######## usb_txn_ctrl ########
usb_txn_ctrl, placed cells, one colour a class:
Bar = 50 um.
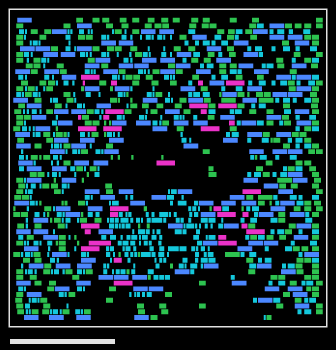
usb_txn_ctrl, gate-type map:
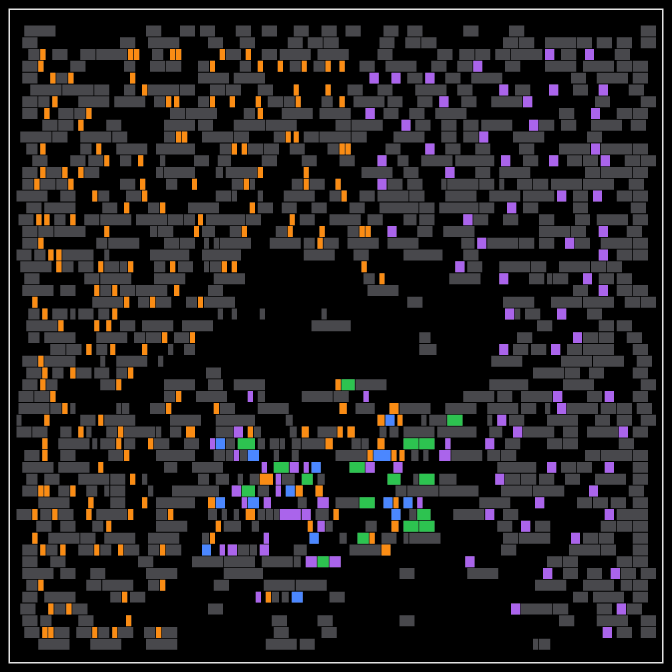
`src/rtl/usb_txn_ctrl.sv`:
```
// Host-side USB transaction sequencer: token, optional DATA0, then handshake or IN data + ACK.
// Define USB_TXN_RETRY_EN to retry failed attempts up to MAX_ATTEMPTS times in total.
module usb_txn_ctrl #(
    parameter int TIMEOUT_CYC  = 255,
    parameter int MAX_ATTEMPTS = 8
) (
    input  logic        clk,
    input  logic        rst_L,
    input  logic        req,
    input  logic        req_in,
    input  logic [6:0]  req_addr,
    input  logic [3:0]  req_endp,
    input  logic [63:0] req_data,
    output logic [3:0]  pid,
    output logic [6:0]  addr,
    output logic [3:0]  endp,
    output logic [63:0] data,
    output logic        pkttype,
    output logic        pktready_bs,
    input  logic        down_ready,
    input  logic        sending_usb,
    output logic        writing,
    input  logic        in_pktready,
    input  logic [63:0] in_data,
    input  logic        in_error,
    input  logic        in_ack,
    input  logic        in_nak,
    output logic        busy,
    output logic        done,
    output logic        success,
    output logic [63:0] rsp_data
);

    typedef enum logic [3:0] {
        IDLE, TOK, TOK_W, DAT, DAT_W, HS_WAIT, IN_WAIT, ACK_TX, ACK_W, FIN
    } state_t;

    localparam logic [3:0] PID_OUT   = 4'b0001;
    localparam logic [3:0] PID_IN    = 4'b1001;
    localparam logic [3:0] PID_DATA0 = 4'b0011;
    localparam logic [3:0] PID_ACK   = 4'b0010;
    localparam logic [7:0] TMO_LIMIT = 8'(TIMEOUT_CYC);

    state_t     state;
    logic       is_in;
    logic       seen_send;
    logic [7:0] tmo_cnt;
    logic       tmo_hit;
    logic       attempt_fail;
    logic       send_done;

`ifdef USB_TXN_RETRY_EN
    logic [2:0] attempts;
    logic       retry_ok;
    assign retry_ok = (int'({29'd0, attempts}) + 1) < MAX_ATTEMPTS;
`endif

    assign tmo_hit      = (tmo_cnt == TMO_LIMIT);
    assign attempt_fail = ((state == HS_WAIT) || (state == IN_WAIT)) &&
                          (in_error || in_nak || tmo_hit);
    // A launched packet is finished once sending_usb has been seen high and is now low.
    assign send_done    = seen_send && !sending_usb;

    always_ff @(posedge clk) begin
        if (!rst_L) begin
            state       <= IDLE;
            is_in       <= 1'b0;
            seen_send   <= 1'b0;
            tmo_cnt     <= 8'd0;
            pid         <= 4'd0;
            addr        <= 7'd0;
            endp        <= 4'd0;
            data        <= 64'd0;
            pkttype     <= 1'b0;
            pktready_bs <= 1'b0;
            writing     <= 1'b0;
            busy        <= 1'b0;
            done        <= 1'b0;
            success     <= 1'b0;
            rsp_data    <= 64'd0;
`ifdef USB_TXN_RETRY_EN
            attempts    <= 3'd0;
`endif
        end else begin
            pktready_bs <= 1'b0;
            done        <= 1'b0;
            if (sending_usb)
                seen_send <= 1'b1;

            if (attempt_fail) begin
`ifdef USB_TXN_RETRY_EN
                if (retry_ok) begin
                    attempts <= attempts + 3'd1;
                    state    <= TOK;
                    pid      <= is_in ? PID_IN : PID_OUT;
                    pkttype  <= 1'b0;
                    writing  <= 1'b1;
                end else begin
                    state   <= FIN;
                    done    <= 1'b1;
                    success <= 1'b0;
                end
`else
                state   <= FIN;
                done    <= 1'b1;
                success <= 1'b0;
`endif
            end else begin
                case (state)
                    IDLE: begin
                        if (req) begin
                            is_in   <= req_in;
                            addr    <= req_addr;
                            endp    <= req_endp;
                            data    <= req_data;
                            pid     <= req_in ? PID_IN : PID_OUT;
                            pkttype <= 1'b0;
                            writing <= 1'b1;
                            busy    <= 1'b1;
                            success <= 1'b0;
                            state   <= TOK;
`ifdef USB_TXN_RETRY_EN
                            attempts <= 3'd0;
`endif
                        end
                    end
                    TOK, DAT, ACK_TX: begin
                        if (down_ready) begin
                            pktready_bs <= 1'b1;
                            seen_send   <= 1'b0;
                            state       <= (state == TOK) ? TOK_W :
                                           (state == DAT) ? DAT_W : ACK_W;
                        end
                    end
                    TOK_W: begin
                        if (send_done) begin
                            if (is_in) begin
                                state   <= IN_WAIT;
                                writing <= 1'b0;
                                tmo_cnt <= 8'd0;
                            end else begin
                                state   <= DAT;
                                pid     <= PID_DATA0;
                                pkttype <= 1'b1;
                            end
                        end
                    end
                    DAT_W: begin
                        if (send_done) begin
                            state   <= HS_WAIT;
                            writing <= 1'b0;
                            tmo_cnt <= 8'd0;
                        end
                    end
                    HS_WAIT: begin
                        if (in_ack) begin
                            state   <= FIN;
                            done    <= 1'b1;
                            success <= 1'b1;
                        end else if (tmo_cnt != 8'hFF) begin
                            tmo_cnt <= tmo_cnt + 8'd1;
                        end
                    end
                    IN_WAIT: begin
                        if (in_pktready) begin
                            rsp_data <= in_data;
                            pid      <= PID_ACK;
                            pkttype  <= 1'b1;
                            writing  <= 1'b1;
                            state    <= ACK_TX;
                        end else if (tmo_cnt != 8'hFF) begin
                            tmo_cnt <= tmo_cnt + 8'd1;
                        end
                    end
                    ACK_W: begin
                        if (send_done) begin
                            state   <= FIN;
                            writing <= 1'b0;
                            done    <= 1'b1;
                            success <= 1'b1;
                        end
                    end
                    FIN: begin
                        busy  <= 1'b0;
                        state <= IDLE;
                    end
                    default: state <= IDLE;
                endcase
            end
        end
    end

endmodule

```
`config.mk`:
```
export PLATFORM = sky130hd
export DESIGN_NAME = usb_txn_ctrl
export DESIGN_NICKNAME = d
export VERILOG_FILES = /design/src/rtl/usb_txn_ctrl.sv
export SDC_FILE = /design/constraint.sdc
export NUM_CORES = 1
export LEC_CHECK = 0
export ABC_CLOCK_PERIOD_IN_PS = 5200
export CORE_UTILIZATION = 30
export CTS_CLUSTER_DIAMETER = 60
export DETAILED_ROUTE_END_ITERATION = 10
export GPL_ROUTABILITY_DRIVEN = 1
export GPL_TIMING_DRIVEN = 0
export HOLD_SLACK_MARGIN = 0.15
export PLACE_DENSITY = 0.58
export SLEW_MARGIN = 20
export SYNTH_ARGS = -nofsm -noshare
export SYNTH_HDL_FRONTEND = slang
export SYNTH_SLANG_ARGS = --single-unit
```
`constraint.sdc`:
```
create_clock -name clk -period 5.2 [get_ports clk]
set_input_delay 0.78 -clock clk [delete_from_list [all_inputs] [get_ports clk]]
set_output_delay 0.78 -clock clk [all_outputs]
set_load 0.02 [all_outputs]
```
==> changes_impl.md <==
### Physical design

- CTS Buffer Depth: 2
- Gate Area: 3050 um^2
- CTS resizes: 0
- Final clock-cell share: 5.517%
- Antenna diodes: 0
- Outcome: finished clean
- Worst setup margin: 2.763 ns
- CTS Buf Count: 17
- Via Count: 5912
- Area of the core: 21290 um^2
- Syn Inst Count: 710
- Area post-placement: 9899 um^2
- Synth Area per Inst: 9.299 um^2
- Combinational Power Share: 31.1%
- Gpl congestion: 0.8274
- Min Tclk post-route: 2.437 ns
Notes on 'placed cells, one colour a class' of usb_txn_ctrl above:
| class | colour | cells | share of their area |
|---|---|---|---|
| all other logic | cyan | 497 | 30% |
| other buffers and delay cells | green | 347 | 32% |
| flip-flops | blue | 161 | 32% |
| clock drivers and dummy loads | magenta | 32 | 5.7% |

Notes on 'gate-type map' of usb_txn_ctrl above:
| family | colour | cells |
|---|---|---|
| AND-OR and OR-AND gates | green | 17 |
| NAND gates | orange | 182 |
| AND and OR gates | blue | 14 |
| NOR gates | purple | 93 |


######## interrupt_unit ########
interrupt_unit, sequential cells coloured by netlist name:
Bar = 20 um. Other sequential cells in the stronger grey, the rest of the logic in the fainter grey.
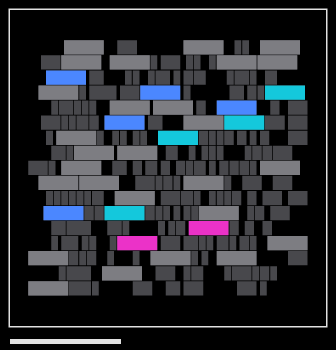
interrupt_unit, gate-type map:
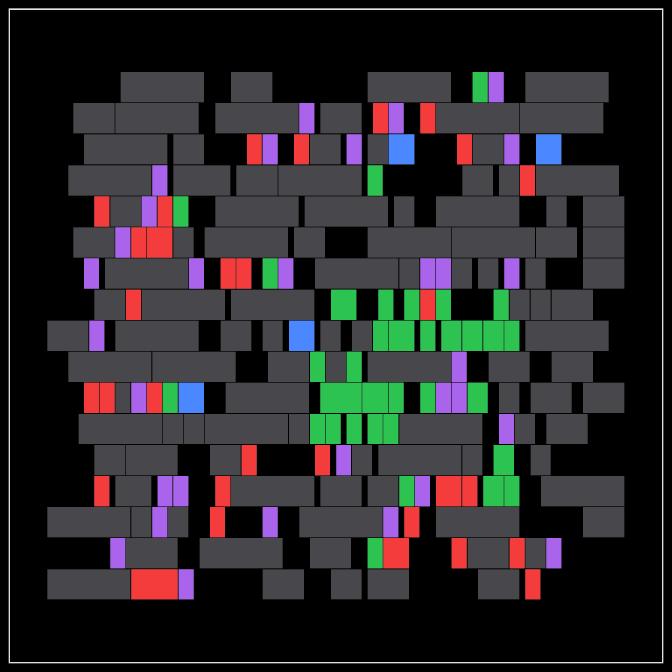
==> config.mk <==
export PLATFORM = sky130hd
export DESIGN_NAME = interrupt_unit
export DESIGN_NICKNAME = d
export VERILOG_FILES = /design/src/rtl/interrupt_unit.sv
export SDC_FILE = /design/constraint.sdc
export NUM_CORES = 1
export LEC_CHECK = 0
export ABC_AREA = 1
export CORE_MARGIN = 3
export CORE_UTILIZATION = 54
export CTS_CLUSTER_SIZE = 30
export DETAILED_ROUTE_END_ITERATION = 6
export PLACE_DENSITY = 0.82
export SYNTH_ARGS = -nofsm -noshare
export SYNTH_HDL_FRONTEND = slang
export SYNTH_SLANG_ARGS = --single-unit
==> constraint.sdc <==
create_clock -name clk -period 2.7 [get_ports clk]
set_input_delay 0.405 -clock clk [delete_from_list [all_inputs] [get_ports clk]]
set_output_delay 0.405 -clock clk [all_outputs]
set_load 0.01 [all_outputs]
==> src/rtl/interrupt_unit.sv <==
// Interrupt front end: synchronises and edge-detects IRQ/NMI lines, holds pending
// requests and runs the request/acknowledge/return handshake with the controller.
module interrupt_unit #(
    parameter int N  = 4,
    parameter int VW = 2
) (
    input  logic          clk,
    input  logic          reset,
    input  logic [N-1:0]  IRQ,
    input  logic          NMIIn,
    input  logic          MaskWe,
    input  logic [N-1:0]  MaskIn,
    input  logic          GieWe,
    input  logic          GieIn,
    input  logic          IntAck,
    input  logic          IntRet,
    output logic          INT,
    output logic          INTD,
    output logic          NMI,
    output logic [VW-1:0] IntVec,
    output logic [N-1:0]  Pending
);

    localparam int L = N + 1;

    typedef enum logic [1:0] {
        IDLE    = 2'd0,
        REQUEST = 2'd1,
        SERVICE = 2'd2
    } state_t;

    logic [L-1:0]  raw_in;
    logic [L-1:0]  sync1_q;
    logic [L-1:0]  sync2_q;
    logic [L-1:0]  prev_q;
    logic [L-1:0]  hold_q;
    logic [L-1:0]  hold_d;
    logic [L-1:0]  edge_d;
    logic [1:0]    settle_q;
    logic [1:0]    settle_d;

    state_t        state_q;
    state_t        state_d;
    logic [N-1:0]  pend_q;
    logic [N-1:0]  pend_d;
    logic [N-1:0]  mask_q;
    logic [N-1:0]  mask_d;
    logic [N-1:0]  eligible;
    logic [N-1:0]  clear_vec;
    logic          gie_q;
    logic          gie_d;
    logic          int_q;
    logic          int_d;
    logic          intd_q;
    logic          intd_d;
    logic          nmi_q;
    logic          nmi_d;
    logic [VW-1:0] vec_q;
    logic [VW-1:0] vec_d;
    logic [VW-1:0] winner;

    assign raw_in   = {NMIIn, IRQ};
    assign settle_d = (settle_q == 2'd2) ? settle_q : settle_q + 2'd1;

    // hold_q remembers lines already high when reset released, so they only
    // produce an edge after having been seen low at least once.
    genvar gi;
    generate
        for (gi = 0; gi < L; gi++) begin : g_line
            assign edge_d[gi] = sync2_q[gi] & ~prev_q[gi] & ~hold_q[gi];
            assign hold_d[gi] = (settle_q == 2'd1) ? sync1_q[gi] :
                                (settle_q == 2'd2) ? (hold_q[gi] & sync2_q[gi]) :
                                hold_q[gi];
        end
    endgenerate

    assign eligible = pend_q & ~mask_q;

    always_comb begin
        winner = '0;
        for (int i = N - 1; i >= 0; i--) begin
            if (eligible[i]) begin
                winner = VW'(i);
            end
        end
    end

    always_comb begin
        state_d   = state_q;
        vec_d     = vec_q;
        clear_vec = '0;
        mask_d    = MaskWe ? MaskIn : mask_q;
        gie_d     = GieWe ? GieIn : gie_q;
        case (state_q)
            IDLE: begin
                if ((|eligible) && !intd_q) begin
                    state_d = REQUEST;
                    vec_d   = winner;
                end
            end
            REQUEST: begin
                if (IntAck) begin
                    clear_vec[vec_q] = 1'b1;
                    state_d          = SERVICE;
                end else if (mask_q[vec_q] || !gie_q) begin
                    state_d = IDLE;
                end
            end
            SERVICE: begin
                if (IntRet) begin
                    state_d = IDLE;
                end
            end
            default: state_d = IDLE;
        endcase
        // A fresh edge in the same cycle as the acknowledge clear is a new event.
        pend_d = (pend_q & ~clear_vec) | edge_d[N-1:0];
        int_d  = (state_d == REQUEST);
        intd_d = ~gie_d | (state_d == SERVICE);
        nmi_d  = edge_d[N];
    end

    always_ff @(posedge clk) begin
        if (reset) begin
            sync1_q  <= '0;
            sync2_q  <= '0;
            prev_q   <= '0;
            hold_q   <= '0;
            settle_q <= 2'd0;
            state_q  <= IDLE;
            pend_q   <= '0;
            mask_q   <= '1;
            gie_q    <= 1'b0;
            int_q    <= 1'b0;
            intd_q   <= 1'b1;
            nmi_q    <= 1'b0;
            vec_q    <= '0;
        end else begin
            sync1_q  <= raw_in;
            sync2_q  <= sync1_q;
            prev_q   <= sync2_q;
            hold_q   <= hold_d;
            settle_q <= settle_d;
            state_q  <= state_d;
            pend_q   <= pend_d;
            mask_q   <= mask_d;
            gie_q    <= gie_d;
            int_q    <= int_d;
            intd_q   <= intd_d;
            nmi_q    <= nmi_d;
            vec_q    <= vec_d;
        end
    end

    assign INT     = int_q;
    assign INTD    = intd_q;
    assign NMI     = nmi_q;
    assign IntVec  = vec_q;
    assign Pending = pend_q;

endmodule

==> changes_impl.md <==
### Physical design

- R2R depth: 6
- Outcome: finished clean
- Final clock-cell share: 3.481%
- Sequential Power Share: 54.3%
- CTS Buffer Depth: 2
- WL met2: 1238 um
- P_int: 0.0008515 W
- Total I/O pin count: 25
- Gate Area: 505.5 um^2
- # clock sinks: 38
- Register area: 760.7 um^2
- Maximum clock rate: 0.5590 GHz
- Slew headroom: 52.05%
- Clk_skew: 0.007494 ns
- CTS Buf Count: 5
- RSZ-0062 raised after global routing: false
- Worst VDD drop: 0.0005146 V
- Setup crit start kind: register
- Logic inverters: 31
- Total power: 0.001199 W
- CTS resizes: 0
- DP Cell Count: 224
Notes on 'sequential cells coloured by netlist name' of interrupt_unit above:
| signal | colour | flops |
|---|---|---|
| state_q | magenta | 2 |
| Pending | cyan | 4 |
| sync2_q | blue | 5 |

Notes on 'gate-type map' of interrupt_unit above:
| family | colour | cells |
|---|---|---|
| NAND gates | green | 34 |
| NOR gates | red | 30 |
| inverters | purple | 31 |
| AND and OR gates | blue | 4 |


######## multichannel_slew_limiter ########
multichannel_slew_limiter, routed clock nets over the placement:
Bar = 50 um.
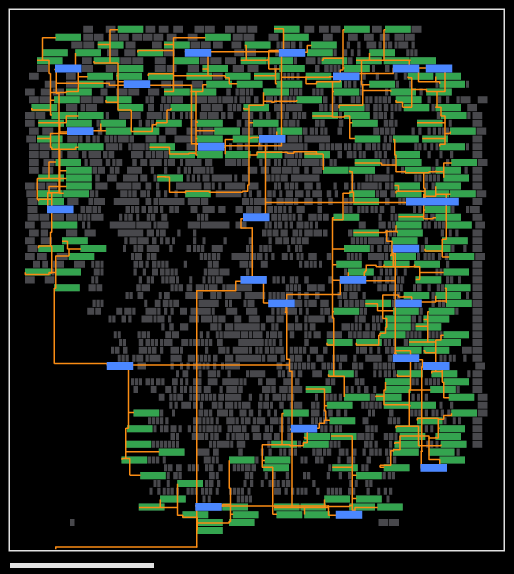
multichannel_slew_limiter, gate-type map:
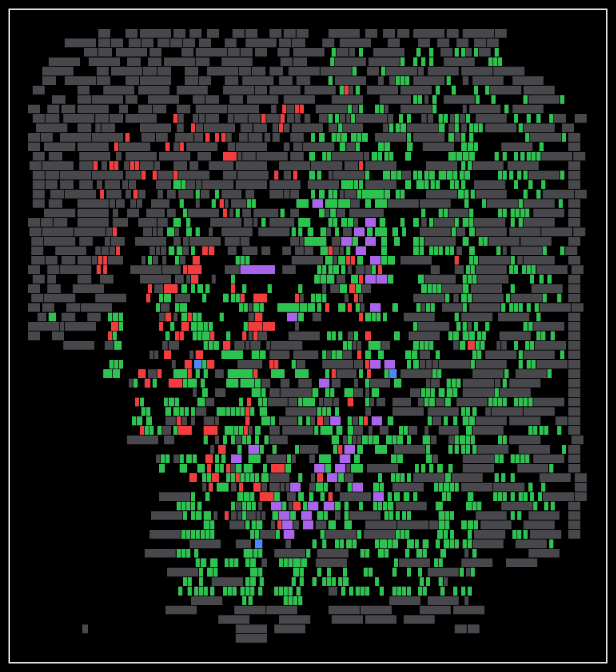
`src/rtl/multichannel_slew_limiter.sv`:
```
// multichannel_slew_limiter
// Time-multiplexed slew-rate limiter for the discrete audio path. One shared
// add/compare datapath walks every channel after each audio sample strobe and
// moves each channel's fractional accumulator toward its input by at most the
// rise or fall step. All outputs then update together in a single cycle.
// Optional feature macro: SLEW_LIMITER_BYPASS_EN adds a per-channel bypass port.
module multichannel_slew_limiter #(
    parameter int WIDTH       = 16,
    parameter int CHANNELS    = 4,
    parameter int FRAC_BITS   = 8,
    parameter int VCC         = 12,
    parameter int SAMPLE_RATE = 48000,
    parameter int RISE_RATE   = 950,
    parameter int FALL_RATE   = 950
) (
    input  logic                      clk,
    input  logic                      I_RSTn,
    input  logic                      audio_clk_en,
    input  logic [CHANNELS*WIDTH-1:0] in,
    output logic [CHANNELS*WIDTH-1:0] out,
    output logic                      out_valid,
    output logic                      busy,
    output logic                      overrun
`ifdef SLEW_LIMITER_BYPASS_EN
    ,
    input  logic [CHANNELS-1:0]       bypass
`endif
);

    localparam int AW = WIDTH + FRAC_BITS;
    localparam int CW = (CHANNELS > 1) ? $clog2(CHANNELS) : 1;

    // Step sizes in fractional LSBs per sample; a zero step would freeze the
    // channel forever, so it is bumped to the smallest possible movement.
    localparam longint RISE_RAW  = (longint'(RISE_RATE) << (WIDTH - 2 + FRAC_BITS))
                                   / longint'(VCC) / longint'(SAMPLE_RATE);
    localparam longint FALL_RAW  = (longint'(FALL_RATE) << (WIDTH - 2 + FRAC_BITS))
                                   / longint'(VCC) / longint'(SAMPLE_RATE);
    localparam longint RISE_STEP = (RISE_RAW == 0) ? 64'sd1 : RISE_RAW;
    localparam longint FALL_STEP = (FALL_RAW == 0) ? 64'sd1 : FALL_RAW;

    localparam logic signed [AW:0]   RISE_S   = RISE_STEP[AW:0];
    localparam logic signed [AW:0]   FALL_NEG = -FALL_STEP[AW:0];
    localparam logic        [AW-1:0] RISE_A   = RISE_STEP[AW-1:0];
    localparam logic        [AW-1:0] FALL_A   = FALL_STEP[AW-1:0];
    localparam logic        [CW-1:0] LAST_CH  = CW'(CHANNELS - 1);

    typedef enum logic [1:0] {
        IDLE,
        RUN,
        DONE
    } state_t;

    state_t                  state;
    state_t                  next_state;
    logic [CW-1:0]           ch;
    logic signed [WIDTH-1:0] in_l [CHANNELS];
    logic signed [AW-1:0]    acc  [CHANNELS];
`ifdef SLEW_LIMITER_BYPASS_EN
    logic [CHANNELS-1:0]     byp_l;
`endif
    logic                    accept;
    logic                    drop;
    logic                    last_ch;
    logic signed [AW:0]      tgt;
    logic signed [AW:0]      cur;
    logic signed [AW:0]      diff;
    logic [AW-1:0]           nxt;

    // State register plus the channel pointer that walks the RUN slots
    always_ff @(posedge clk or negedge I_RSTn) begin
        if (!I_RSTn) begin
            state <= IDLE;
            ch    <= '0;
        end else begin
            state <= next_state;
            if (state == RUN) ch <= ch + 1'b1;
            else              ch <= '0;
        end
    end

    // Next-state: one RUN slot per channel, then a single DONE cycle
    always_comb begin
        next_state = state;
        case (state)
            IDLE:    if (audio_clk_en) next_state = RUN;
            RUN:     if (last_ch)      next_state = DONE;
            DONE:    next_state = IDLE;
            default: next_state = IDLE;
        endcase
    end

    // Decoded FSM outputs; a strobe arriving mid-pass is dropped, not queued
    always_comb begin
        busy    = (state != IDLE);
        accept  = audio_clk_en && (state == IDLE);
        drop    = audio_clk_en && (state != IDLE);
        last_ch = (ch == LAST_CH);
    end

    // Shared limiter: one extra bit on the difference so it can never wrap
    always_comb begin
        tgt  = {in_l[ch][WIDTH-1], in_l[ch], {FRAC_BITS{1'b0}}};
        cur  = {acc[ch][AW-1], acc[ch]};
        diff = tgt - cur;
        if (diff > RISE_S)        nxt = acc[ch] + RISE_A;
        else if (diff < FALL_NEG) nxt = acc[ch] - FALL_A;
        else                      nxt = tgt[AW-1:0];
`ifdef SLEW_LIMITER_BYPASS_EN
        if (byp_l[ch]) nxt = tgt[AW-1:0];
`endif
    end

    // Input latch at acceptance and per-channel accumulator update in RUN
    always_ff @(posedge clk or negedge I_RSTn) begin
        if (!I_RSTn) begin
            for (int k = 0; k < CHANNELS; k++) begin
                acc[k]  <= '0;
                in_l[k] <= '0;
            end
`ifdef SLEW_LIMITER_BYPASS_EN
            byp_l <= '0;
`endif
        end else begin
            if (accept) begin
                for (int k = 0; k < CHANNELS; k++) in_l[k] <= in[k*WIDTH +: WIDTH];
`ifdef SLEW_LIMITER_BYPASS_EN
                byp_l <= bypass;
`endif
            end
            if (state == RUN) acc[ch] <= nxt;
        end
    end

    // Coherent output load in DONE, valid pulse and sticky overrun flag
    always_ff @(posedge clk or negedge I_RSTn) begin
        if (!I_RSTn) begin
            out       <= '0;
            out_valid <= 1'b0;
            overrun   <= 1'b0;
        end else begin
            out_valid <= (state == DONE);
            if (drop) overrun <= 1'b1;
            if (state == DONE) begin
                for (int k = 0; k < CHANNELS; k++) out[k*WIDTH +: WIDTH] <= acc[k][AW-1:FRAC_BITS];
            end
        end
    end

endmodule

```
`config.mk`:
```
export PLATFORM = sky130hd
export DESIGN_NAME = multichannel_slew_limiter
export DESIGN_NICKNAME = d
export VERILOG_FILES = /design/src/rtl/multichannel_slew_limiter.sv
export SDC_FILE = /design/constraint.sdc
export NUM_CORES = 1
export LEC_CHECK = 0
export ABC_AREA = 1
export CORE_ASPECT_RATIO = 1.1
export CORE_MARGIN = 5
export CORE_UTILIZATION = 45
export CTS_CLUSTER_DIAMETER = 120
export CTS_CLUSTER_SIZE = 10
export DETAILED_ROUTE_END_ITERATION = 8
export PLACE_DENSITY = 0.73
export RECOVER_POWER = 25
export SETUP_SLACK_MARGIN = 0.5
export SYNTH_ARGS = -nofsm -noshare
export SYNTH_HDL_FRONTEND = slang
export SYNTH_SLANG_ARGS = --single-unit
export TNS_END_PERCENT = 5
```
`constraint.sdc`:
```
create_clock -name clk -period 4.3 [get_ports clk]
set_input_delay 0.645 -clock clk [delete_from_list [all_inputs] [get_ports clk]]
set_output_delay 0.645 -clock clk [all_outputs]
set_load 0.02 [all_outputs]
```
==> changes_impl.md <==
### Physical design

- Top Metal Used: met4
- Met2 Use GR: 40.08%
- DRT Wirelength: 39890 um
- Antenna diodes: 0
- Hold Path Origin: out[37]$_DFFE_PN0P_
- WHS Endpoint: out[37]$_DFFE_PN0P_
- Seq cells: 230
- Hold Vio Cnt, Final: 0
- Area of the core: 28460 um^2
- Outcome: finished, violations left
- Non-CTS buffers: 212
- Top cells by area: dfrtp_1 45%, nand2_1 20%, nand3_1 6.4%
- Failing checks: max-capacitance violations, max-slew violations
- # DRC: 0
- Die X: 171.5 um
- Place WS: 0.2506 ns
- Setup crit start kind: register
- Max reg flops: 96
- DP Cell Count: 2167
- Top Layout Cells: 652 x nand2_1, 230 x dfrtp_1, 163 x nand3_1
- Slew headroom: -62.46%
- Gate Area: 7019 um^2
- Max-cap violations: 1
- CP Buf/Inv Count: 5
- I/O Buffers: 133
- Max-slew violations: 99
- Post-synth top area share: 44.60%
- Tap Cells: 368
- Dominant class by area: multi-input combinational cells
- RSZ-0062 raised after global routing: true
- Clk ins delay skew pair: 0.53 ns
- Distinct lib cells: 42
- Critical path capture point: acc[30]$_DFFE_PN0P_
- Synth Area per Inst: 7.672 um^2
- Reg-to-reg endpoint: acc[30]$_DFFE_PN0P_
## Picture notes: 'routed clock nets over the placement' of multichannel_slew_limiter
[flip-flops] green | count: 230
[cells driving clock nets] blue | count: 26
[clock wires] orange | length: 2890 um
flops lie: spread over the die
routed clock nets: 27

## Picture notes: 'gate-type map' of multichannel_slew_limiter
| family | colour | cells |
|---|---|---|
| XOR/XNOR gates | purple | 35 |
| NOR gates | red | 125 |
| AND and OR gates | blue | 3 |
| NAND gates | green | 892 |


######## apb_master_bridge ########
apb_master_bridge, track usage over the die:
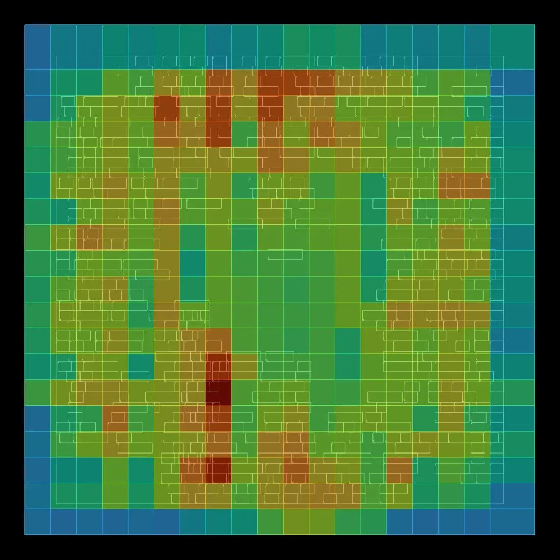
apb_master_bridge, placed cells, one colour a class:
Bar = 50 um.
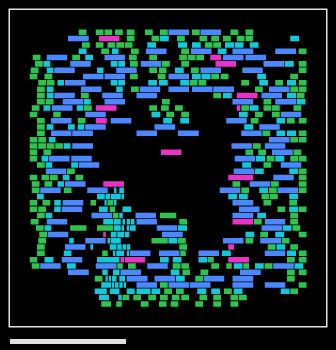
apb_master_bridge, gate-type map:
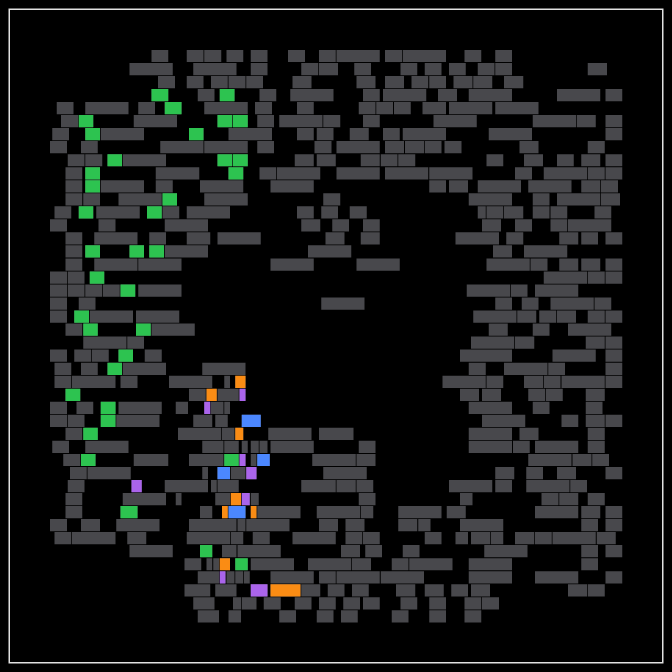
<file path="src/rtl/apb_pkg.sv">
// Shared APB definitions: bridge FSM state encoding and default bus widths.
package apb_pkg;

  localparam int unsigned APB_DATA_WIDTH = 32;
  localparam int unsigned APB_ADDR_WIDTH = 32;

  typedef enum logic [1:0] {
    APB_IDLE   = 2'd0,
    APB_SETUP  = 2'd1,
    APB_ACCESS = 2'd2
  } apb_state_e;

endpackage

</file>
<file path="src/rtl/apb_wait_timer.sv">
// Wait-state watchdog: counts stalled ACCESS cycles and flags the one in which the limit is hit.
// TIMEOUT_CYCLES = 0 disables the watchdog; expired_o then stays low.
module apb_wait_timer #(
  parameter int unsigned TIMEOUT_CYCLES = 16
) (
  input  logic clk_i,
  input  logic rst_ni,
  input  logic clear_i,
  input  logic enable_i,
  output logic expired_o
);

  localparam int unsigned   CW      = (TIMEOUT_CYCLES > 0) ? $clog2(TIMEOUT_CYCLES + 1) : 1;
  localparam bit            ENABLED = (TIMEOUT_CYCLES != 0);
  localparam logic [CW-1:0] LIMIT   = CW'(TIMEOUT_CYCLES);
  localparam logic [CW-1:0] LAST    = CW'(TIMEOUT_CYCLES - 1);

  logic [CW-1:0] count_q, count_d;

  // Next count: clear wins, otherwise count stalled cycles and saturate at the limit.
  always_comb begin
    count_d = count_q;
    if (clear_i) begin
      count_d = '0;
    end else if (enable_i && (count_q != LIMIT)) begin
      count_d = count_q + CW'(1);
    end
  end

  // Counter register.
  always_ff @(posedge clk_i or negedge rst_ni) begin
    if (!rst_ni) begin
      count_q <= '0;
    end else begin
      count_q <= count_d;
    end
  end

  // The stalled cycle that would bring the count to the limit is the expiring one.
  assign expired_o = ENABLED && enable_i && (count_q >= LAST);

endmodule

</file>
<file path="src/rtl/apb_master_bridge.sv">
// APB requester: one SETUP+ACCESS transfer per accepted command, one-cycle response strobe,
// with a wait-state watchdog aborting transfers to a stuck slave.
module apb_master_bridge
  import apb_pkg::*;
#(
  parameter int unsigned DATA_WIDTH     = APB_DATA_WIDTH,
  parameter int unsigned ADDR_WIDTH     = APB_ADDR_WIDTH,
  parameter int unsigned TIMEOUT_CYCLES = 16
) (
  input  logic                  mst_clk,
  input  logic                  mst_rst_n,
  input  logic                  cmd_valid,
  output logic                  cmd_ready,
  input  logic                  cmd_write,
  input  logic [ADDR_WIDTH-1:0] cmd_addr,
  input  logic [DATA_WIDTH-1:0] cmd_wdata,
  output logic                  rsp_valid,
  output logic [DATA_WIDTH-1:0] rsp_rdata,
  output logic                  rsp_err,
  output logic                  rsp_timeout,
  output logic                  psel,
  output logic                  penable,
  output logic                  pwrite,
  output logic [ADDR_WIDTH-1:0] paddr,
  output logic [DATA_WIDTH-1:0] pwdata,
  input  logic [DATA_WIDTH-1:0] prdata,
  input  logic                  pready,
  input  logic                  pslverr
);

  apb_state_e            state_q, state_d;
  logic                  ready_q;
  logic [ADDR_WIDTH-1:0] paddr_q, paddr_d;
  logic                  pwrite_q, pwrite_d;
  logic [DATA_WIDTH-1:0] pwdata_q, pwdata_d;
  logic                  rsp_valid_q, rsp_valid_d;
  logic [DATA_WIDTH-1:0] rsp_rdata_q, rsp_rdata_d;
  logic                  rsp_err_q, rsp_err_d;
  logic                  rsp_timeout_q, rsp_timeout_d;
  logic                  wait_expired;

  apb_wait_timer #(
    .TIMEOUT_CYCLES(TIMEOUT_CYCLES)
  ) u_wait_timer (
    .clk_i    (mst_clk),
    .rst_ni   (mst_rst_n),
    .clear_i  (state_q == APB_SETUP),
    .enable_i ((state_q == APB_ACCESS) && !pready),
    .expired_o(wait_expired)
  );

  // Next-state, request capture and response generation.
  always_comb begin
    state_d       = state_q;
    paddr_d       = paddr_q;
    pwrite_d      = pwrite_q;
    pwdata_d      = pwdata_q;
    rsp_valid_d   = 1'b0;
    rsp_rdata_d   = rsp_rdata_q;
    rsp_err_d     = rsp_err_q;
    rsp_timeout_d = rsp_timeout_q;
    unique case (state_q)
      APB_IDLE: begin
        if (cmd_valid && ready_q) begin
          paddr_d  = cmd_addr;
          pwrite_d = cmd_write;
          pwdata_d = cmd_wdata;
          state_d  = APB_SETUP;
        end
      end
      APB_SETUP: state_d = APB_ACCESS;
      APB_ACCESS: begin
        if (pready) begin
          rsp_valid_d   = 1'b1;
          rsp_err_d     = pslverr;
          rsp_timeout_d = 1'b0;
          rsp_rdata_d   = pwrite_q ? '0 : prdata;
          state_d       = APB_IDLE;
        end else if (wait_expired) begin
          rsp_valid_d   = 1'b1;
          rsp_err_d     = 1'b1;
          rsp_timeout_d = 1'b1;
          rsp_rdata_d   = '0;
          state_d       = APB_IDLE;
        end
      end
      default: state_d = APB_IDLE;
    endcase
  end

  // State, request and response registers. cmd_ready is registered so it reads 0 during reset.
  always_ff @(posedge mst_clk or negedge mst_rst_n) begin
    if (!mst_rst_n) begin
      state_q       <= APB_IDLE;
      ready_q       <= 1'b0;
      paddr_q       <= '0;
      pwrite_q      <= 1'b0;
      pwdata_q      <= '0;
      rsp_valid_q   <= 1'b0;
      rsp_rdata_q   <= '0;
      rsp_err_q     <= 1'b0;
      rsp_timeout_q <= 1'b0;
    end else begin
      state_q       <= state_d;
      ready_q       <= (state_d == APB_IDLE);
      paddr_q       <= paddr_d;
      pwrite_q      <= pwrite_d;
      pwdata_q      <= pwdata_d;
      rsp_valid_q   <= rsp_valid_d;
      rsp_rdata_q   <= rsp_rdata_d;
      rsp_err_q     <= rsp_err_d;
      rsp_timeout_q <= rsp_timeout_d;
    end
  end

  assign cmd_ready   = ready_q;
  assign psel        = (state_q == APB_SETUP) || (state_q == APB_ACCESS);
  assign penable     = (state_q == APB_ACCESS);
  assign pwrite      = pwrite_q;
  assign paddr       = paddr_q;
  assign pwdata      = pwdata_q;
  assign rsp_valid   = rsp_valid_q;
  assign rsp_rdata   = rsp_rdata_q;
  assign rsp_err     = rsp_err_q;
  assign rsp_timeout = rsp_timeout_q;

endmodule

</file>
<file path="config.mk">
export PLATFORM = sky130hd
export DESIGN_NAME = apb_master_bridge
export DESIGN_NICKNAME = d
export VERILOG_FILES = /design/src/rtl/apb_pkg.sv /design/src/rtl/apb_wait_timer.sv /design/src/rtl/apb_master_bridge.sv
export SDC_FILE = /design/constraint.sdc
export NUM_CORES = 1
export LEC_CHECK = 0
export ABC_CLOCK_PERIOD_IN_PS = 2200
export CORE_MARGIN = 8
export CORE_UTILIZATION = 29
export CTS_CLUSTER_SIZE = 16
export DETAILED_ROUTE_END_ITERATION = 10
export REMOVE_ABC_BUFFERS = 1
export SETUP_SLACK_MARGIN = 0.1
export SLEW_MARGIN = 5
export SYNTH_ARGS = -nofsm -noshare
export SYNTH_HDL_FRONTEND = slang
export SYNTH_SLANG_ARGS = --single-unit
</file>
<file path="constraint.sdc">
create_clock -name mst_clk -period 2.2 [get_ports mst_clk]
set_input_delay 0.44 -clock mst_clk [delete_from_list [all_inputs] [get_ports mst_clk]]
set_output_delay 0.44 -clock mst_clk [all_outputs]
set_load 0.01 [all_outputs]
</file>
==> changes_impl.md <==
### Physical design

- Setup crit end kind: register
- Critical path's top delay family: simple AND/OR/NAND/NOR gates
- Mapped cell area: 4182 um^2
- Via/cell ratio: 4.474
- Aoi share: 9.785%
- Syn Inst Count: 271
- Most frequent cell after synthesis: dfrtp_1
- Commonest flop: dfrtp_1
- Gpl congestion: 0.7566
- Max-cap violations: 0
- I/O Buffers: 204
- Yosys Instances: 271
- Gate Area: 1386 um^2
- Worst setup startpoint: u_wait_timer.count_q[0]$_DFFE_PN0P_
- Final Cycle Share: 91.33%
- Top Metal Used: met4
- # clock sinks: 108
- Layout non-clock buf frac: 32.14%
- Via Count: 3029
- Register area: 2703 um^2
- Final nets: 597
- Initial antenna violation count: 0
- Chip height: 136.1 um
- Die X: 136.1 um
- Initial DRC Count: 131
- Slew headroom: 77.31%
- Root buffer cell: clkbuf_16
- DRT Wirelength: 11810 um
- 1st-pass router iterations: 4
- Yosys stat chip area: 4182 um^2
- Seq/total area: 39.38%
- Least-Margin Pin Slew: 0.3393 ns
- Row cnt: 44
- Setup_tns: 0 ns
- Post-synth EDFFs: 0
- CP max FO: 3
- Critical Path RT: 2.42 ns
- Most used routing layer: met2
- Arrival @ worst endpoint: 2.23 ns
- Outcome: finished clean
- Number of global-route vias before repair: 3401
About 'track usage over the die' of apb_master_bridge:
WL/cell: 17.44 um
GR Util met3: 5.395%
total track usage: 12.68%
met2 Use GR: 19.87%
grt met1 use: 14.93%

About 'placed cells, one colour a class' of apb_master_bridge:
| class | colour | cells | share of their area |
|---|---|---|---|
| other buffers and delay cells | green | 219 | 33% |
| flip-flops | blue | 108 | 41% |
| clock drivers and dummy loads | magenta | 16 | 4.6% |
| all other logic | cyan | 150 | 21% |

About 'gate-type map' of apb_master_bridge:
| family | colour | cells |
|---|---|---|
| NOR gates | purple | 8 |
| AND-OR and OR-AND gates | green | 36 |
| NAND gates | orange | 8 |
| AND and OR gates | blue | 4 |


######## cu_seq ########
File: src/rtl/cu_pkg.sv
// Shared types and constants for the cu_seq control sequencer: opcode encodings,
// FSM states, ALU/writeback selects and the decoded control word.
package cu_pkg;

  localparam logic [5:0] OP_NOP  = 6'b000000;
  localparam logic [5:0] OP_ADD  = 6'b000001;
  localparam logic [5:0] OP_SUB  = 6'b000010;
  localparam logic [5:0] OP_AND  = 6'b000011;
  localparam logic [5:0] OP_OR   = 6'b000100;
  localparam logic [5:0] OP_XOR  = 6'b000101;
  localparam logic [5:0] OP_MUL  = 6'b000110;
  localparam logic [5:0] OP_LDIM = 6'b001110;
  localparam logic [5:0] OP_CLR  = 6'b001111;
  localparam logic [5:0] OP_HLT  = 6'b111111;

  localparam logic [3:0] ALU_ADD = 4'b0000;
  localparam logic [3:0] ALU_SUB = 4'b0001;
  localparam logic [3:0] ALU_AND = 4'b0010;
  localparam logic [3:0] ALU_OR  = 4'b0011;
  localparam logic [3:0] ALU_XOR = 4'b0100;
  localparam logic [3:0] ALU_MUL = 4'b0101;

  typedef enum logic [2:0] {
    FETCH  = 3'd0,
    DECODE = 3'd1,
    EXEC   = 3'd2,
    WB     = 3'd3,
    HALT   = 3'd4,
    TRAP   = 3'd5
  } state_t;

  typedef enum logic [1:0] {
    IT_NONE  = 2'b00,
    IT_RTYPE = 2'b01,
    IT_IMM   = 2'b10
  } inst_type_t;

  typedef enum logic [2:0] {
    WB_ALU = 3'b000,
    WB_IMM = 3'b001
  } wb_sel_t;

  typedef struct packed {
    logic [3:0] alu_sel;
    logic       alu_c_in;
    inst_type_t inst_type;
    wb_sel_t    wb_sel;
    logic       is_rtype;
    logic       is_multi;
    logic       is_ldim;
    logic       is_clr;
    logic       is_hlt;
    logic       is_illegal;
  } ctrl_word_t;

  localparam ctrl_word_t CTRL_NOP = '{
    alu_sel:    4'b0000,
    alu_c_in:   1'b0,
    inst_type:  IT_NONE,
    wb_sel:     WB_ALU,
    is_rtype:   1'b0,
    is_multi:   1'b0,
    is_ldim:    1'b0,
    is_clr:     1'b0,
    is_hlt:     1'b0,
    is_illegal: 1'b0
  };

  function automatic ctrl_word_t rtype_ctrl(input logic [3:0] sel, input logic c_in,
                                            input logic multi);
    ctrl_word_t w;
    w           = CTRL_NOP;
    w.alu_sel   = sel;
    w.alu_c_in  = c_in;
    w.inst_type = IT_RTYPE;
    w.wb_sel    = WB_ALU;
    w.is_rtype  = 1'b1;
    w.is_multi  = multi;
    return w;
  endfunction

endpackage

File: src/rtl/cu_decode.sv
// Purely combinational opcode decoder: maps a (zero-extended) opcode to the
// sequencer's control word. Anything not listed is flagged illegal and treated as NOP.
module cu_decode
  import cu_pkg::*;
#(
  parameter int OPCODE_W = 6
) (
  input  logic [OPCODE_W-1:0] i_opcode,
  output ctrl_word_t          o_ctrl
);

  always_comb begin
    o_ctrl = CTRL_NOP;
    case (i_opcode)
      OPCODE_W'(OP_ADD):  o_ctrl = rtype_ctrl(ALU_ADD, 1'b0, 1'b0);
      OPCODE_W'(OP_SUB):  o_ctrl = rtype_ctrl(ALU_SUB, 1'b1, 1'b0);
      OPCODE_W'(OP_AND):  o_ctrl = rtype_ctrl(ALU_AND, 1'b0, 1'b0);
      OPCODE_W'(OP_OR):   o_ctrl = rtype_ctrl(ALU_OR,  1'b0, 1'b0);
      OPCODE_W'(OP_XOR):  o_ctrl = rtype_ctrl(ALU_XOR, 1'b0, 1'b0);
      OPCODE_W'(OP_MUL):  o_ctrl = rtype_ctrl(ALU_MUL, 1'b0, 1'b1);
      OPCODE_W'(OP_LDIM): begin
        o_ctrl.inst_type = IT_IMM;
        o_ctrl.wb_sel    = WB_IMM;
        o_ctrl.is_ldim   = 1'b1;
      end
      OPCODE_W'(OP_CLR):  o_ctrl.is_clr = 1'b1;
      OPCODE_W'(OP_HLT):  o_ctrl.is_hlt = 1'b1;
      OPCODE_W'(OP_NOP):  o_ctrl = CTRL_NOP;
      default:            o_ctrl.is_illegal = 1'b1;
    endcase
  end

endmodule

File: src/rtl/cu_seq.sv
// Multi-cycle control sequencer FETCH -> DECODE -> EXEC -> WB with a MUL timeout.
// Optional macro CU_ILLEGAL_TRAP_EN adds a sticky TRAP state and the illegal_op output.
module cu_seq
  import cu_pkg::*;
#(
  parameter int OPCODE_W    = 6,
  parameter int ALU_SEL_W   = 4,
  parameter int WB_SEL_W    = 3,
  parameter int MUL_TIMEOUT = 16
) (
  input  logic                 clk,
  input  logic                 rst,
  input  logic                 instr_valid,
  output logic                 instr_ready,
  input  logic [OPCODE_W-1:0]  opcode,
  input  logic                 alu_done,
  output logic                 alu_c_in,
  output logic                 alu_enable,
  output logic [ALU_SEL_W-1:0] alu_sel,
  output logic                 reg_read_a,
  output logic                 reg_read_b,
  output logic                 reg_write,
  output logic                 reg_reset,
  output logic [1:0]           inst_type,
  output logic [WB_SEL_W-1:0]  wb_sel,
  output logic                 pc_inc,
  output logic                 busy,
  output logic                 halted,
  output logic                 exec_timeout
`ifdef CU_ILLEGAL_TRAP_EN
  ,
  output logic                 illegal_op
`endif
);

  localparam int CNT_W = $clog2(MUL_TIMEOUT + 1);

  state_t              r_state;
  logic [OPCODE_W-1:0] r_opcode;
  logic [CNT_W-1:0]    r_cnt;
  logic                r_timeout;
  ctrl_word_t          w_ctrl;

  cu_decode #(.OPCODE_W(OPCODE_W)) u_decode (
    .i_opcode (r_opcode),
    .o_ctrl   (w_ctrl)
  );

  // FSM: phase sequencing, opcode latch and MUL wait counter
  always_ff @(posedge clk or posedge rst) begin
    if (rst) begin
      r_state   <= FETCH;
      r_opcode  <= OPCODE_W'(OP_NOP);
      r_cnt     <= '0;
      r_timeout <= 1'b0;
    end else begin
      r_timeout <= 1'b0;
      case (r_state)
        FETCH: begin
          r_cnt <= '0;
          if (instr_valid) begin
            r_opcode <= opcode;
            r_state  <= DECODE;
          end else begin
            r_state  <= FETCH;
          end
        end
        DECODE: begin
          if (w_ctrl.is_hlt) begin
            r_state <= HALT;
          end else if (w_ctrl.is_rtype) begin
            r_state <= EXEC;
`ifdef CU_ILLEGAL_TRAP_EN
          end else if (w_ctrl.is_illegal) begin
            r_state <= TRAP;
`else
          end else if (w_ctrl.is_illegal) begin
            r_state <= WB;
`endif
          end else begin
            r_state <= WB;
          end
        end
        EXEC: begin
          // a completing alu_done takes priority over the timeout in the same cycle
          if (!w_ctrl.is_multi || alu_done) begin
            r_state <= WB;
          end else if (r_cnt == CNT_W'(MUL_TIMEOUT - 1)) begin
            r_state   <= FETCH;
            r_timeout <= 1'b1;
            r_cnt     <= '0;
          end else begin
            r_cnt <= r_cnt + CNT_W'(1);
          end
        end
        WB:      r_state <= FETCH;
        HALT:    r_state <= HALT;
        TRAP:    r_state <= TRAP;
        default: r_state <= FETCH;
      endcase
    end
  end

  // Phase gating: every output decoded from the registered state and opcode
  always_comb begin
    instr_ready  = 1'b0;
    alu_c_in     = 1'b0;
    alu_enable   = 1'b0;
    alu_sel      = '0;
    reg_read_a   = 1'b0;
    reg_read_b   = 1'b0;
    reg_write    = 1'b0;
    reg_reset    = 1'b0;
    inst_type    = 2'b00;
    wb_sel       = '0;
    pc_inc       = 1'b0;
    busy         = 1'b0;
    halted       = 1'b0;
    exec_timeout = 1'b0;
    case (r_state)
      FETCH: begin
        instr_ready  = 1'b1;
        exec_timeout = r_timeout;
      end
      DECODE: begin
        busy       = 1'b1;
        reg_read_a = w_ctrl.is_rtype;
        reg_read_b = w_ctrl.is_rtype;
      end
      EXEC: begin
        busy       = 1'b1;
        alu_enable = 1'b1;
        alu_sel    = ALU_SEL_W'(w_ctrl.alu_sel);
        alu_c_in   = w_ctrl.alu_c_in;
        inst_type  = w_ctrl.inst_type;
        reg_read_a = 1'b1;
        reg_read_b = 1'b1;
      end
      WB: begin
        busy      = 1'b1;
        pc_inc    = 1'b1;
        reg_write = w_ctrl.is_rtype | w_ctrl.is_ldim;
        reg_reset = w_ctrl.is_clr;
        inst_type = w_ctrl.inst_type;
        wb_sel    = WB_SEL_W'(w_ctrl.wb_sel);
      end
      HALT:    halted = 1'b1;
      TRAP:    busy   = 1'b1;
      default: busy   = 1'b0;
    endcase
  end

`ifdef CU_ILLEGAL_TRAP_EN
  assign illegal_op = (r_state == TRAP);
`endif

endmodule

File: config.mk
export PLATFORM = sky130hd
export DESIGN_NAME = cu_seq
export DESIGN_NICKNAME = d
export VERILOG_FILES = /design/src/rtl/cu_pkg.sv /design/src/rtl/cu_decode.sv /design/src/rtl/cu_seq.sv
export SDC_FILE = /design/constraint.sdc
export NUM_CORES = 1
export LEC_CHECK = 0
export CAP_MARGIN = 20
export CORE_ASPECT_RATIO = 1.25
export CORE_MARGIN = 10
export CORE_UTILIZATION = 50
export DETAILED_ROUTE_END_ITERATION = 10
export PLACE_DENSITY = 0.92
export SYNTH_ARGS = -nofsm -noshare
export SYNTH_HDL_FRONTEND = slang
export SYNTH_SLANG_ARGS = --single-unit
File: constraint.sdc
create_clock -name clk -period 4.1 [get_ports clk]
set_input_delay 0.82 -clock clk [delete_from_list [all_inputs] [get_ports clk]]
set_output_delay 0.82 -clock clk [all_outputs]
set_load 0.01 [all_outputs]
cu_seq, gate-type map:
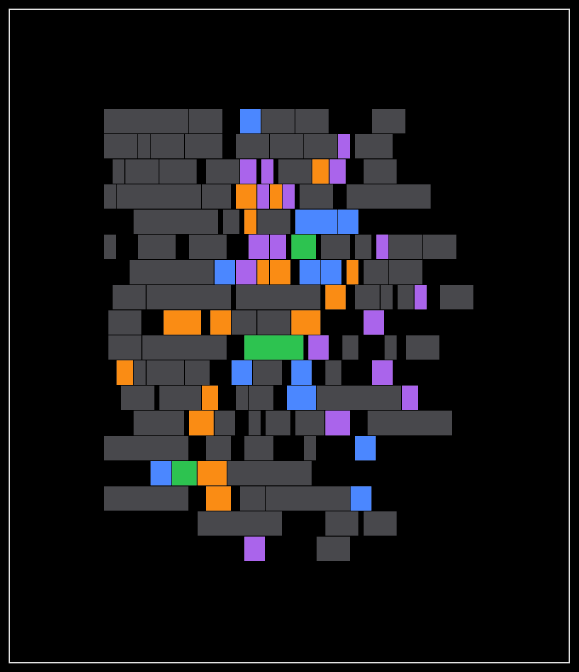
| family | colour | cells |
|---|---|---|
| NAND gates | orange | 16 |
| NOR gates | purple | 17 |
| AND-OR and OR-AND gates | green | 3 |
| AND and OR gates | blue | 12 |

cu_seq, sequential cells coloured by netlist name:
Bar = 20 um. Other sequential cells in the stronger grey, the rest of the logic in the fainter grey.
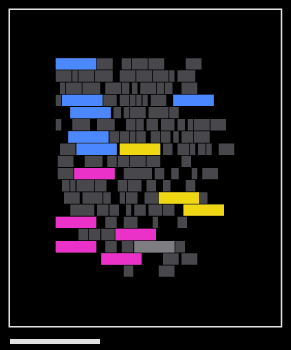
| signal | colour | flops |
|---|---|---|
| r_opcode | blue | 6 |
| r_cnt | magenta | 5 |
| r_state | yellow | 3 |
not coloured: 1

cu_seq, track usage over the die:
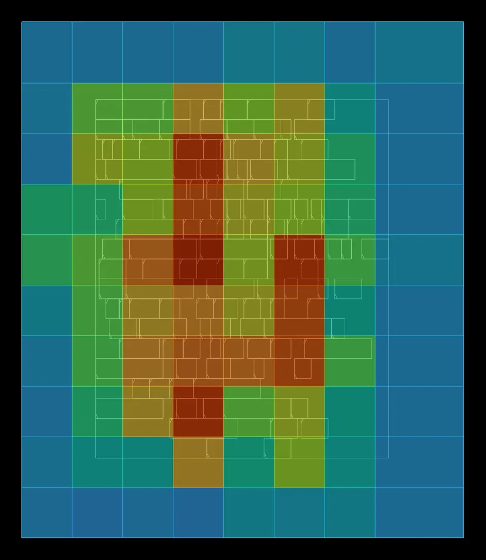
met2 Use GR: 21.44%
grt met1 use: 14.87%
most used routing layer: met2

==> changes_impl.md <==
### Physical design

- Seq power: 0.000297 W
- Reg-to-reg endpoint: r_opcode[3]$_DFFE_PP0P_
- XOR/XNOR Fraction of Synth Area: 0.8589%
- Worst r2r src: r_state[1]$_DFFE_PP0P_
- Clk_skew: 0.006013 ns
- Clk network pwr share: 11.2%
- Hold Vio Cnt, Final: 0
- Area of the core: 1959 um^2
- Pin count of the biggest net entering global routing: 16
- OpenROAD warning count: 26
- Least-Margin Pin Slew: 0.5862 ns
- Synth Area per Inst: 9.355 um^2
- Post-synth top area share: 36.81%
- Via Count: 891
- Largest stage delay on the critical path: 0.57 ns
- Antenna diodes: 0
- Outcome: finished clean
- Aoi share: 13.37%
- Most frequent cell after synthesis: dfrtp_1
- Setup crit end kind: output pin

######## arm_mem_responder ########
arm_mem_responder, track usage over the die:
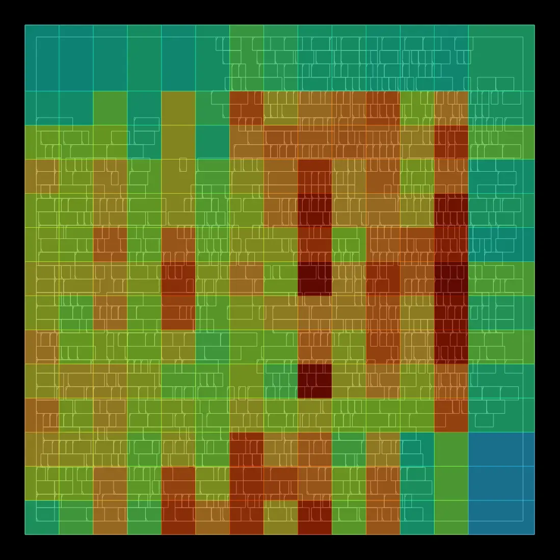
arm_mem_responder, placed cells, one colour a class:
Bar = 20 um.
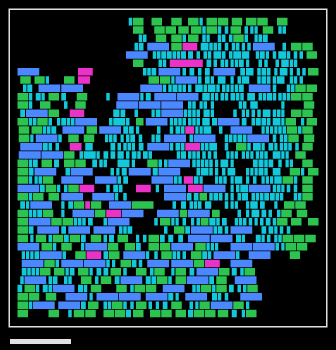
arm_mem_responder, routed clock nets over the placement:
Bar = 20 um.
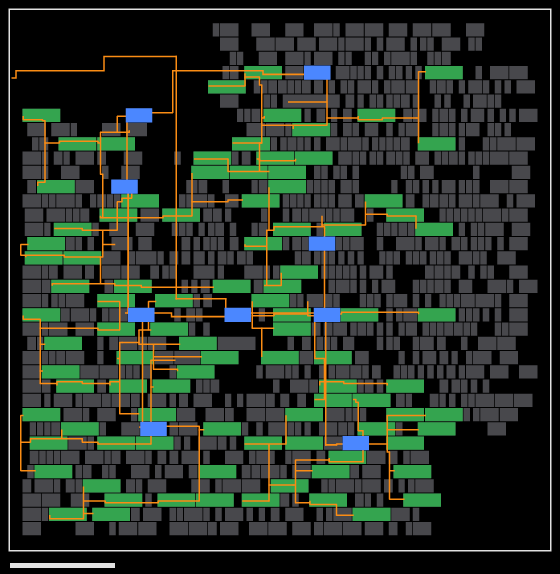
<file path="src/rtl/arm_mem_responder_pkg.sv">
// arm_mem_responder_pkg: shared bus encodings (transfer sizes, FSM state codes) for the ARM7 memory responder.
package arm_mem_responder_pkg;
  localparam logic [1:0] MAS_BYTE = 2'b00;
  localparam logic [1:0] MAS_HALF = 2'b01;
  localparam logic [1:0] MAS_WORD = 2'b10;
  localparam logic [1:0] MAS_RSVD = 2'b11;
  typedef enum logic [1:0] {
    ST_IDLE = 2'd0,
    ST_BUSY = 2'd1,
    ST_DONE = 2'd2
  } state_t;
endpackage

</file>
<file path="src/rtl/arm_mem_lane.sv">
// arm_mem_lane: byte enables and lane-replicated read data from transfer size and low address bits.
module arm_mem_lane
  import arm_mem_responder_pkg::*;
(
  input  logic [1:0]  mas,
  input  logic [1:0]  a,
  input  logic [31:0] rdata,
  output logic [3:0]  be,
  output logic [31:0] lane_data
);
  logic [7:0]  b;
  logic [15:0] h;
  always_comb begin
    b = rdata[{a, 3'b000} +: 8];
    h = a[1] ? rdata[31:16] : rdata[15:0];
    be = (mas == MAS_BYTE) ? 4'b0001 << a :
         (mas == MAS_HALF) ? (a[1] ? 4'b1100 : 4'b0011) : 4'b1111;
    lane_data = (mas == MAS_BYTE) ? {4{b}} :
                (mas == MAS_HALF) ? {2{h}} : rdata;
  end
endmodule

</file>
<file path="src/rtl/arm_mem_responder.sv">
// arm_mem_responder: ARM7 bus memory slave bridging core address/data phases to a req/ack backend.
// Optional range/size abort checking is enabled by defining ABORT_CHECK_EN.
module arm_mem_responder
  import arm_mem_responder_pkg::*;
#(
  parameter int WAIT_STATES = 0,
  parameter int ADDR_W      = 16,
  parameter int MEM_BYTES   = 65536
) (
  input  logic              sysclk,
  input  logic              RESET,
  input  logic              nMREQ,
  input  logic              nRW,
  input  logic [1:0]        MAS,
  input  logic [31:0]       A_MAR,
  input  logic [31:0]       D_in,
  output logic [31:0]       D_out,
  output logic              D_oe,
  output logic              nWAIT,
  output logic              ABORT,
  output logic              mem_req,
  output logic              mem_we,
  output logic [ADDR_W-1:0] mem_addr,
  output logic [3:0]        mem_be,
  output logic [31:0]       mem_wdata,
  input  logic [31:0]       mem_rdata,
  input  logic              mem_ack
);
`ifdef ABORT_CHECK_EN
  localparam bit CHECK = 1'b1;
`else
  localparam bit CHECK = 1'b0;
`endif
  state_t      state, state_nx;
  logic [1:0]  mas_q, lo_q;
  logic        wr_q, abort_q, ack_seen, first_q;
  logic [3:0]  cnt;
  logic [31:0] rdata_q, lane_data;
  logic [3:0]  lane_be;
  logic        capture, bad, ack_hit, done_go;
  arm_mem_lane u_lane (
    .mas       (mas_q),
    .a         (lo_q),
    .rdata     (rdata_q),
    .be        (lane_be),
    .lane_data (lane_data)
  );
  assign capture = (state != ST_BUSY) & ~nMREQ;
  assign bad     = CHECK & (({1'b0, A_MAR} >= 33'(MEM_BYTES)) | (MAS == MAS_RSVD));
  assign ack_hit = mem_ack & mem_req;
  assign done_go = (ack_seen | ack_hit) & (cnt == 4'd0);
  always_ff @(posedge sysclk) begin
    if (RESET) state <= ST_IDLE;
    else       state <= state_nx;
  end
  always_comb begin
    state_nx = state;
    state_nx = (state == ST_BUSY) ? (done_go ? ST_DONE : ST_BUSY) :
               capture ? (bad ? ST_DONE : ST_BUSY) : ST_IDLE;
  end
  // Aborted accesses never raise mem_req, so the backend sees nothing.
  always_ff @(posedge sysclk) begin
    if (RESET) begin
      mas_q     <= '0;
      lo_q      <= '0;
      wr_q      <= 1'b0;
      abort_q   <= 1'b0;
      ack_seen  <= 1'b0;
      first_q   <= 1'b0;
      cnt       <= '0;
      rdata_q   <= '0;
      mem_req   <= 1'b0;
      mem_addr  <= '0;
      mem_wdata <= '0;
    end else if (capture) begin
      mas_q    <= MAS;
      lo_q     <= A_MAR[1:0];
      wr_q     <= nRW;
      abort_q  <= bad;
      ack_seen <= 1'b0;
      first_q  <= ~bad;
      cnt      <= 4'(WAIT_STATES);
      mem_req  <= ~bad;
      mem_addr <= A_MAR[ADDR_W+1:2];
    end else if (state == ST_BUSY) begin
      cnt     <= (cnt == 4'd0) ? 4'd0 : cnt - 4'd1;
      first_q <= 1'b0;
      if (first_q) mem_wdata <= D_in;
      if (ack_hit) begin
        rdata_q  <= mem_rdata;
        ack_seen <= 1'b1;
        mem_req  <= 1'b0;
      end
    end
  end
  always_comb begin
    nWAIT  = state != ST_BUSY;
    D_oe   = (state == ST_DONE) & ~wr_q & ~abort_q;
    D_out  = D_oe ? lane_data : 32'd0;
    ABORT  = (state == ST_DONE) & abort_q;
    mem_we = mem_req & wr_q;
    mem_be = mem_req ? lane_be : 4'b0000;
  end
endmodule

</file>
<file path="config.mk">
export PLATFORM = sky130hd
export DESIGN_NAME = arm_mem_responder
export DESIGN_NICKNAME = d
export VERILOG_FILES = /design/src/rtl/arm_mem_responder_pkg.sv /design/src/rtl/arm_mem_lane.sv /design/src/rtl/arm_mem_responder.sv
export SDC_FILE = /design/constraint.sdc
export NUM_CORES = 1
export LEC_CHECK = 0
export ABC_AREA = 1
export CAP_MARGIN = 20
export CORE_MARGIN = 2
export CORE_UTILIZATION = 47
export CTS_CLUSTER_DIAMETER = 30
export DETAILED_ROUTE_END_ITERATION = 10
export PLACE_DENSITY = 0.91
export SLEW_MARGIN = 20
export SYNTH_ARGS = -nofsm -noshare
export SYNTH_HDL_FRONTEND = slang
export SYNTH_HIERARCHICAL = 1
export SYNTH_SLANG_ARGS = --single-unit
</file>
<file path="constraint.sdc">
create_clock -name sysclk -period 3.4 [get_ports sysclk]
set_input_delay 0.51 -clock sysclk [delete_from_list [all_inputs] [get_ports sysclk]]
set_output_delay 0.51 -clock sysclk [all_outputs]
set_load 0.02 [all_outputs]
</file>
==> changes_impl.md <==
### Physical design

- Total power: 0.002479 W
- Setup crit start kind: register
- CTS Buffer Depth: 2
- Synth area leader: dfxtp_1
- Kind of critical path: reg -> out
- Hold Path Depth: 2
- Ys async rst share: 0%
- Area of the core: 9639 um^2
- Outcome: finished clean
- Tap Cells: 133
- WHS Endpoint: ack_seen$_SDFFE_PP0P_
- Top logic family: simple AND/OR/NAND/NOR gates
- First-pass GRT wire length: 21530 um
- Chip height: 103.1 um
- I/O Buffers: 176
- Largest stage delay on the critical path: 0.64 ns
- Worst VDD drop: 0.0003114 V
- Largest regs: mem_wdata x32, rdata_q x32, mem_addr x16
- GR Util met3: 8.949%
- Final setup viols: 0
Notes on 'track usage over the die' of arm_mem_responder above:
met2 Use GR: 41.21%
total track usage: 25.78%

Notes on 'placed cells, one colour a class' of arm_mem_responder above:
| class | colour | cells | share of their area |
|---|---|---|---|
| all other logic | cyan | 580 | 39% |
| flip-flops | blue | 94 | 29% |
| clock drivers and dummy loads | magenta | 16 | 3.3% |
| other buffers and delay cells | green | 182 | 28% |

Notes on 'routed clock nets over the placement' of arm_mem_responder above:
[flip-flops] green | count: 94
[clock wires] orange | length: 1120 um
[cells driving clock nets] blue | count: 9
routed clock nets: 10


######## cacheline_burst_adaptor ########
cacheline_burst_adaptor, placed cells, one colour a class:
Bar = 100 um.
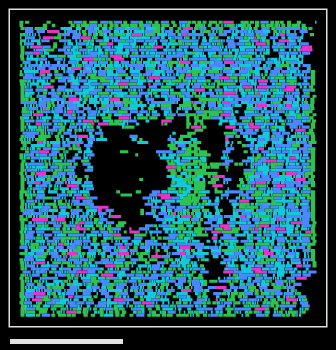
cacheline_burst_adaptor, gate-type map:
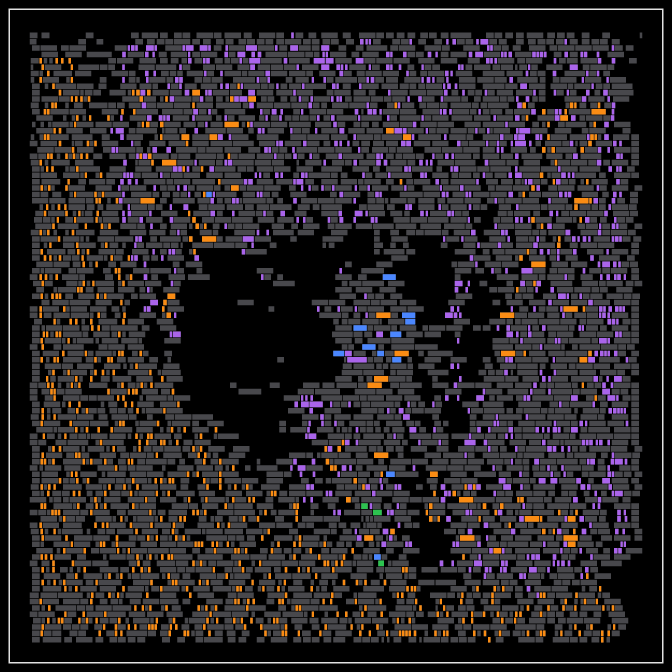
**config.mk**
```make
export PLATFORM = sky130hd
export DESIGN_NAME = cacheline_burst_adaptor
export DESIGN_NICKNAME = d
export VERILOG_FILES = /design/src/rtl/cacheline_burst_adaptor_pkg.sv /design/src/rtl/cacheline_burst_adaptor.sv
export SDC_FILE = /design/constraint.sdc
export NUM_CORES = 2
export LEC_CHECK = 0
export CAP_MARGIN = 20
export CORE_MARGIN = 8
export CORE_UTILIZATION = 46
export DETAILED_ROUTE_END_ITERATION = 10
export PLACE_DENSITY_LB_ADDON = 0.25
export SLEW_MARGIN = 20
export SYNTH_ARGS = -nofsm -noshare
export SYNTH_HDL_FRONTEND = slang
export SYNTH_SLANG_ARGS = --single-unit
```
**constraint.sdc**
```tcl
create_clock -name clk -period 2.3 [get_ports clk]
set_clock_uncertainty 0.1 [all_clocks]
set_input_delay 0.46 -clock clk [delete_from_list [all_inputs] [get_ports clk]]
set_output_delay 0.46 -clock clk [all_outputs]
set_load 0.02 [all_outputs]
```
**src/rtl/cacheline_burst_adaptor_pkg.sv**
```systemverilog
// Purpose: shared types for the cacheline <-> 64-bit burst adaptor.
// Latency: n/a (types, constants and a helper only).
// Backpressure: n/a.
package cacheline_burst_adaptor_pkg;

   localparam int s_offset  = 5;
   localparam int s_beat    = 64;
   localparam int num_beats = 4;
   localparam int line_w    = s_beat * num_beats;

   typedef logic [line_w-1:0]              llc_cacheline;
   typedef logic [s_beat-1:0]              burst_beat_t;
   typedef logic [$clog2(num_beats)-1:0]   beat_idx_t;
   typedef logic [$clog2(line_w)-1:0]      beat_base_t;

   typedef enum logic [1:0] {
      IDLE,
      RD_BURST,
      WR_BURST,
      DONE
   } burst_state_t;

   // Clear the byte-offset bits so the burst starts on a line boundary.
   function automatic logic [31:0] line_align(input logic [31:0] addr);
      return addr & ~((32'd1 << s_offset) - 32'd1);
   endfunction

endpackage

```
**src/rtl/cacheline_burst_adaptor.sv**
```systemverilog
// Purpose: serves one 256-bit cache line request as a 4-beat 64-bit memory burst.
// Latency: accept at N, burst request at N+1, pmem_resp at N+5 with no memory stalls.
// Backpressure: each beat waits for burst_resp_i; stall cycles lose nothing.
module cacheline_burst_adaptor
   import cacheline_burst_adaptor_pkg::*;
(
   input  logic                clk,
   input  logic                rst,
   input  logic                pmem_read,
   input  logic                pmem_write,
   input  logic [31:0]         pmem_address,
   input  llc_cacheline        pmem_wdata,
   output llc_cacheline        pmem_rdata,
   output logic                pmem_resp,
   output logic                burst_read_o,
   output logic                burst_write_o,
   output logic [31:0]         burst_address_o,
   output burst_beat_t         burst_o,
   input  burst_beat_t         burst_i,
   input  logic                burst_resp_i
);

   localparam beat_idx_t last_beat = beat_idx_t'(num_beats - 1);

   burst_state_t  state;
   beat_idx_t     beat_cnt;
   beat_base_t    beat_base;
   llc_cacheline  wdata_q;
   llc_cacheline  line_q;
   llc_cacheline  line_nxt;

   // Bit offset of the current beat inside the line (beat index times beat width).
   assign beat_base = {beat_cnt, {$clog2(s_beat){1'b0}}};

   // Write data always comes from the latched line, never from the live cache port.
   assign burst_o = wdata_q[beat_base +: s_beat];

   // Line being assembled with the incoming read beat merged into its slot.
   always_comb begin
      line_nxt = line_q;
      line_nxt[beat_base +: s_beat] = burst_i;
   end

   // Request acceptance, beat sequencing and all registered outputs.
   always_ff @(posedge clk) begin
      if (rst) begin
         state           <= IDLE;
         beat_cnt        <= '0;
         wdata_q         <= '0;
         line_q          <= '0;
         pmem_rdata      <= '0;
         pmem_resp       <= 1'b0;
         burst_read_o    <= 1'b0;
         burst_write_o   <= 1'b0;
         burst_address_o <= '0;
      end else begin
         case (state)
            IDLE: begin
               beat_cnt <= '0;
               // Writeback takes priority so a dirty victim leaves before the fill.
               if (pmem_write) begin
                  burst_address_o <= line_align(pmem_address);
                  wdata_q         <= pmem_wdata;
                  burst_write_o   <= 1'b1;
                  state           <= WR_BURST;
               end else if (pmem_read) begin
                  burst_address_o <= line_align(pmem_address);
                  burst_read_o    <= 1'b1;
                  state           <= RD_BURST;
               end
            end
            RD_BURST: begin
               if (burst_resp_i) begin
                  line_q <= line_nxt;
                  if (beat_cnt == last_beat) begin
                     pmem_rdata   <= line_nxt;
                     burst_read_o <= 1'b0;
                     pmem_resp    <= 1'b1;
                     beat_cnt     <= '0;
                     state        <= DONE;
                  end else begin
                     beat_cnt <= beat_cnt + 1'b1;
                  end
               end
            end
            WR_BURST: begin
               if (burst_resp_i) begin
                  if (beat_cnt == last_beat) begin
                     burst_write_o <= 1'b0;
                     pmem_resp     <= 1'b1;
                     beat_cnt      <= '0;
                     state         <= DONE;
                  end else begin
                     beat_cnt <= beat_cnt + 1'b1;
                  end
               end
            end
            DONE: begin
               // Always pass through IDLE so a request still held here is not re-taken.
               pmem_resp <= 1'b0;
               state     <= IDLE;
            end
            default: state <= IDLE;
         endcase
      end
   end

endmodule

```
==> changes_impl.md <==
### Physical design

- Outcome: finished, violations left
- Failing checks: negative setup slack
- Worst setup startpoint: beat_cnt[0]$_SDFFE_PP0P_
- Remaining antenna violation count after routing: 0
- # clk buffers: 125
- Maximum clock rate: 0.3701 GHz
- Tap Cells: 882
- Met2 Use GR: 48.11%
- Yosys adder share: 0.4333%
- Crit. path cell count: 5
- Synth area leader: dfxtp_1
- Arrival @ worst endpoint: 2.14 ns
- Max-cap violations: 0
- P_int: 0.02828 W
- Clk network pwr share: 34.5%
- Final setup viols: 501
- Setup Buffers After CTS: 13
- Crit-path cells: buf_12 > buf_12 > buf_8 > mux4_2 > buf_6
- Antenna diodes: 15
- Clk slew on worst S/H paths: 0.06 ns
- Distinct lib cells: 39
- Initial antenna violation count: 19
- Post-DP HPWL: 81660 um
- Slew headroom: 55.59%
- Seq power: 0.0155 W
- Number of global-route vias before repair: 29470
- First-pass GRT wire length: 181600 um
- Reg-to-reg endpoint: line_q[129]$_SDFFE_PP0P_
- CTS Buf Count: 83
- R2R depth: 12
- Top Layout Cells: 800 x dfxtp_1, 631 x nand2_1, 622 x clkdlybuf4s50_1
- Post-synth EDFFs: 0
- XOR/XNOR Fraction of Synth Area: 0%
- Min Tclk post-route: 2.702 ns
- GR Util met3: 7.463%
- WL met2: 63080 um
- Top cells by area: dfxtp_1 51%, nand2_1 7.5%, a21oi_1 5.5%
- I/O Buffers: 701
- Worst setup margin: -0.4017 ns
- Leakage: 17.58 nW
- Comb area share: 33.35%
- Total I/O pin count: 712
- Root buffer cell: clkbuf_16
- Pin count of the biggest net entering global routing: 76
- Chip height: 278.8 um
## Picture notes: 'placed cells, one colour a class' of cacheline_burst_adaptor
| class | colour | cells | share of their area |
|---|---|---|---|
| clock drivers and dummy loads | magenta | 152 | 6.2% |
| other buffers and delay cells | green | 1059 | 26% |
| flip-flops | blue | 802 | 34% |
| all other logic | cyan | 2437 | 34% |

## Picture notes: 'gate-type map' of cacheline_burst_adaptor
| family | colour | cells |
|---|---|---|
| AND and OR gates | blue | 12 |
| NAND gates | orange | 705 |
| NOR gates | purple | 819 |
| AND-OR and OR-AND gates | green | 3 |


######## control_cmd_dumprow ########
control_cmd_dumprow, gate-type map:
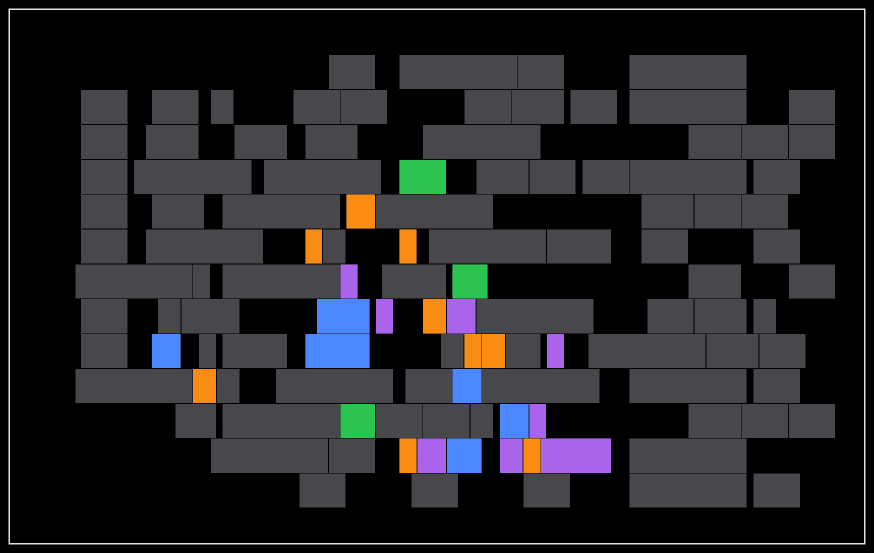
control_cmd_dumprow, sequential cells coloured by netlist name:
Bar = 20 um. Other sequential cells in the stronger grey, the rest of the logic in the fainter grey.
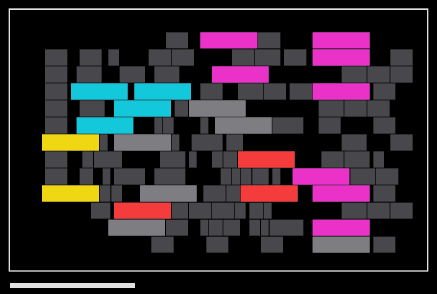
File: src/rtl/calc_pkg.sv
// Address-width helpers for the framebuffer port.
package calc_pkg;
   // A single-entry dimension still needs one address bit so the port exists.
   function automatic int clog2_min1(input int n);
      return (n <= 2) ? 1 : $clog2(n);
   endfunction

   function automatic int num_row_address_bits(input int pixel_height);
      return clog2_min1(pixel_height);
   endfunction

   function automatic int num_column_address_bits(input int pixel_width);
      return clog2_min1(pixel_width);
   endfunction

   function automatic int num_pixelcolorselect_bits(input int bytes_per_pixel);
      return clog2_min1(bytes_per_pixel);
   endfunction
endpackage

File: src/rtl/cmd_pkg.sv
// State encoding and byte-count helper for the row dump command.
package cmd_pkg;
   typedef enum logic [2:0] {
      ST_IDLE   = 3'd0,
      ST_ISSUE  = 3'd1,
      ST_WAIT   = 3'd2,
      ST_SEND   = 3'd3,
      ST_FINISH = 3'd4
   } dump_state_e;

   function automatic int dump_byte_count(input int pixel_width, input int bytes_per_pixel);
      return pixel_width * bytes_per_pixel;
   endfunction
endpackage

File: src/rtl/params_pkg.sv
// Default framebuffer geometry shared by the display command blocks.
package params_pkg;
   localparam int BYTES_PER_PIXEL = 2;
   localparam int PIXEL_WIDTH     = 4;
   localparam int PIXEL_HEIGHT    = 16;
endpackage

File: src/rtl/pixel_addr_countdown.sv
// Column/pixel down-counter walking a row MSB-first; holds at column 0 / pixel 0.
module pixel_addr_countdown #(
   parameter int PIXEL_WIDTH     = 4,
   parameter int BYTES_PER_PIXEL = 2,
   parameter int COL_W           = 2,
   parameter int PIX_W           = 1
) (
   input  logic             clk,
   input  logic             reset,
   input  logic             load,
   input  logic             step,
   output logic [COL_W-1:0] column,
   output logic [PIX_W-1:0] pixel,
   output logic             last
);
   localparam logic [COL_W-1:0] COL_MAX = COL_W'(PIXEL_WIDTH - 1);
   localparam logic [PIX_W-1:0] PIX_MAX = PIX_W'(BYTES_PER_PIXEL - 1);
   localparam logic [COL_W-1:0] COL_ONE = COL_W'(1);
   localparam logic [PIX_W-1:0] PIX_ONE = PIX_W'(1);

   logic [COL_W-1:0] col_q, col_d;
   logic [PIX_W-1:0] pix_q, pix_d;

   assign last   = (col_q == '0) && (pix_q == '0);
   assign column = col_q;
   assign pixel  = pix_q;

   always_comb begin
      col_d = col_q;
      pix_d = pix_q;
      if (load) begin
         col_d = COL_MAX;
         pix_d = PIX_MAX;
      end else if (step && !last) begin
         if (pix_q == '0) begin
            pix_d = PIX_MAX;
            col_d = col_q - COL_ONE;
         end else begin
            pix_d = pix_q - PIX_ONE;
         end
      end
   end

   always_ff @(posedge clk or negedge reset) begin
      if (!reset) begin
         col_q <= '0;
         pix_q <= '0;
      end else begin
         col_q <= col_d;
         pix_q <= pix_d;
      end
   end
endmodule

File: src/rtl/control_cmd_dumprow.sv
// Streams one framebuffer row out as bytes, pixel-fastest, highest address first.
//
// state  | meaning
// IDLE   | waiting for enable; bad row pulses row_error+done
// ISSUE  | ram_read_enable high for the current address
// WAIT   | ram_data valid, captured into tx_data
// SEND   | tx_valid held until tx_ready, then address advances
// FINISH | done pulse, framebuffer port released
module control_cmd_dumprow
   import cmd_pkg::*;
#(
   parameter int BYTES_PER_PIXEL = params_pkg::BYTES_PER_PIXEL,
   parameter int PIXEL_WIDTH     = params_pkg::PIXEL_WIDTH,
   parameter int PIXEL_HEIGHT    = params_pkg::PIXEL_HEIGHT
) (
   input  logic clk,
   input  logic reset,
   input  logic enable,
   input  logic [7:0] data_in,
   output logic [calc_pkg::num_row_address_bits(PIXEL_HEIGHT)-1:0]         row,
   output logic [calc_pkg::num_column_address_bits(PIXEL_WIDTH)-1:0]       column,
   output logic [calc_pkg::num_pixelcolorselect_bits(BYTES_PER_PIXEL)-1:0] pixel,
   output logic ram_access_start,
   output logic ram_read_enable,
   input  logic [7:0] ram_data,
   output logic [7:0] tx_data,
   output logic tx_valid,
   input  logic tx_ready,
   output logic done,
   output logic row_error
);
   localparam int ROW_W = calc_pkg::num_row_address_bits(PIXEL_HEIGHT);
   localparam int COL_W = calc_pkg::num_column_address_bits(PIXEL_WIDTH);
   localparam int PIX_W = calc_pkg::num_pixelcolorselect_bits(BYTES_PER_PIXEL);
   // data_in is 8 bits wide, so any taller frame accepts every value.
   localparam logic [8:0] ROW_LIMIT = (PIXEL_HEIGHT > 256) ? 9'd256 : 9'(PIXEL_HEIGHT);

   dump_state_e state_q, state_d;
   logic [ROW_W-1:0] row_q, row_d;
   logic [7:0] tx_data_q, tx_data_d;
   logic tx_valid_q, tx_valid_d;
   logic ras_q, ras_d;
   logic rre_q, rre_d;
   logic done_q, done_d;
   logic err_q, err_d;
   logic cnt_load, cnt_step, cnt_last;
   logic row_ok;

   assign row_ok = ({1'b0, data_in} < ROW_LIMIT);

   pixel_addr_countdown #(
      .PIXEL_WIDTH     (PIXEL_WIDTH),
      .BYTES_PER_PIXEL (BYTES_PER_PIXEL),
      .COL_W           (COL_W),
      .PIX_W           (PIX_W)
   ) u_addr (
      .clk    (clk),
      .reset  (reset),
      .load   (cnt_load),
      .step   (cnt_step),
      .column (column),
      .pixel  (pixel),
      .last   (cnt_last)
   );

   always_comb begin
      state_d    = state_q;
      row_d      = row_q;
      tx_data_d  = tx_data_q;
      tx_valid_d = tx_valid_q;
      ras_d      = ras_q;
      rre_d      = 1'b0;
      done_d     = 1'b0;
      err_d      = 1'b0;
      cnt_load   = 1'b0;
      cnt_step   = 1'b0;
      unique case (state_q)
         ST_IDLE: begin
            if (enable) begin
               if (row_ok) begin
                  row_d    = ROW_W'(data_in);
                  cnt_load = 1'b1;
                  ras_d    = 1'b1;
                  rre_d    = 1'b1;
                  state_d  = ST_ISSUE;
               end else begin
                  err_d  = 1'b1;
                  done_d = 1'b1;
               end
            end
         end
         ST_ISSUE: state_d = ST_WAIT;
         ST_WAIT: begin
            tx_data_d  = ram_data;
            tx_valid_d = 1'b1;
            state_d    = ST_SEND;
         end
         ST_SEND: begin
            if (tx_valid_q && tx_ready) begin
               tx_valid_d = 1'b0;
               cnt_step   = 1'b1;
               if (cnt_last) begin
                  ras_d   = 1'b0;
                  done_d  = 1'b1;
                  state_d = ST_FINISH;
               end else begin
                  rre_d   = 1'b1;
                  state_d = ST_ISSUE;
               end
            end
         end
         ST_FINISH: state_d = ST_IDLE;
         default:   state_d = ST_IDLE;
      endcase
   end

   always_ff @(posedge clk or negedge reset) begin
      if (!reset) begin
         state_q    <= ST_IDLE;
         row_q      <= '0;
         tx_data_q  <= '0;
         tx_valid_q <= 1'b0;
         ras_q      <= 1'b0;
         rre_q      <= 1'b0;
         done_q     <= 1'b0;
         err_q      <= 1'b0;
      end else begin
         state_q    <= state_d;
         row_q      <= row_d;
         tx_data_q  <= tx_data_d;
         tx_valid_q <= tx_valid_d;
         ras_q      <= ras_d;
         rre_q      <= rre_d;
         done_q     <= done_d;
         err_q      <= err_d;
      end
   end

   assign row              = row_q;
   assign tx_data          = tx_data_q;
   assign tx_valid         = tx_valid_q;
   assign ram_access_start = ras_q;
   assign ram_read_enable  = rre_q;
   assign done             = done_q;
   assign row_error        = err_q;
endmodule

File: config.mk
export PLATFORM = sky130hd
export DESIGN_NAME = control_cmd_dumprow
export DESIGN_NICKNAME = d
export VERILOG_FILES = /design/src/rtl/calc_pkg.sv /design/src/rtl/cmd_pkg.sv /design/src/rtl/params_pkg.sv /design/src/rtl/pixel_addr_countdown.sv /design/src/rtl/control_cmd_dumprow.sv
export SDC_FILE = /design/constraint.sdc
export NUM_CORES = 1
export LEC_CHECK = 0
export CORE_ASPECT_RATIO = 0.6
export CORE_MARGIN = 2
export CORE_UTILIZATION = 40
export DETAILED_ROUTE_END_ITERATION = 12
export PLACE_DENSITY = 0.76
export SETUP_SLACK_MARGIN = 0.05
export SLEW_MARGIN = 20
export SYNTH_ARGS = -nofsm -noshare
export SYNTH_HDL_FRONTEND = slang
export SYNTH_SLANG_ARGS = --single-unit
File: constraint.sdc
create_clock -name clk -period 4.1 [get_ports clk]
set_input_delay 0.82 -clock clk [delete_from_list [all_inputs] [get_ports clk]]
set_output_delay 0.82 -clock clk [all_outputs]
set_load 0.1 [all_outputs]
==> changes_impl.md <==
### Physical design

- Outcome: finished clean
- Area of the core: 2196 um^2
- Final Cycle Share: 64.74%
- Critical path capture point: pixel
- Distinct lib cells: 24
- Setup_tns: 0 ns
- CTS resizes: 0
- Flop2flop setup slack: 2.39 ns
- CTS Buf Count: 3
- Total track usage: 16.14%
- CP Buf/Inv Count: 1
- R2R depth: 5
- Total I/O pin count: 40
- Top logic family: simple AND/OR/NAND/NOR gates
- Number of global-route vias before repair: 738
- Layout cells sized above 1: 16.67%
- Most used routing layer: met2
- #FFs+latches synth: 23
- Via Count: 732
- Commonest flop: dfrtp_1
- Worst setup margin: 1.446 ns
- Die ar.: 2769 um^2
- Final clock-cell share: 3.295%
- Post-Layout Inst Area: 1405 um^2
- Yosys warns: 0
- Reg-to-reg endpoint: u_addr.column[1]$_DFFE_PN0P_
- Tap Cells: 30
- Top Layout Cells: 38 x clkdlybuf4s50_1, 23 x dfrtp_1, 12 x mux2_2
- Ys async rst share: 100.0%
- Gpl congestion: 0.7551
- Largest stage delay on the critical path: 1.15 ns
- Max-cap violations: 0
- Min Tclk post-route: 2.654 ns
- OpenROAD warning count: 26
- Syn Inst Count: 72
## Picture notes: 'gate-type map' of control_cmd_dumprow
| family | colour | cells |
|---|---|---|
| AND-OR and OR-AND gates | green | 3 |
| NOR gates | purple | 8 |
| NAND gates | orange | 9 |
| AND and OR gates | blue | 6 |

## Picture notes: 'sequential cells coloured by netlist name' of control_cmd_dumprow
| signal | colour | flops |
|---|---|---|
| tx_data | magenta | 8 |
| state_q | red | 3 |
| u_addr.column | yellow | 2 |
| row | cyan | 4 |
not coloured: 6


######## numpad_encoder ########
`config.mk`:
```
export PLATFORM = sky130hd
export DESIGN_NAME = numpad_encoder
export DESIGN_NICKNAME = d
export VERILOG_FILES = /design/src/rtl/numpad_encoder.sv
export SDC_FILE = /design/constraint.sdc
export NUM_CORES = 1
export LEC_CHECK = 0
export CAP_MARGIN = 5
export CORE_ASPECT_RATIO = 1.75
export CORE_MARGIN = 4
export CORE_UTILIZATION = 50
export CTS_BUF_LIST = sky130_fd_sc_hd__clkbuf_4 sky130_fd_sc_hd__clkbuf_8 sky130_fd_sc_hd__clkbuf_16
export CTS_CLUSTER_SIZE = 30
export DETAILED_ROUTE_END_ITERATION = 7
export GPL_ROUTABILITY_DRIVEN = 1
export GPL_TIMING_DRIVEN = 0
export PLACE_DENSITY = 0.8
export SLEW_MARGIN = 20
export SYNTH_ARGS = -nofsm -noshare
export SYNTH_HDL_FRONTEND = slang
export SYNTH_SLANG_ARGS = --single-unit
```
`constraint.sdc`:
```
create_clock -name clk -period 12 [get_ports clk]
set_input_delay 1.2 -clock clk [delete_from_list [all_inputs] [get_ports clk]]
set_output_delay 1.2 -clock clk [all_outputs]
set_load 0.005 [all_outputs]
```
`src/rtl/numpad_encoder.sv`:
```
// Decimal keypad front end: synchronises and debounces ten key lines, then
// priority-encodes the accepted pattern into registered BCD, valid, strobe and multi-key outputs.
module numpad_encoder #(
  parameter int SYNC_STAGES     = 2,
  parameter int DEBOUNCE_CYCLES = 4
) (
  input  logic       clk,
  input  logic       rst,
  input  logic       enablen,
  input  logic [9:0] numpad,
  output logic [3:0] BCDout,
  output logic       validData,
  output logic       keyStrobe,
  output logic       multiKey
);

  localparam int              CW      = $clog2(DEBOUNCE_CYCLES + 1);
  localparam logic [CW-1:0]   CNT_MAX = CW'(DEBOUNCE_CYCLES);

  // Highest pressed key wins; 4'hF stands for "no key".
  function automatic logic [3:0] top_key(input logic [9:0] v);
    logic [3:0] idx;
    idx = 4'hF;
    for (int i = 0; i < 10; i++) begin
      idx = v[i] ? 4'(i) : idx;
    end
    return idx;
  endfunction

  function automatic logic more_than_one(input logic [9:0] v);
    logic [3:0] n;
    n = 4'd0;
    for (int i = 0; i < 10; i++) begin
      n = n + {3'd0, v[i]};
    end
    return (n > 4'd1);
  endfunction

  logic [9:0]    sync_q [SYNC_STAGES];
  logic [9:0]    sync_vec_s;
  logic [9:0]    prev_q;
  logic [CW-1:0] cnt_q,    cnt_d;
  logic [9:0]    acc_q,    acc_d;
  logic [3:0]    bcd_q,    bcd_d;
  logic          valid_n_q, valid_n_d;
  logic          strobe_q, strobe_d;
  logic          multi_q,  multi_d;
  logic          accept_s;

  // Synchroniser chain bringing the raw key lines into the clock domain.
  always_ff @(posedge clk or posedge rst) begin
    if (rst) begin
      for (int i = 0; i < SYNC_STAGES; i++) begin
        sync_q[i] <= 10'd0;
      end
    end else begin
      sync_q[0] <= numpad;
      for (int i = 1; i < SYNC_STAGES; i++) begin
        sync_q[i] <= sync_q[i-1];
      end
    end
  end

  assign sync_vec_s = sync_q[SYNC_STAGES-1];

  // Debounce counter, accepted pattern and registered encoder outputs next-state.
  always_comb begin
    cnt_d     = cnt_q;
    acc_d     = acc_q;
    accept_s  = 1'b0;
    bcd_d     = 4'hF;
    valid_n_d = 1'b1;
    multi_d   = 1'b0;
    strobe_d  = 1'b0;

    if (enablen) begin
      cnt_d = {CW{1'b0}};
      acc_d = 10'd0;
    end else if (sync_vec_s != prev_q) begin
      cnt_d = {CW{1'b0}};
    end else if (cnt_q != CNT_MAX) begin
      cnt_d = cnt_q + CW'(1);
    end else begin
      cnt_d = cnt_q;
    end

    // Outputs track the pattern being latched this edge so the output edge
    // coincides with acceptance rather than trailing it by a cycle.
    if (!enablen && (cnt_d == CNT_MAX)) begin
      accept_s = 1'b1;
      acc_d    = sync_vec_s;
    end else begin
      accept_s = 1'b0;
    end

    bcd_d     = top_key(acc_d);
    valid_n_d = (acc_d == 10'd0);
    multi_d   = more_than_one(acc_d);

    if (accept_s && (acc_d != 10'd0)) begin
      strobe_d = valid_n_q || (bcd_d != bcd_q);
    end else begin
      strobe_d = 1'b0;
    end
  end

  // State and output registers.
  always_ff @(posedge clk or posedge rst) begin
    if (rst) begin
      prev_q    <= 10'd0;
      cnt_q     <= {CW{1'b0}};
      acc_q     <= 10'd0;
      bcd_q     <= 4'hF;
      valid_n_q <= 1'b1;
      strobe_q  <= 1'b0;
      multi_q   <= 1'b0;
    end else begin
      prev_q    <= sync_vec_s;
      cnt_q     <= cnt_d;
      acc_q     <= acc_d;
      bcd_q     <= bcd_d;
      valid_n_q <= valid_n_d;
      strobe_q  <= strobe_d;
      multi_q   <= multi_d;
    end
  end

  assign BCDout    = bcd_q;
  assign validData = valid_n_q;
  assign keyStrobe = strobe_q;
  assign multiKey  = multi_q;

endmodule

```
numpad_encoder, sequential cells coloured by netlist name:
Bar = 20 um. Other sequential cells in the stronger grey, the rest of the logic in the fainter grey.
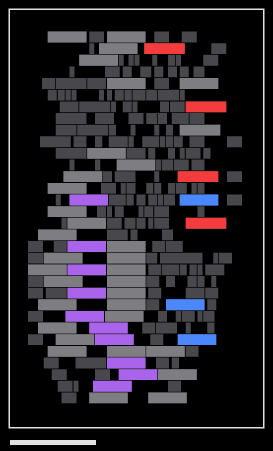
| signal | colour | flops |
|---|---|---|
| sync_vec_s | purple | 10 |
| cnt_q | blue | 3 |
| BCDout | red | 4 |
not coloured: 33

numpad_encoder, placed cells, one colour a class:
Bar = 20 um.
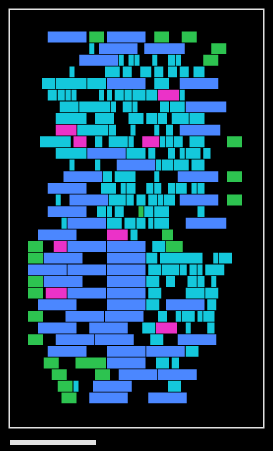
| class | colour | cells | share of their area |
|---|---|---|---|
| all other logic | cyan | 137 | 39% |
| clock drivers and dummy loads | magenta | 8 | 3.8% |
| flip-flops | blue | 50 | 49% |
| other buffers and delay cells | green | 23 | 9.0% |

==> changes_impl.md <==
### Physical design

- Commonest flop: dfrtp_1
- TritonCTS clock tree: done
- Setup crit start kind: input pin
- Synth Area per Inst: 12.02 um^2
- Outcome: finished clean
- Layout non-clock buf frac: 8.761%
- P_int: 0.0002235 W
- Global route overflow: 0
- Combinational Power Share: 4.5%
- Fraction of power spent switching nets: 23.44%
- Root buffer cell: clkbuf_8
- CP max-delay cell: or4_1
- Number of global-route vias before repair: 1497
- H-tree depth: 2
- Final hold slack: 0.3500 ns
- Critical Path RT: 12.19 ns
- Gpl congestion: 0.8721
- Final Util: 60.31%
- Die ar.: 5758 um^2
- Final Cycle Share: 50.72%
- Crit-path cells: clkdlybuf4s50_1 > or4_1 > or3_1 > a21oi_1 > a21oi_1 > fa_1 > fa_1 > fa_1 > inv_1 > ha_1 > inv_1 > fa_1 > a2111oi_0 > o21ai_0
- Post-synth top area share: 49.29%
- Comb area share: 35.42%
- Post-Layout Inst Area: 2656 um^2
- Logic inverters: 17
- Post-Synthesis Net Count: 215

######## udp_tx_framer ########
$ cat config.mk
export PLATFORM = sky130hd
export DESIGN_NAME = udp_tx_framer
export DESIGN_NICKNAME = d
export VERILOG_FILES = /design/src/rtl/eth_pkg.sv /design/src/rtl/udp_hdr_mux.sv /design/src/rtl/udp_tx_framer.sv
export SDC_FILE = /design/constraint.sdc
export NUM_CORES = 1
export LEC_CHECK = 0
export CORE_ASPECT_RATIO = 1.2
export CORE_UTILIZATION = 53
export CTS_CLUSTER_DIAMETER = 100
export DETAILED_ROUTE_END_ITERATION = 8
export GPL_ROUTABILITY_DRIVEN = 0
export PLACE_DENSITY_LB_ADDON = 0.12
export SLEW_MARGIN = 30
export SYNTH_ARGS = -nofsm -noshare
export SYNTH_HDL_FRONTEND = slang
export SYNTH_SLANG_ARGS = --single-unit
$ cat constraint.sdc
create_clock -name tx_clock -period 3.1 [get_ports tx_clock]
set_input_delay 0.465 -clock tx_clock [delete_from_list [all_inputs] [get_ports tx_clock]]
set_output_delay 0.465 -clock tx_clock [all_outputs]
set_load 0.01 [all_outputs]
$ cat src/rtl/eth_pkg.sv
// Shared Ethernet TX-path constants and the UDP framer state encoding.
package eth_pkg;

    localparam logic [15:0] ETH_MTU         = 16'd1500;
    localparam logic [15:0] IP_HDR_LEN      = 16'd20;
    localparam logic [15:0] UDP_HDR_LEN     = 16'd8;
    localparam logic [15:0] UDP_MAX_PAYLOAD = ETH_MTU - IP_HDR_LEN - UDP_HDR_LEN;

    typedef enum logic [2:0] {
        IDLE,
        IP_REQ,
        HEADER,
        PAYLOAD,
        DRAIN
    } state_t;

endpackage

$ cat src/rtl/udp_hdr_mux.sv
// Combinational selector for the 8 UDP header bytes, MSB of each field first.
module udp_hdr_mux (
    input  logic [2:0]  i_idx,
    input  logic [15:0] i_src,
    input  logic [15:0] i_dst,
    input  logic [15:0] i_len,
    output logic [7:0]  o_byte
);

    always_comb begin
        o_byte = 8'h00;
        case (i_idx)
            3'd0:    o_byte = i_src[15:8];
            3'd1:    o_byte = i_src[7:0];
            3'd2:    o_byte = i_dst[15:8];
            3'd3:    o_byte = i_dst[7:0];
            3'd4:    o_byte = i_len[15:8];
            3'd5:    o_byte = i_len[7:0];
            default: o_byte = 8'h00;   // checksum unused in IPv4
        endcase
    end

endmodule

$ cat src/rtl/udp_tx_framer.sv
// Grants the packet sender, prepends the UDP header and streams the datagram
// one byte per tx_clock to the IP layer.
module udp_tx_framer
    import eth_pkg::*;
#(
    parameter logic [15:0] SRC_PORT_BASE = 16'd1024,
    parameter logic [15:0] MAX_PAYLOAD   = UDP_MAX_PAYLOAD,
    parameter logic [7:0]  MIN_GAP       = 8'd4
) (
    input  logic        tx_clock,
    input  logic        reset_n,
    input  logic        udp_tx_request,
    input  logic [15:0] udp_tx_length,
    input  logic [7:0]  port_ID,
    input  logic [7:0]  udp_tx_data,
    input  logic [15:0] to_port,
    output logic        udp_tx_enable,
    output logic        udp_tx_active,
    output logic        ip_tx_request,
    output logic [15:0] ip_tx_length,
    input  logic        ip_tx_enable,
    output logic [7:0]  ip_tx_data,
    output logic        ip_tx_valid,
    output logic        length_err
);

    state_t      r_state;
    state_t      w_next;
    logic [15:0] r_len;
    logic [15:0] r_ip_len;
    logic [15:0] r_src;
    logic [15:0] r_dst;
    logic [15:0] r_cnt;
    logic [7:0]  r_gap;
    logic        r_udp_tx_enable;
    logic        r_length_err;

    logic        w_accept;
    logic        w_oversize;
    logic        w_hdr_last;
    logic        w_pay_last;
    logic [7:0]  w_hdr_byte;

    assign w_accept   = (r_state == IDLE) && udp_tx_request;
    assign w_oversize = udp_tx_length > MAX_PAYLOAD;
    assign w_hdr_last = (r_cnt[2:0] == 3'd7);
    assign w_pay_last = (r_cnt == r_len - 16'd1);

    udp_hdr_mux u_hdr_mux (
        .i_idx  (r_cnt[2:0]),
        .i_src  (r_src),
        .i_dst  (r_dst),
        .i_len  (r_ip_len),
        .o_byte (w_hdr_byte)
    );

    always_comb begin
        w_next = r_state;
        case (r_state)
            IDLE:    if (udp_tx_request) w_next = w_oversize ? DRAIN : IP_REQ;
            IP_REQ:  if (ip_tx_enable) w_next = HEADER;
            HEADER:  if (w_hdr_last) w_next = (r_len != 16'd0) ? PAYLOAD : DRAIN;
            PAYLOAD: if (w_pay_last) w_next = DRAIN;
            // A request still held from the previous datagram must not retrigger.
            DRAIN:   if (!udp_tx_request && (r_gap >= MIN_GAP)) w_next = IDLE;
            default: w_next = IDLE;
        endcase
    end

    always_comb begin
        ip_tx_data = 8'h00;
        if (r_state == HEADER) begin
            ip_tx_data = w_hdr_byte;
        end else if (r_state == PAYLOAD) begin
            ip_tx_data = udp_tx_data;
        end
    end

    assign ip_tx_request = (r_state == IP_REQ) || (r_state == HEADER) || (r_state == PAYLOAD);
    assign ip_tx_valid   = (r_state == HEADER) || (r_state == PAYLOAD);
    assign udp_tx_active = (r_state == PAYLOAD);
    assign udp_tx_enable = r_udp_tx_enable;
    assign length_err    = r_length_err;
    assign ip_tx_length  = r_ip_len;

    always_ff @(posedge tx_clock or negedge reset_n) begin
        if (!reset_n) begin
            r_state         <= IDLE;
            r_len           <= '0;
            r_ip_len        <= '0;
            r_src           <= '0;
            r_dst           <= '0;
            r_cnt           <= '0;
            r_gap           <= '0;
            r_udp_tx_enable <= 1'b0;
            r_length_err    <= 1'b0;
        end else begin
            r_state <= w_next;
            // Grant lands on the first header cycle, 8 cycles ahead of the first payload byte.
            r_udp_tx_enable <= (r_state == IP_REQ) && ip_tx_enable;
            r_length_err    <= w_accept && w_oversize;

            if (w_accept) begin
                r_len    <= udp_tx_length;
                r_ip_len <= udp_tx_length + UDP_HDR_LEN;
                r_src    <= SRC_PORT_BASE + {8'd0, port_ID};
                r_dst    <= to_port;
            end

            case (r_state)
                HEADER:  r_cnt <= w_hdr_last ? '0 : r_cnt + 16'd1;
                PAYLOAD: r_cnt <= w_pay_last ? '0 : r_cnt + 16'd1;
                default: r_cnt <= '0;
            endcase

            // Gap counts only cycles with the request released.
            if ((r_state == DRAIN) && !udp_tx_request) begin
                if (r_gap < MIN_GAP) r_gap <= r_gap + 8'd1;
            end else begin
                r_gap <= '0;
            end
        end
    end

endmodule

udp_tx_framer, sequential cells coloured by netlist name:
Bar = 20 um. Other sequential cells in the stronger grey, the rest of the logic in the fainter grey.
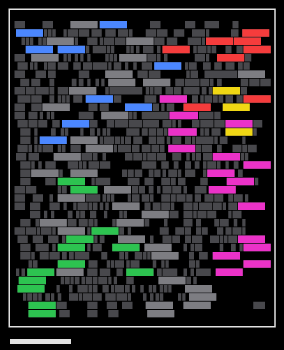
| signal | colour | flops |
|---|---|---|
| r_src | blue | 9 |
| r_state | yellow | 3 |
| r_gap | red | 8 |
| ip_tx_length | green | 13 |
| r_cnt | magenta | 16 |

udp_tx_framer, placed cells, one colour a class:
Bar = 20 um.
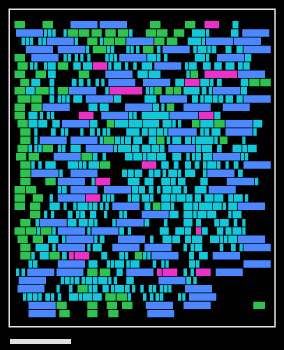
| class | colour | cells | share of their area |
|---|---|---|---|
| clock drivers and dummy loads | magenta | 16 | 4.1% |
| flip-flops | blue | 83 | 37% |
| other buffers and delay cells | green | 91 | 16% |
| all other logic | cyan | 411 | 43% |

udp_tx_framer, track usage over the die:
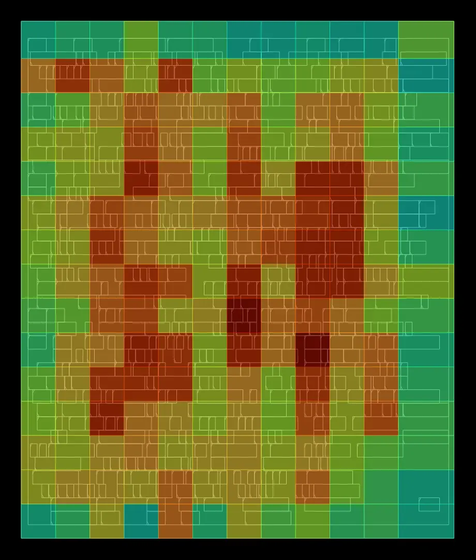
total track usage: 28.20%
grt met1 use: 36.76%
met2 Use GR: 43.48%
WL/cell: 16.72 um

==> changes_impl.md <==
### Physical design

- Outcome: finished, violations left
- Failing checks: negative setup slack
- Gate Area: 2335 um^2
- 1st-pass router iterations: 5
- Commonest flop: dfrtp_1
- Crit-path cells: or4_1 > nor2_1 > nor2_1 > a2111oi_0 > nand4_1 > o21ai_4 > buf_4 > nor2_1
- OpenROAD warning count: 32
- Critical Path RT: 3.36 ns
- Comb pwr: 0.00228 W
- Clk slew on worst S/H paths: 0.08 ns
- Final hold slack: 0.1044 ns
- TritonCTS clock tree: done
- Clk ins delay skew pair: 0.37 ns
- Setup crit start kind: register
- Initial antenna violation count: 0
- # clk buffers: 11
- GR Util met3: 6.746%
- Post-synthesis sequential area ratio: 45.11%
- Tap Cells: 114
- #FFs+latches synth: 83
- Non-CTS buffers: 91
- Worst setup startpoint: r_len[3]$_DFFE_PN0P_
- Setup Buffers After CTS: 2
- Root buffer cell: clkbuf_8
- Worst setup margin: -0.1209 ns
- Top cells by area: dfrtp_1 45%, nand2_1 11%, xor2_1 4.4%
- Remaining antenna violation count after routing: 0
- Final setup viols: 15
- CP max FO: 15
- H-tree depth: 3
- First-pass GRT wire length: 19670 um
- Maximum clock rate: 0.3105 GHz
- Layout cells sized above 1: 7.321%
- Pin count of the biggest net entering global routing: 84
- PwrDens: 882.8 nW/um^2
- Row cnt: 36
- Comb area share: 40.77%
- Total I/O pin count: 81

######## rx_receiver ########
rx_receiver, placed cells, one colour a class:
Bar = 20 um.
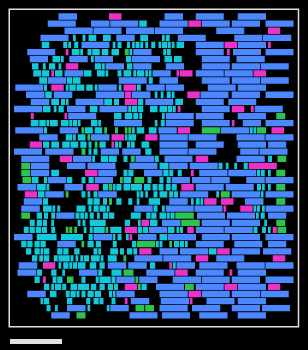
rx_receiver, sequential cells coloured by netlist name:
Bar = 20 um. Other sequential cells in the stronger grey, the rest of the logic in the fainter grey.
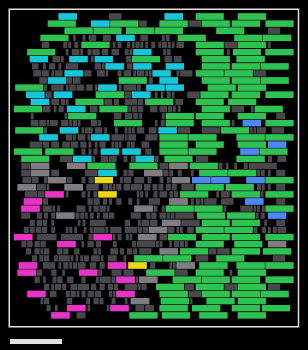
rx_receiver, routed clock nets over the placement:
Bar = 20 um.
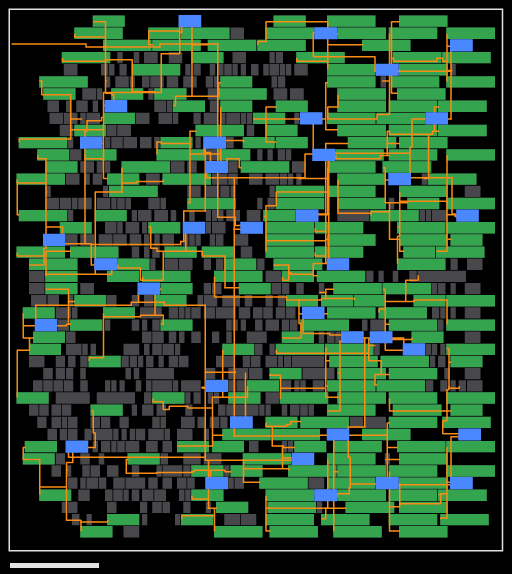
[src/rtl/rx_pkg.sv]
// Shared definitions for the serial packet receiver and its transmitter peer:
// FSM encodings, packet field positions and the serial CRC-32 step.
package rx_pkg;

  localparam int PKT_W = 136;

  localparam logic [7:0]  SYNC_BYTE = 8'h7E;
  localparam logic [31:0] CRC_POLY  = 32'h04C11DB7;
  localparam logic [31:0] CRC_INIT  = 32'hFFFFFFFF;

  localparam int SYNC_MSB = 135;
  localparam int SYNC_LSB = 128;
  localparam int MODE_MSB = 121;
  localparam int MODE_LSB = 120;
  localparam int RSV_MSB  = 119;
  localparam int RSV_LSB  = 40;
  localparam int DATA_MSB = 39;
  localparam int DATA_LSB = 32;
  localparam int CRC_MSB  = 31;
  localparam int CRC_LSB  = 0;

  // Sample indices (0 = first packet bit on the wire) covered by the CRC,
  // i.e. packet bits [127:32].
  localparam int CRC_FIRST_IDX = 8;
  localparam int CRC_LAST_IDX  = 103;

  typedef logic [2:0] rx_state_t;

  localparam rx_state_t ST_IDLE  = 3'd0;
  localparam rx_state_t ST_START = 3'd1;
  localparam rx_state_t ST_DATA  = 3'd2;
  localparam rx_state_t ST_STOP  = 3'd3;
  localparam rx_state_t ST_DONE  = 3'd4;

  function automatic logic [31:0] crc32_step(input logic [31:0] crc, input logic din);
    logic fb;
    fb = crc[31] ^ din;
    return {crc[30:0], 1'b0} ^ (fb ? CRC_POLY : 32'h0);
  endfunction

endpackage

[src/rtl/rx_crc32_serial.sv]
// Bit-serial CRC-32 (MSB first, no reflection, no final XOR); shared with the
// transmitter so both ends compute the checksum identically.
module rx_crc32_serial
  import rx_pkg::*;
(
  input  logic        clk,
  input  logic        rst,
  input  logic        init,
  input  logic        en,
  input  logic        din,
  output logic [31:0] crc
);

  always_ff @(posedge clk) begin
    if (rst || init) begin
      crc <= CRC_INIT;
    end else if (en) begin
      crc <= crc32_step(crc, din);
    end
  end

endmodule

[src/rtl/rx_receiver.sv]
// Serial packet receiver: start bit, 136-bit MSB-first packet, stop bit.
// Checks sync byte, stop bit and CRC-32, then reports the payload with a pulse.
module rx_receiver
  import rx_pkg::*;
#(
  parameter int CLKS_PER_BIT = 434
) (
  input  logic       clk,
  input  logic       rst,
  input  logic       rx_line,
  output logic [7:0] rx_data,
  output logic [1:0] rx_mode,
  output logic       rx_valid,
  output logic       crc_ok,
  output logic       crc_err,
  output logic       frame_err,
  output logic       busy
);

  localparam logic [15:0] LAST_CLK = 16'(CLKS_PER_BIT - 1);
  localparam logic [15:0] HALF_CLK = 16'(CLKS_PER_BIT / 2);
  localparam logic [7:0]  LAST_BIT = 8'(PKT_W - 1);
  localparam logic [7:0]  CRC_FIRST = 8'(CRC_FIRST_IDX);
  localparam logic [7:0]  CRC_LAST  = 8'(CRC_LAST_IDX);

  rx_state_t          state;
  logic [15:0]        clk_cnt;
  logic [7:0]         bit_cnt;
  logic               arm;
  logic [1:0]         sync_fill;
  logic               rx_meta_p0;
  logic               rx_sync_p1;
  logic [PKT_W-1:0]   shift_reg;
  logic [31:0]        crc_val;
  logic               start_det;
  logic               bit_tick;
  logic               crc_en;
  logic               sync_bad;
  logic               frame_bad;
  logic               crc_match;
  logic               reserved_unused;

  // Two-flop synchronizer; flops preset high so reset looks like an idle line
  always_ff @(posedge clk) begin
    if (rst) begin
      rx_meta_p0 <= 1'b1;
      rx_sync_p1 <= 1'b1;
    end else begin
      rx_meta_p0 <= rx_line;
      rx_sync_p1 <= rx_meta_p0;
    end
  end

  assign start_det = (state == ST_IDLE) && arm && !rx_sync_p1;
  assign bit_tick  = (clk_cnt == LAST_CLK);
  assign crc_en    = (state == ST_DATA) && bit_tick &&
                     (bit_cnt >= CRC_FIRST) && (bit_cnt <= CRC_LAST);

  rx_crc32_serial u_crc (
    .clk  (clk),
    .rst  (rst),
    .init (start_det),
    .en   (crc_en),
    .din  (rx_sync_p1),
    .crc  (crc_val)
  );

  always_ff @(posedge clk) begin
    if ((state == ST_DATA) && bit_tick) begin
      shift_reg <= {shift_reg[PKT_W-2:0], rx_sync_p1};
    end
  end

  always_comb begin
    sync_bad  = 1'b0;
    frame_bad = 1'b0;
    crc_match = 1'b0;
    sync_bad  = (shift_reg[SYNC_MSB:SYNC_LSB] != SYNC_BYTE);
    frame_bad = sync_bad || !rx_sync_p1;
    crc_match = (crc_val == shift_reg[CRC_MSB:CRC_LSB]);
  end

  assign reserved_unused = ^{shift_reg[SYNC_LSB-1:MODE_MSB+1], shift_reg[RSV_MSB:RSV_LSB]};

  // sync_fill marks when the synchronizer carries real line samples, so the
  // reset preset of the flops can never arm a start.
  always_ff @(posedge clk) begin
    if (rst) begin
      state     <= ST_IDLE;
      clk_cnt   <= '0;
      bit_cnt   <= '0;
      arm       <= 1'b0;
      sync_fill <= 2'b00;
      busy      <= 1'b0;
      rx_valid  <= 1'b0;
      rx_data   <= '0;
      rx_mode   <= '0;
      crc_ok    <= 1'b0;
      crc_err   <= 1'b0;
      frame_err <= 1'b0;
    end else begin
      rx_valid  <= 1'b0;
      sync_fill <= {sync_fill[0], 1'b1};
      case (state)
        ST_IDLE: begin
          if (start_det) begin
            state   <= ST_START;
            clk_cnt <= '0;
            bit_cnt <= '0;
            arm     <= 1'b0;
            busy    <= 1'b1;
          end else if (rx_sync_p1 && sync_fill[1]) begin
            arm <= 1'b1;
          end
        end
        ST_START: begin
          if (clk_cnt == HALF_CLK) begin
            clk_cnt <= '0;
            if (!rx_sync_p1) begin
              state <= ST_DATA;
            end else begin
              state <= ST_IDLE;
              busy  <= 1'b0;
            end
          end else begin
            clk_cnt <= clk_cnt + 16'd1;
          end
        end
        ST_DATA: begin
          if (bit_tick) begin
            clk_cnt <= '0;
            bit_cnt <= bit_cnt + 8'd1;
            if (bit_cnt == LAST_BIT) begin
              state <= ST_STOP;
            end
          end else begin
            clk_cnt <= clk_cnt + 16'd1;
          end
        end
        ST_STOP: begin
          if (bit_tick) begin
            clk_cnt   <= '0;
            state     <= ST_DONE;
            rx_data   <= shift_reg[DATA_MSB:DATA_LSB];
            rx_mode   <= shift_reg[MODE_MSB:MODE_LSB];
            frame_err <= frame_bad;
            crc_ok    <= crc_match && !frame_bad;
            crc_err   <= !(crc_match && !frame_bad);
            rx_valid  <= 1'b1;
          end else begin
            clk_cnt <= clk_cnt + 16'd1;
          end
        end
        ST_DONE: begin
          state <= ST_IDLE;
          busy  <= 1'b0;
        end
        default: begin
          state <= ST_IDLE;
          busy  <= 1'b0;
        end
      endcase
    end
  end

endmodule

[config.mk]
export PLATFORM = sky130hd
export DESIGN_NAME = rx_receiver
export DESIGN_NICKNAME = d
export VERILOG_FILES = /design/src/rtl/rx_pkg.sv /design/src/rtl/rx_crc32_serial.sv /design/src/rtl/rx_receiver.sv
export SDC_FILE = /design/constraint.sdc
export NUM_CORES = 1
export LEC_CHECK = 0
export CORE_ASPECT_RATIO = 1.1
export CORE_UTILIZATION = 62
export CTS_BUF_LIST = sky130_fd_sc_hd__clkbuf_8
export DETAILED_ROUTE_END_ITERATION = 12
export GPL_TIMING_DRIVEN = 0
export PLACE_DENSITY_LB_ADDON = 0.15
export SYNTH_ARGS = -nofsm -noshare
export SYNTH_HDL_FRONTEND = slang
export SYNTH_SLANG_ARGS = --single-unit
[constraint.sdc]
create_clock -name clk -period 9.9 [get_ports clk]
set_clock_uncertainty 0.2 [all_clocks]
set_input_delay 1.485 -clock clk [delete_from_list [all_inputs] [get_ports clk]]
set_output_delay 1.485 -clock clk [all_outputs]
set_load 0.02 [all_outputs]
==> changes_impl.md <==
### Physical design

- Outcome: finished clean
- Root buffer cell: clkbuf_8
- Aoi share: 6.165%
- Min Tclk post-route: 3.257 ns
- Post-synthesis sequential area ratio: 71.22%
- Kind of critical path: in -> reg
- Row cnt: 43
- Setup crit start kind: input pin
- Max reg flops: 136
- Commonest flop: edfxtp_1
- GR Util met3: 4.906%
- Leakage: 2.835 nW
- Die ar.: 13290 um^2
- Sequential Power Share: 56.9%
- Synth area leader: edfxtp_1
- Setup Buffers After CTS: 0
- Top Layout Cells: 136 x edfxtp_1, 96 x nand2_1, 79 x dfxtp_1
- XOR/XNOR Fraction of Synth Area: 5.285%
- Via/cell ratio: 5.758
- Final setup viols: 0
- TritonCTS clock tree: done
- DP Cell Count: 783
- Area post-placement: 8409 um^2
- CP dominant cell by count: clkbuf_1
- Seq cells: 215
- Critical path's top delay family: buffers and inverters
- Grt met1 use: 33.49%
- Yosys stat chip area: 7955 um^2
- CP max FO: 10
- R2R depth: 8
- Place WS: 6.177 ns
- Most used routing layer: met2
- Top Metal Used: met4
- Mapped cell area: 7955 um^2
- Register area: 5665 um^2
- Hold Path Depth: 0
- Pin count of the biggest net entering global routing: 38
- Critical path capture point: rx_data[1]$_SDFFE_PP0P_
- Final cell count without fillers: 844
- WHS Endpoint: shift_reg[53]$_DFFE_PP_
- Final nets: 670
- Hold-fix buffers, CTS: 0
About 'placed cells, one colour a class' of rx_receiver:
| class | colour | cells | share of their area |
|---|---|---|---|
| all other logic | cyan | 364 | 25% |
| flip-flops | blue | 215 | 64% |
| other buffers and delay cells | green | 47 | 4.2% |
| clock drivers and dummy loads | magenta | 61 | 7.2% |

About 'sequential cells coloured by netlist name' of rx_receiver:
| signal | colour | flops |
|---|---|---|
| shift_reg | green | 136 |
| state | yellow | 3 |
| rx_data | blue | 8 |
| u_crc.crc | cyan | 32 |
| clk_cnt | magenta | 16 |
not coloured: 20

About 'routed clock nets over the placement' of rx_receiver:
[cells driving clock nets] blue | count: 35
[clock wires] orange | length: 2440 um
[flip-flops] green | count: 215
flops lie: spread over the die


######## if_stage_flat ########
if_stage_flat, track usage over the die:
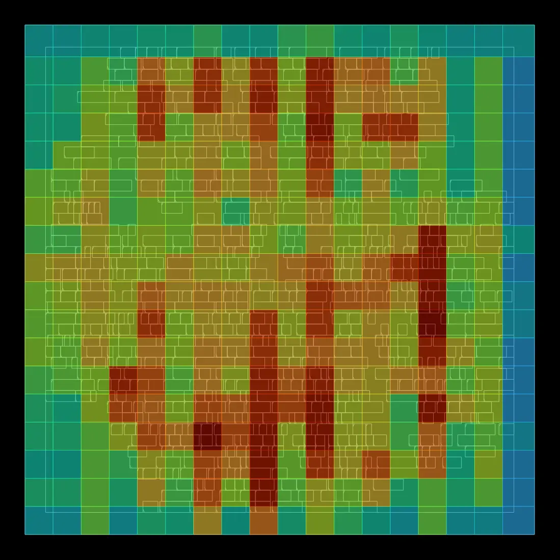
<file path="src/rtl/if_stage_if.sv">
// IF-stage bus bundle: IF->ID instruction bus, ID->IF branch bus and the instruction-SRAM port.
interface if_stage_if;
  logic        id_allow_in;
  logic [32:0] id_to_if_branch_bus;
  logic [64:0] if_to_id_instruction_bus;
  logic        inst_sram_en;
  logic [31:0] inst_sram_addr;
  logic [31:0] inst_sram_rdata;

  modport master (
    input  id_allow_in,
    input  id_to_if_branch_bus,
    input  inst_sram_rdata,
    output if_to_id_instruction_bus,
    output inst_sram_en,
    output inst_sram_addr
  );

  modport slave (
    output id_allow_in,
    output id_to_if_branch_bus,
    output inst_sram_rdata,
    input  if_to_id_instruction_bus,
    input  inst_sram_en,
    input  inst_sram_addr
  );
endinterface

</file>
<file path="src/rtl/if_stage.sv">
// Instruction-fetch stage: next-PC select, IF PC/valid registers, 1-cycle SRAM fetch and a
// one-entry instruction buffer that holds returned data while ID stalls.
module if_stage #(
  parameter logic [31:0] RESET_PC = 32'hbfc0_0000
) (
  input  logic         clock,
  input  logic         reset_n,
  if_stage_if.master   bus
);

  logic        r_to_if_valid;
  logic        r_if_valid;
  logic [31:0] r_if_pc;
  logic        r_rdata_live;
  logic        r_buf_valid;
  logic [31:0] r_inst_buf;

  logic        w_br_taken;
  logic [31:0] w_br_target;
  logic        w_if_allow_in;
  logic [31:0] w_next_pc;
  logic        w_sram_en;
  logic [31:0] w_instruction;

  assign w_br_taken  = bus.id_to_if_branch_bus[32];
  assign w_br_target = bus.id_to_if_branch_bus[31:0];

  assign w_if_allow_in = !r_if_valid || bus.id_allow_in;
  // A branch only redirects when a valid delay-slot instruction is being accepted.
  assign w_next_pc     = (w_br_taken && r_if_valid) ? w_br_target : (r_if_pc + 32'd4);
  assign w_sram_en     = r_to_if_valid && w_if_allow_in;
  assign w_instruction = r_buf_valid ? r_inst_buf : bus.inst_sram_rdata;

  assign bus.inst_sram_en             = w_sram_en;
  assign bus.inst_sram_addr           = w_next_pc;
  assign bus.if_to_id_instruction_bus = {r_if_valid, r_if_pc, w_instruction};

  always_ff @(posedge clock or negedge reset_n) begin
    if (!reset_n) begin
      r_to_if_valid <= 1'b0;
      r_if_valid    <= 1'b0;
      r_if_pc       <= RESET_PC - 32'd4;
      r_rdata_live  <= 1'b0;
      r_buf_valid   <= 1'b0;
      r_inst_buf    <= 32'd0;
    end else begin
      r_to_if_valid <= 1'b1;
      if (w_if_allow_in) begin
        r_if_valid   <= r_to_if_valid;
        r_rdata_live <= w_sram_en;
        r_buf_valid  <= 1'b0;
        // PC advances only once a fetch is actually issued for next_pc.
        if (r_to_if_valid) begin
          r_if_pc <= w_next_pc;
        end
      end else if (r_rdata_live && r_if_valid && !bus.id_allow_in && !r_buf_valid) begin
        r_inst_buf  <= bus.inst_sram_rdata;
        r_buf_valid <= 1'b1;
      end
    end
  end

endmodule

</file>
<file path="src/flat_wrapper.sv">
// flat-port wrapper written by rule: the top's interface ports become plain ports
module if_stage_flat 
#(
  parameter logic [31:0] RESET_PC = 32'hbfc0_0000
)
  (clock, reset_n, bus_id_allow_in, bus_id_to_if_branch_bus, bus_inst_sram_rdata, bus_if_to_id_instruction_bus, bus_inst_sram_en, bus_inst_sram_addr);
  if_stage_if bus_i ();
  input  logic clock;
  input  logic reset_n;
  input wire logic [$bits(bus_i.id_allow_in)-1:0] bus_id_allow_in;
  input wire logic [$bits(bus_i.id_to_if_branch_bus)-1:0] bus_id_to_if_branch_bus;
  input wire logic [$bits(bus_i.inst_sram_rdata)-1:0] bus_inst_sram_rdata;
  output wire logic [$bits(bus_i.if_to_id_instruction_bus)-1:0] bus_if_to_id_instruction_bus;
  output wire logic [$bits(bus_i.inst_sram_en)-1:0] bus_inst_sram_en;
  output wire logic [$bits(bus_i.inst_sram_addr)-1:0] bus_inst_sram_addr;
  assign bus_i.id_allow_in = bus_id_allow_in;
  assign bus_i.id_to_if_branch_bus = bus_id_to_if_branch_bus;
  assign bus_i.inst_sram_rdata = bus_inst_sram_rdata;
  assign bus_if_to_id_instruction_bus = bus_i.if_to_id_instruction_bus;
  assign bus_inst_sram_en = bus_i.inst_sram_en;
  assign bus_inst_sram_addr = bus_i.inst_sram_addr;
  if_stage #(.RESET_PC(RESET_PC)) u_core (.clock(clock), .reset_n(reset_n), .bus(bus_i));
endmodule
</file>
<file path="config.mk">
export PLATFORM = sky130hd
export DESIGN_NAME = if_stage_flat
export DESIGN_NICKNAME = d
export VERILOG_FILES = /design/src/rtl/if_stage_if.sv /design/src/rtl/if_stage.sv /design/src/flat_wrapper.sv
export SDC_FILE = /design/constraint.sdc
export NUM_CORES = 1
export LEC_CHECK = 0
export CAP_MARGIN = 20
export CORE_MARGIN = 5
export CORE_UTILIZATION = 35
export CTS_BUF_LIST = sky130_fd_sc_hd__clkbuf_8
export DETAILED_ROUTE_END_ITERATION = 16
export PLACE_DENSITY = 0.68
export REMOVE_ABC_BUFFERS = 1
export SYNTH_ARGS = -nofsm -noshare
export SYNTH_HDL_FRONTEND = slang
export SYNTH_SLANG_ARGS = --single-unit
</file>
<file path="constraint.sdc">
create_clock -name clock -period 2.7 [get_ports clock]
set_input_delay 0.675 -clock clock [delete_from_list [all_inputs] [get_ports clock]]
set_output_delay 0.675 -clock clock [all_outputs]
set_load 0.05 [all_outputs]
</file>
==> changes_impl.md <==
### Physical design

- Outcome: finished, violations left
- Failing checks: negative setup slack
- 1st-pass router iterations: 7
- Met3 routed WL: 1221 um
- # clk buffers: 11
- Final hold slack: 0.3336 ns
- TritonCTS clock tree: done
- Final setup viols: 21
- Most used routing layer: met2
- Flop2flop setup slack: 0.56 ns
- Hold WC Path Type: in -> async
- Pin count of the biggest net entering global routing: 46
- Worst VDD drop: 0.0008575 V
- Post-synth EDFFs: 0
- Via Count: 5319
- Root buffer cell: clkbuf_8
- Worst setup startpoint: u_core.r_if_pc[15]$_DFFE_PN1P_
- Top Layout Cells: 129 x buf_4, 96 x clkdlybuf4s50_1, 72 x mux2_2
- Seq/total area: 20.89%
- R2R depth: 7
- Worst setup margin: -0.4770 ns
- PwrDens: 739.9 nW/um^2
- Initial DRC Count: 446
- Distinct lib cells: 51
## Picture notes: 'track usage over the die' of if_stage_flat
Final Util: 63.27%
grt met1 use: 26.90%
total track usage: 21.54%
GR Util met3: 3.667%



==> notes/layouts.md <==
Pictures saved along the way, in no particular order.

Routed clock nets over the placement.
picture 1
Bar = 20 um.
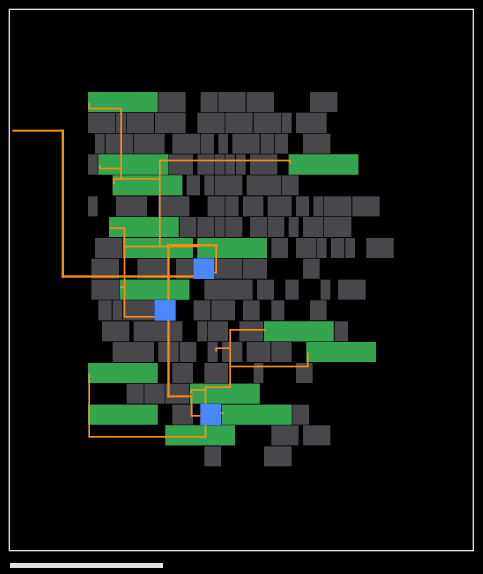
picture 2
Bar = 100 um.
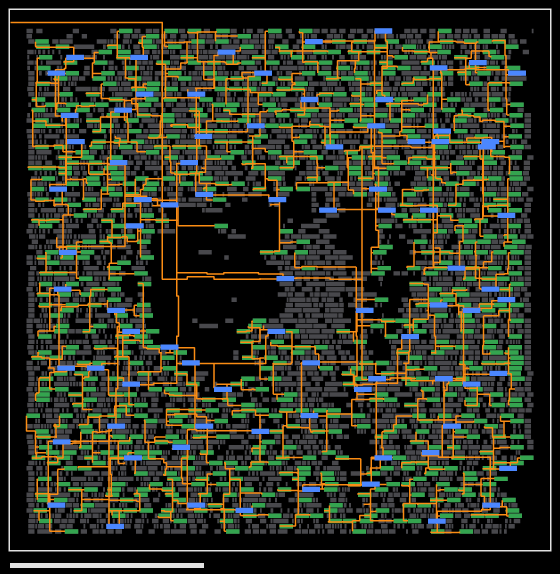
picture 3
Bar = 50 um.
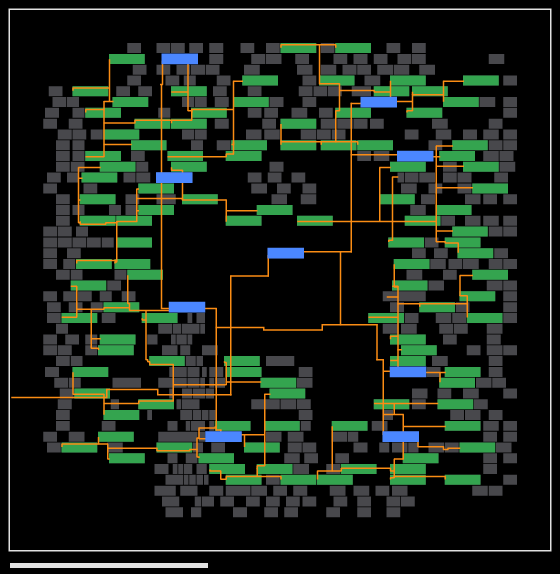
picture 4
Bar = 20 um.
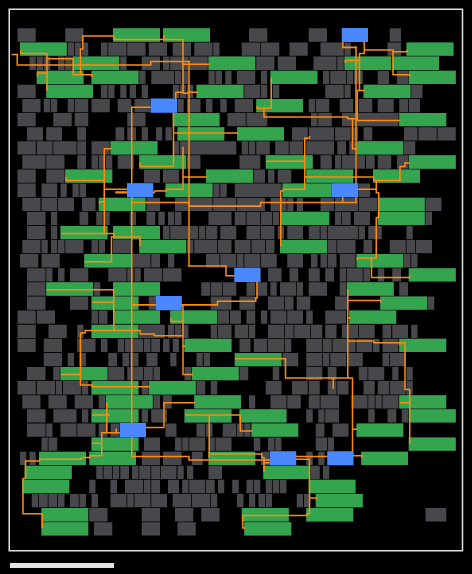
picture 5
Bar = 20 um.
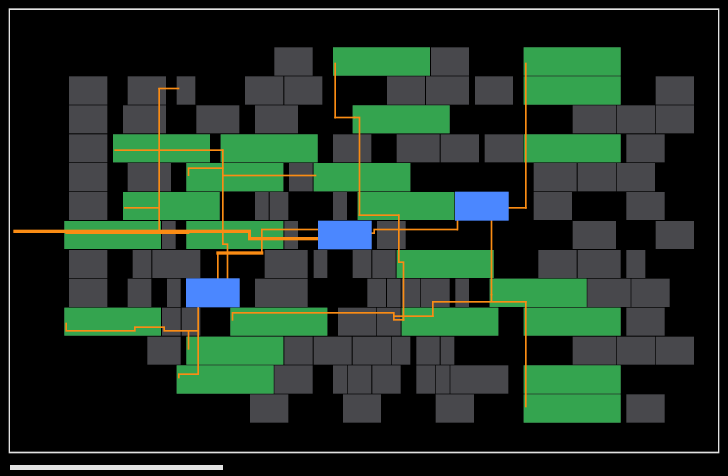
picture 6
Bar = 50 um.
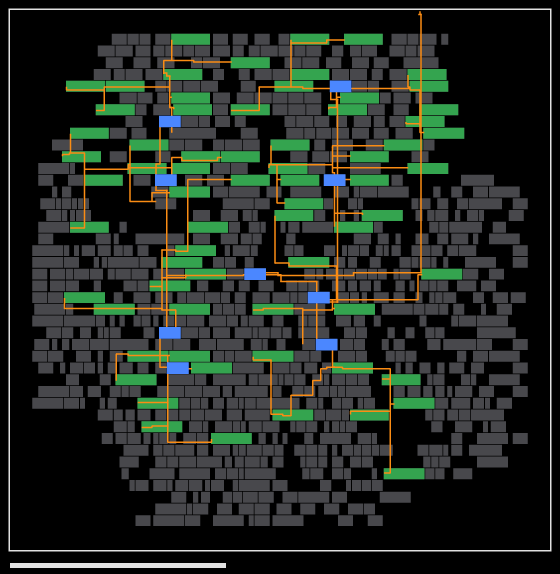
Picture 2 is cacheline_burst_adaptor.
Picture 5 is control_cmd_dumprow.
Picture 1 is cu_seq.
Picture 4 is udp_tx_framer.
Picture 6 is if_stage_flat.
Picture 3 is apb_master_bridge.
- fewest sequential cells: picture 1


==> gallery <==
Gate-type map.
image #1
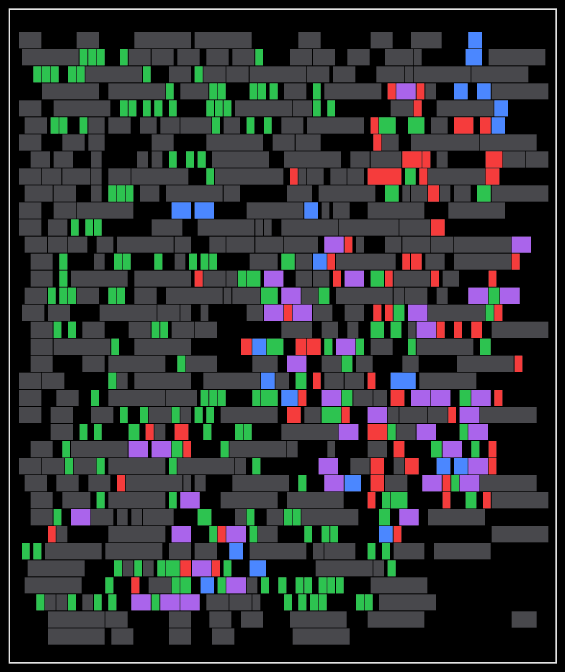
image #2
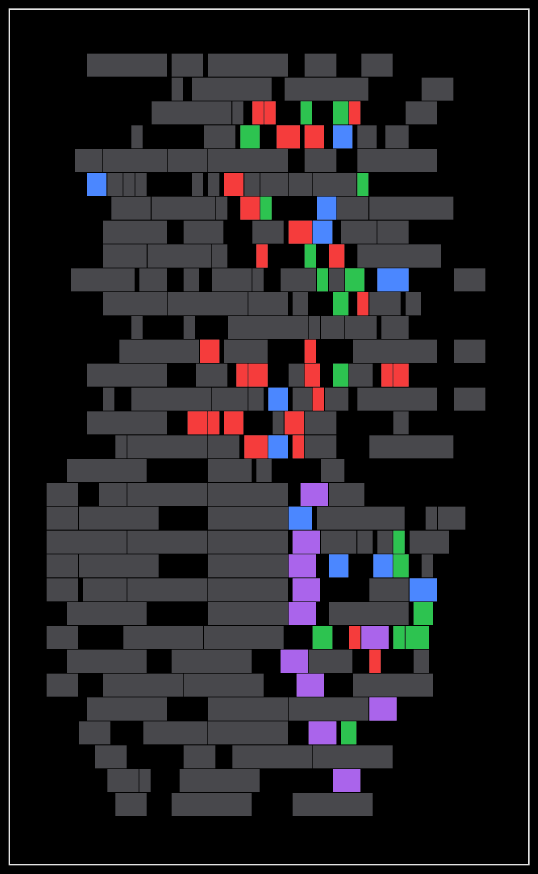
image #3
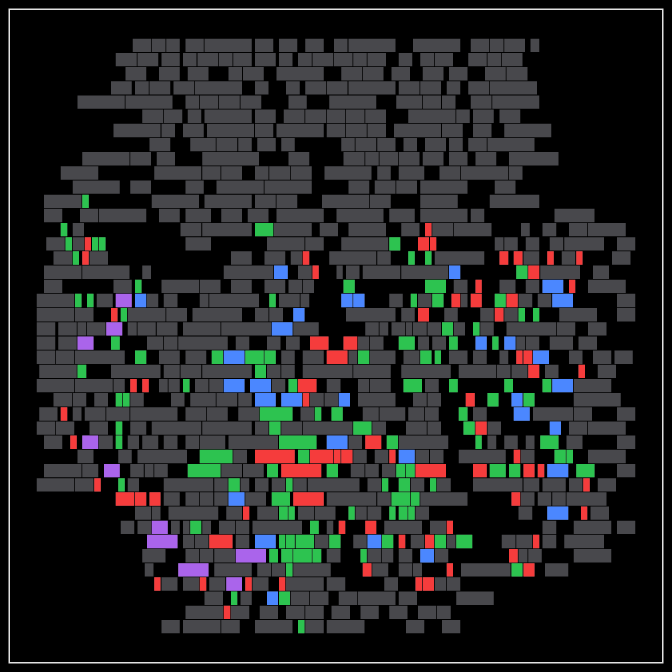
image #4
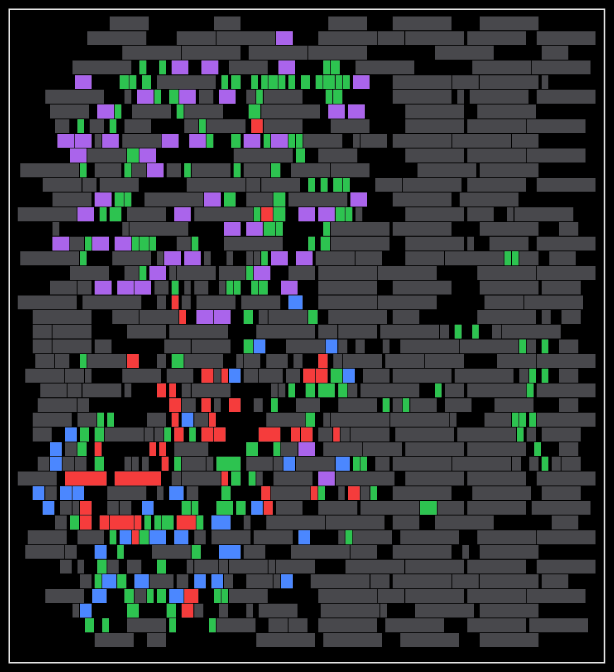
image #5
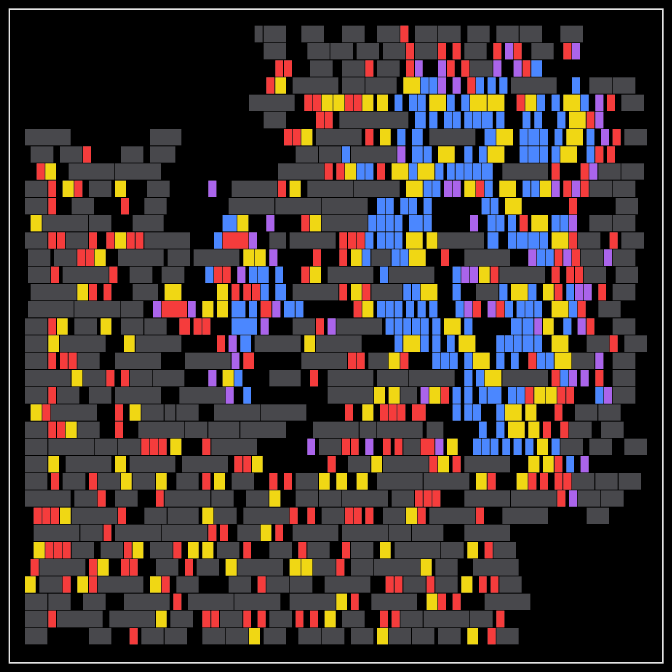
image #5 -> arm_mem_responder
image #4 -> rx_receiver
image #3 -> if_stage_flat
image #1 -> udp_tx_framer
image #2 -> numpad_encoder
- fewest cells: image #2

No activity file was given, so power comes from the tool's default toggle rates.
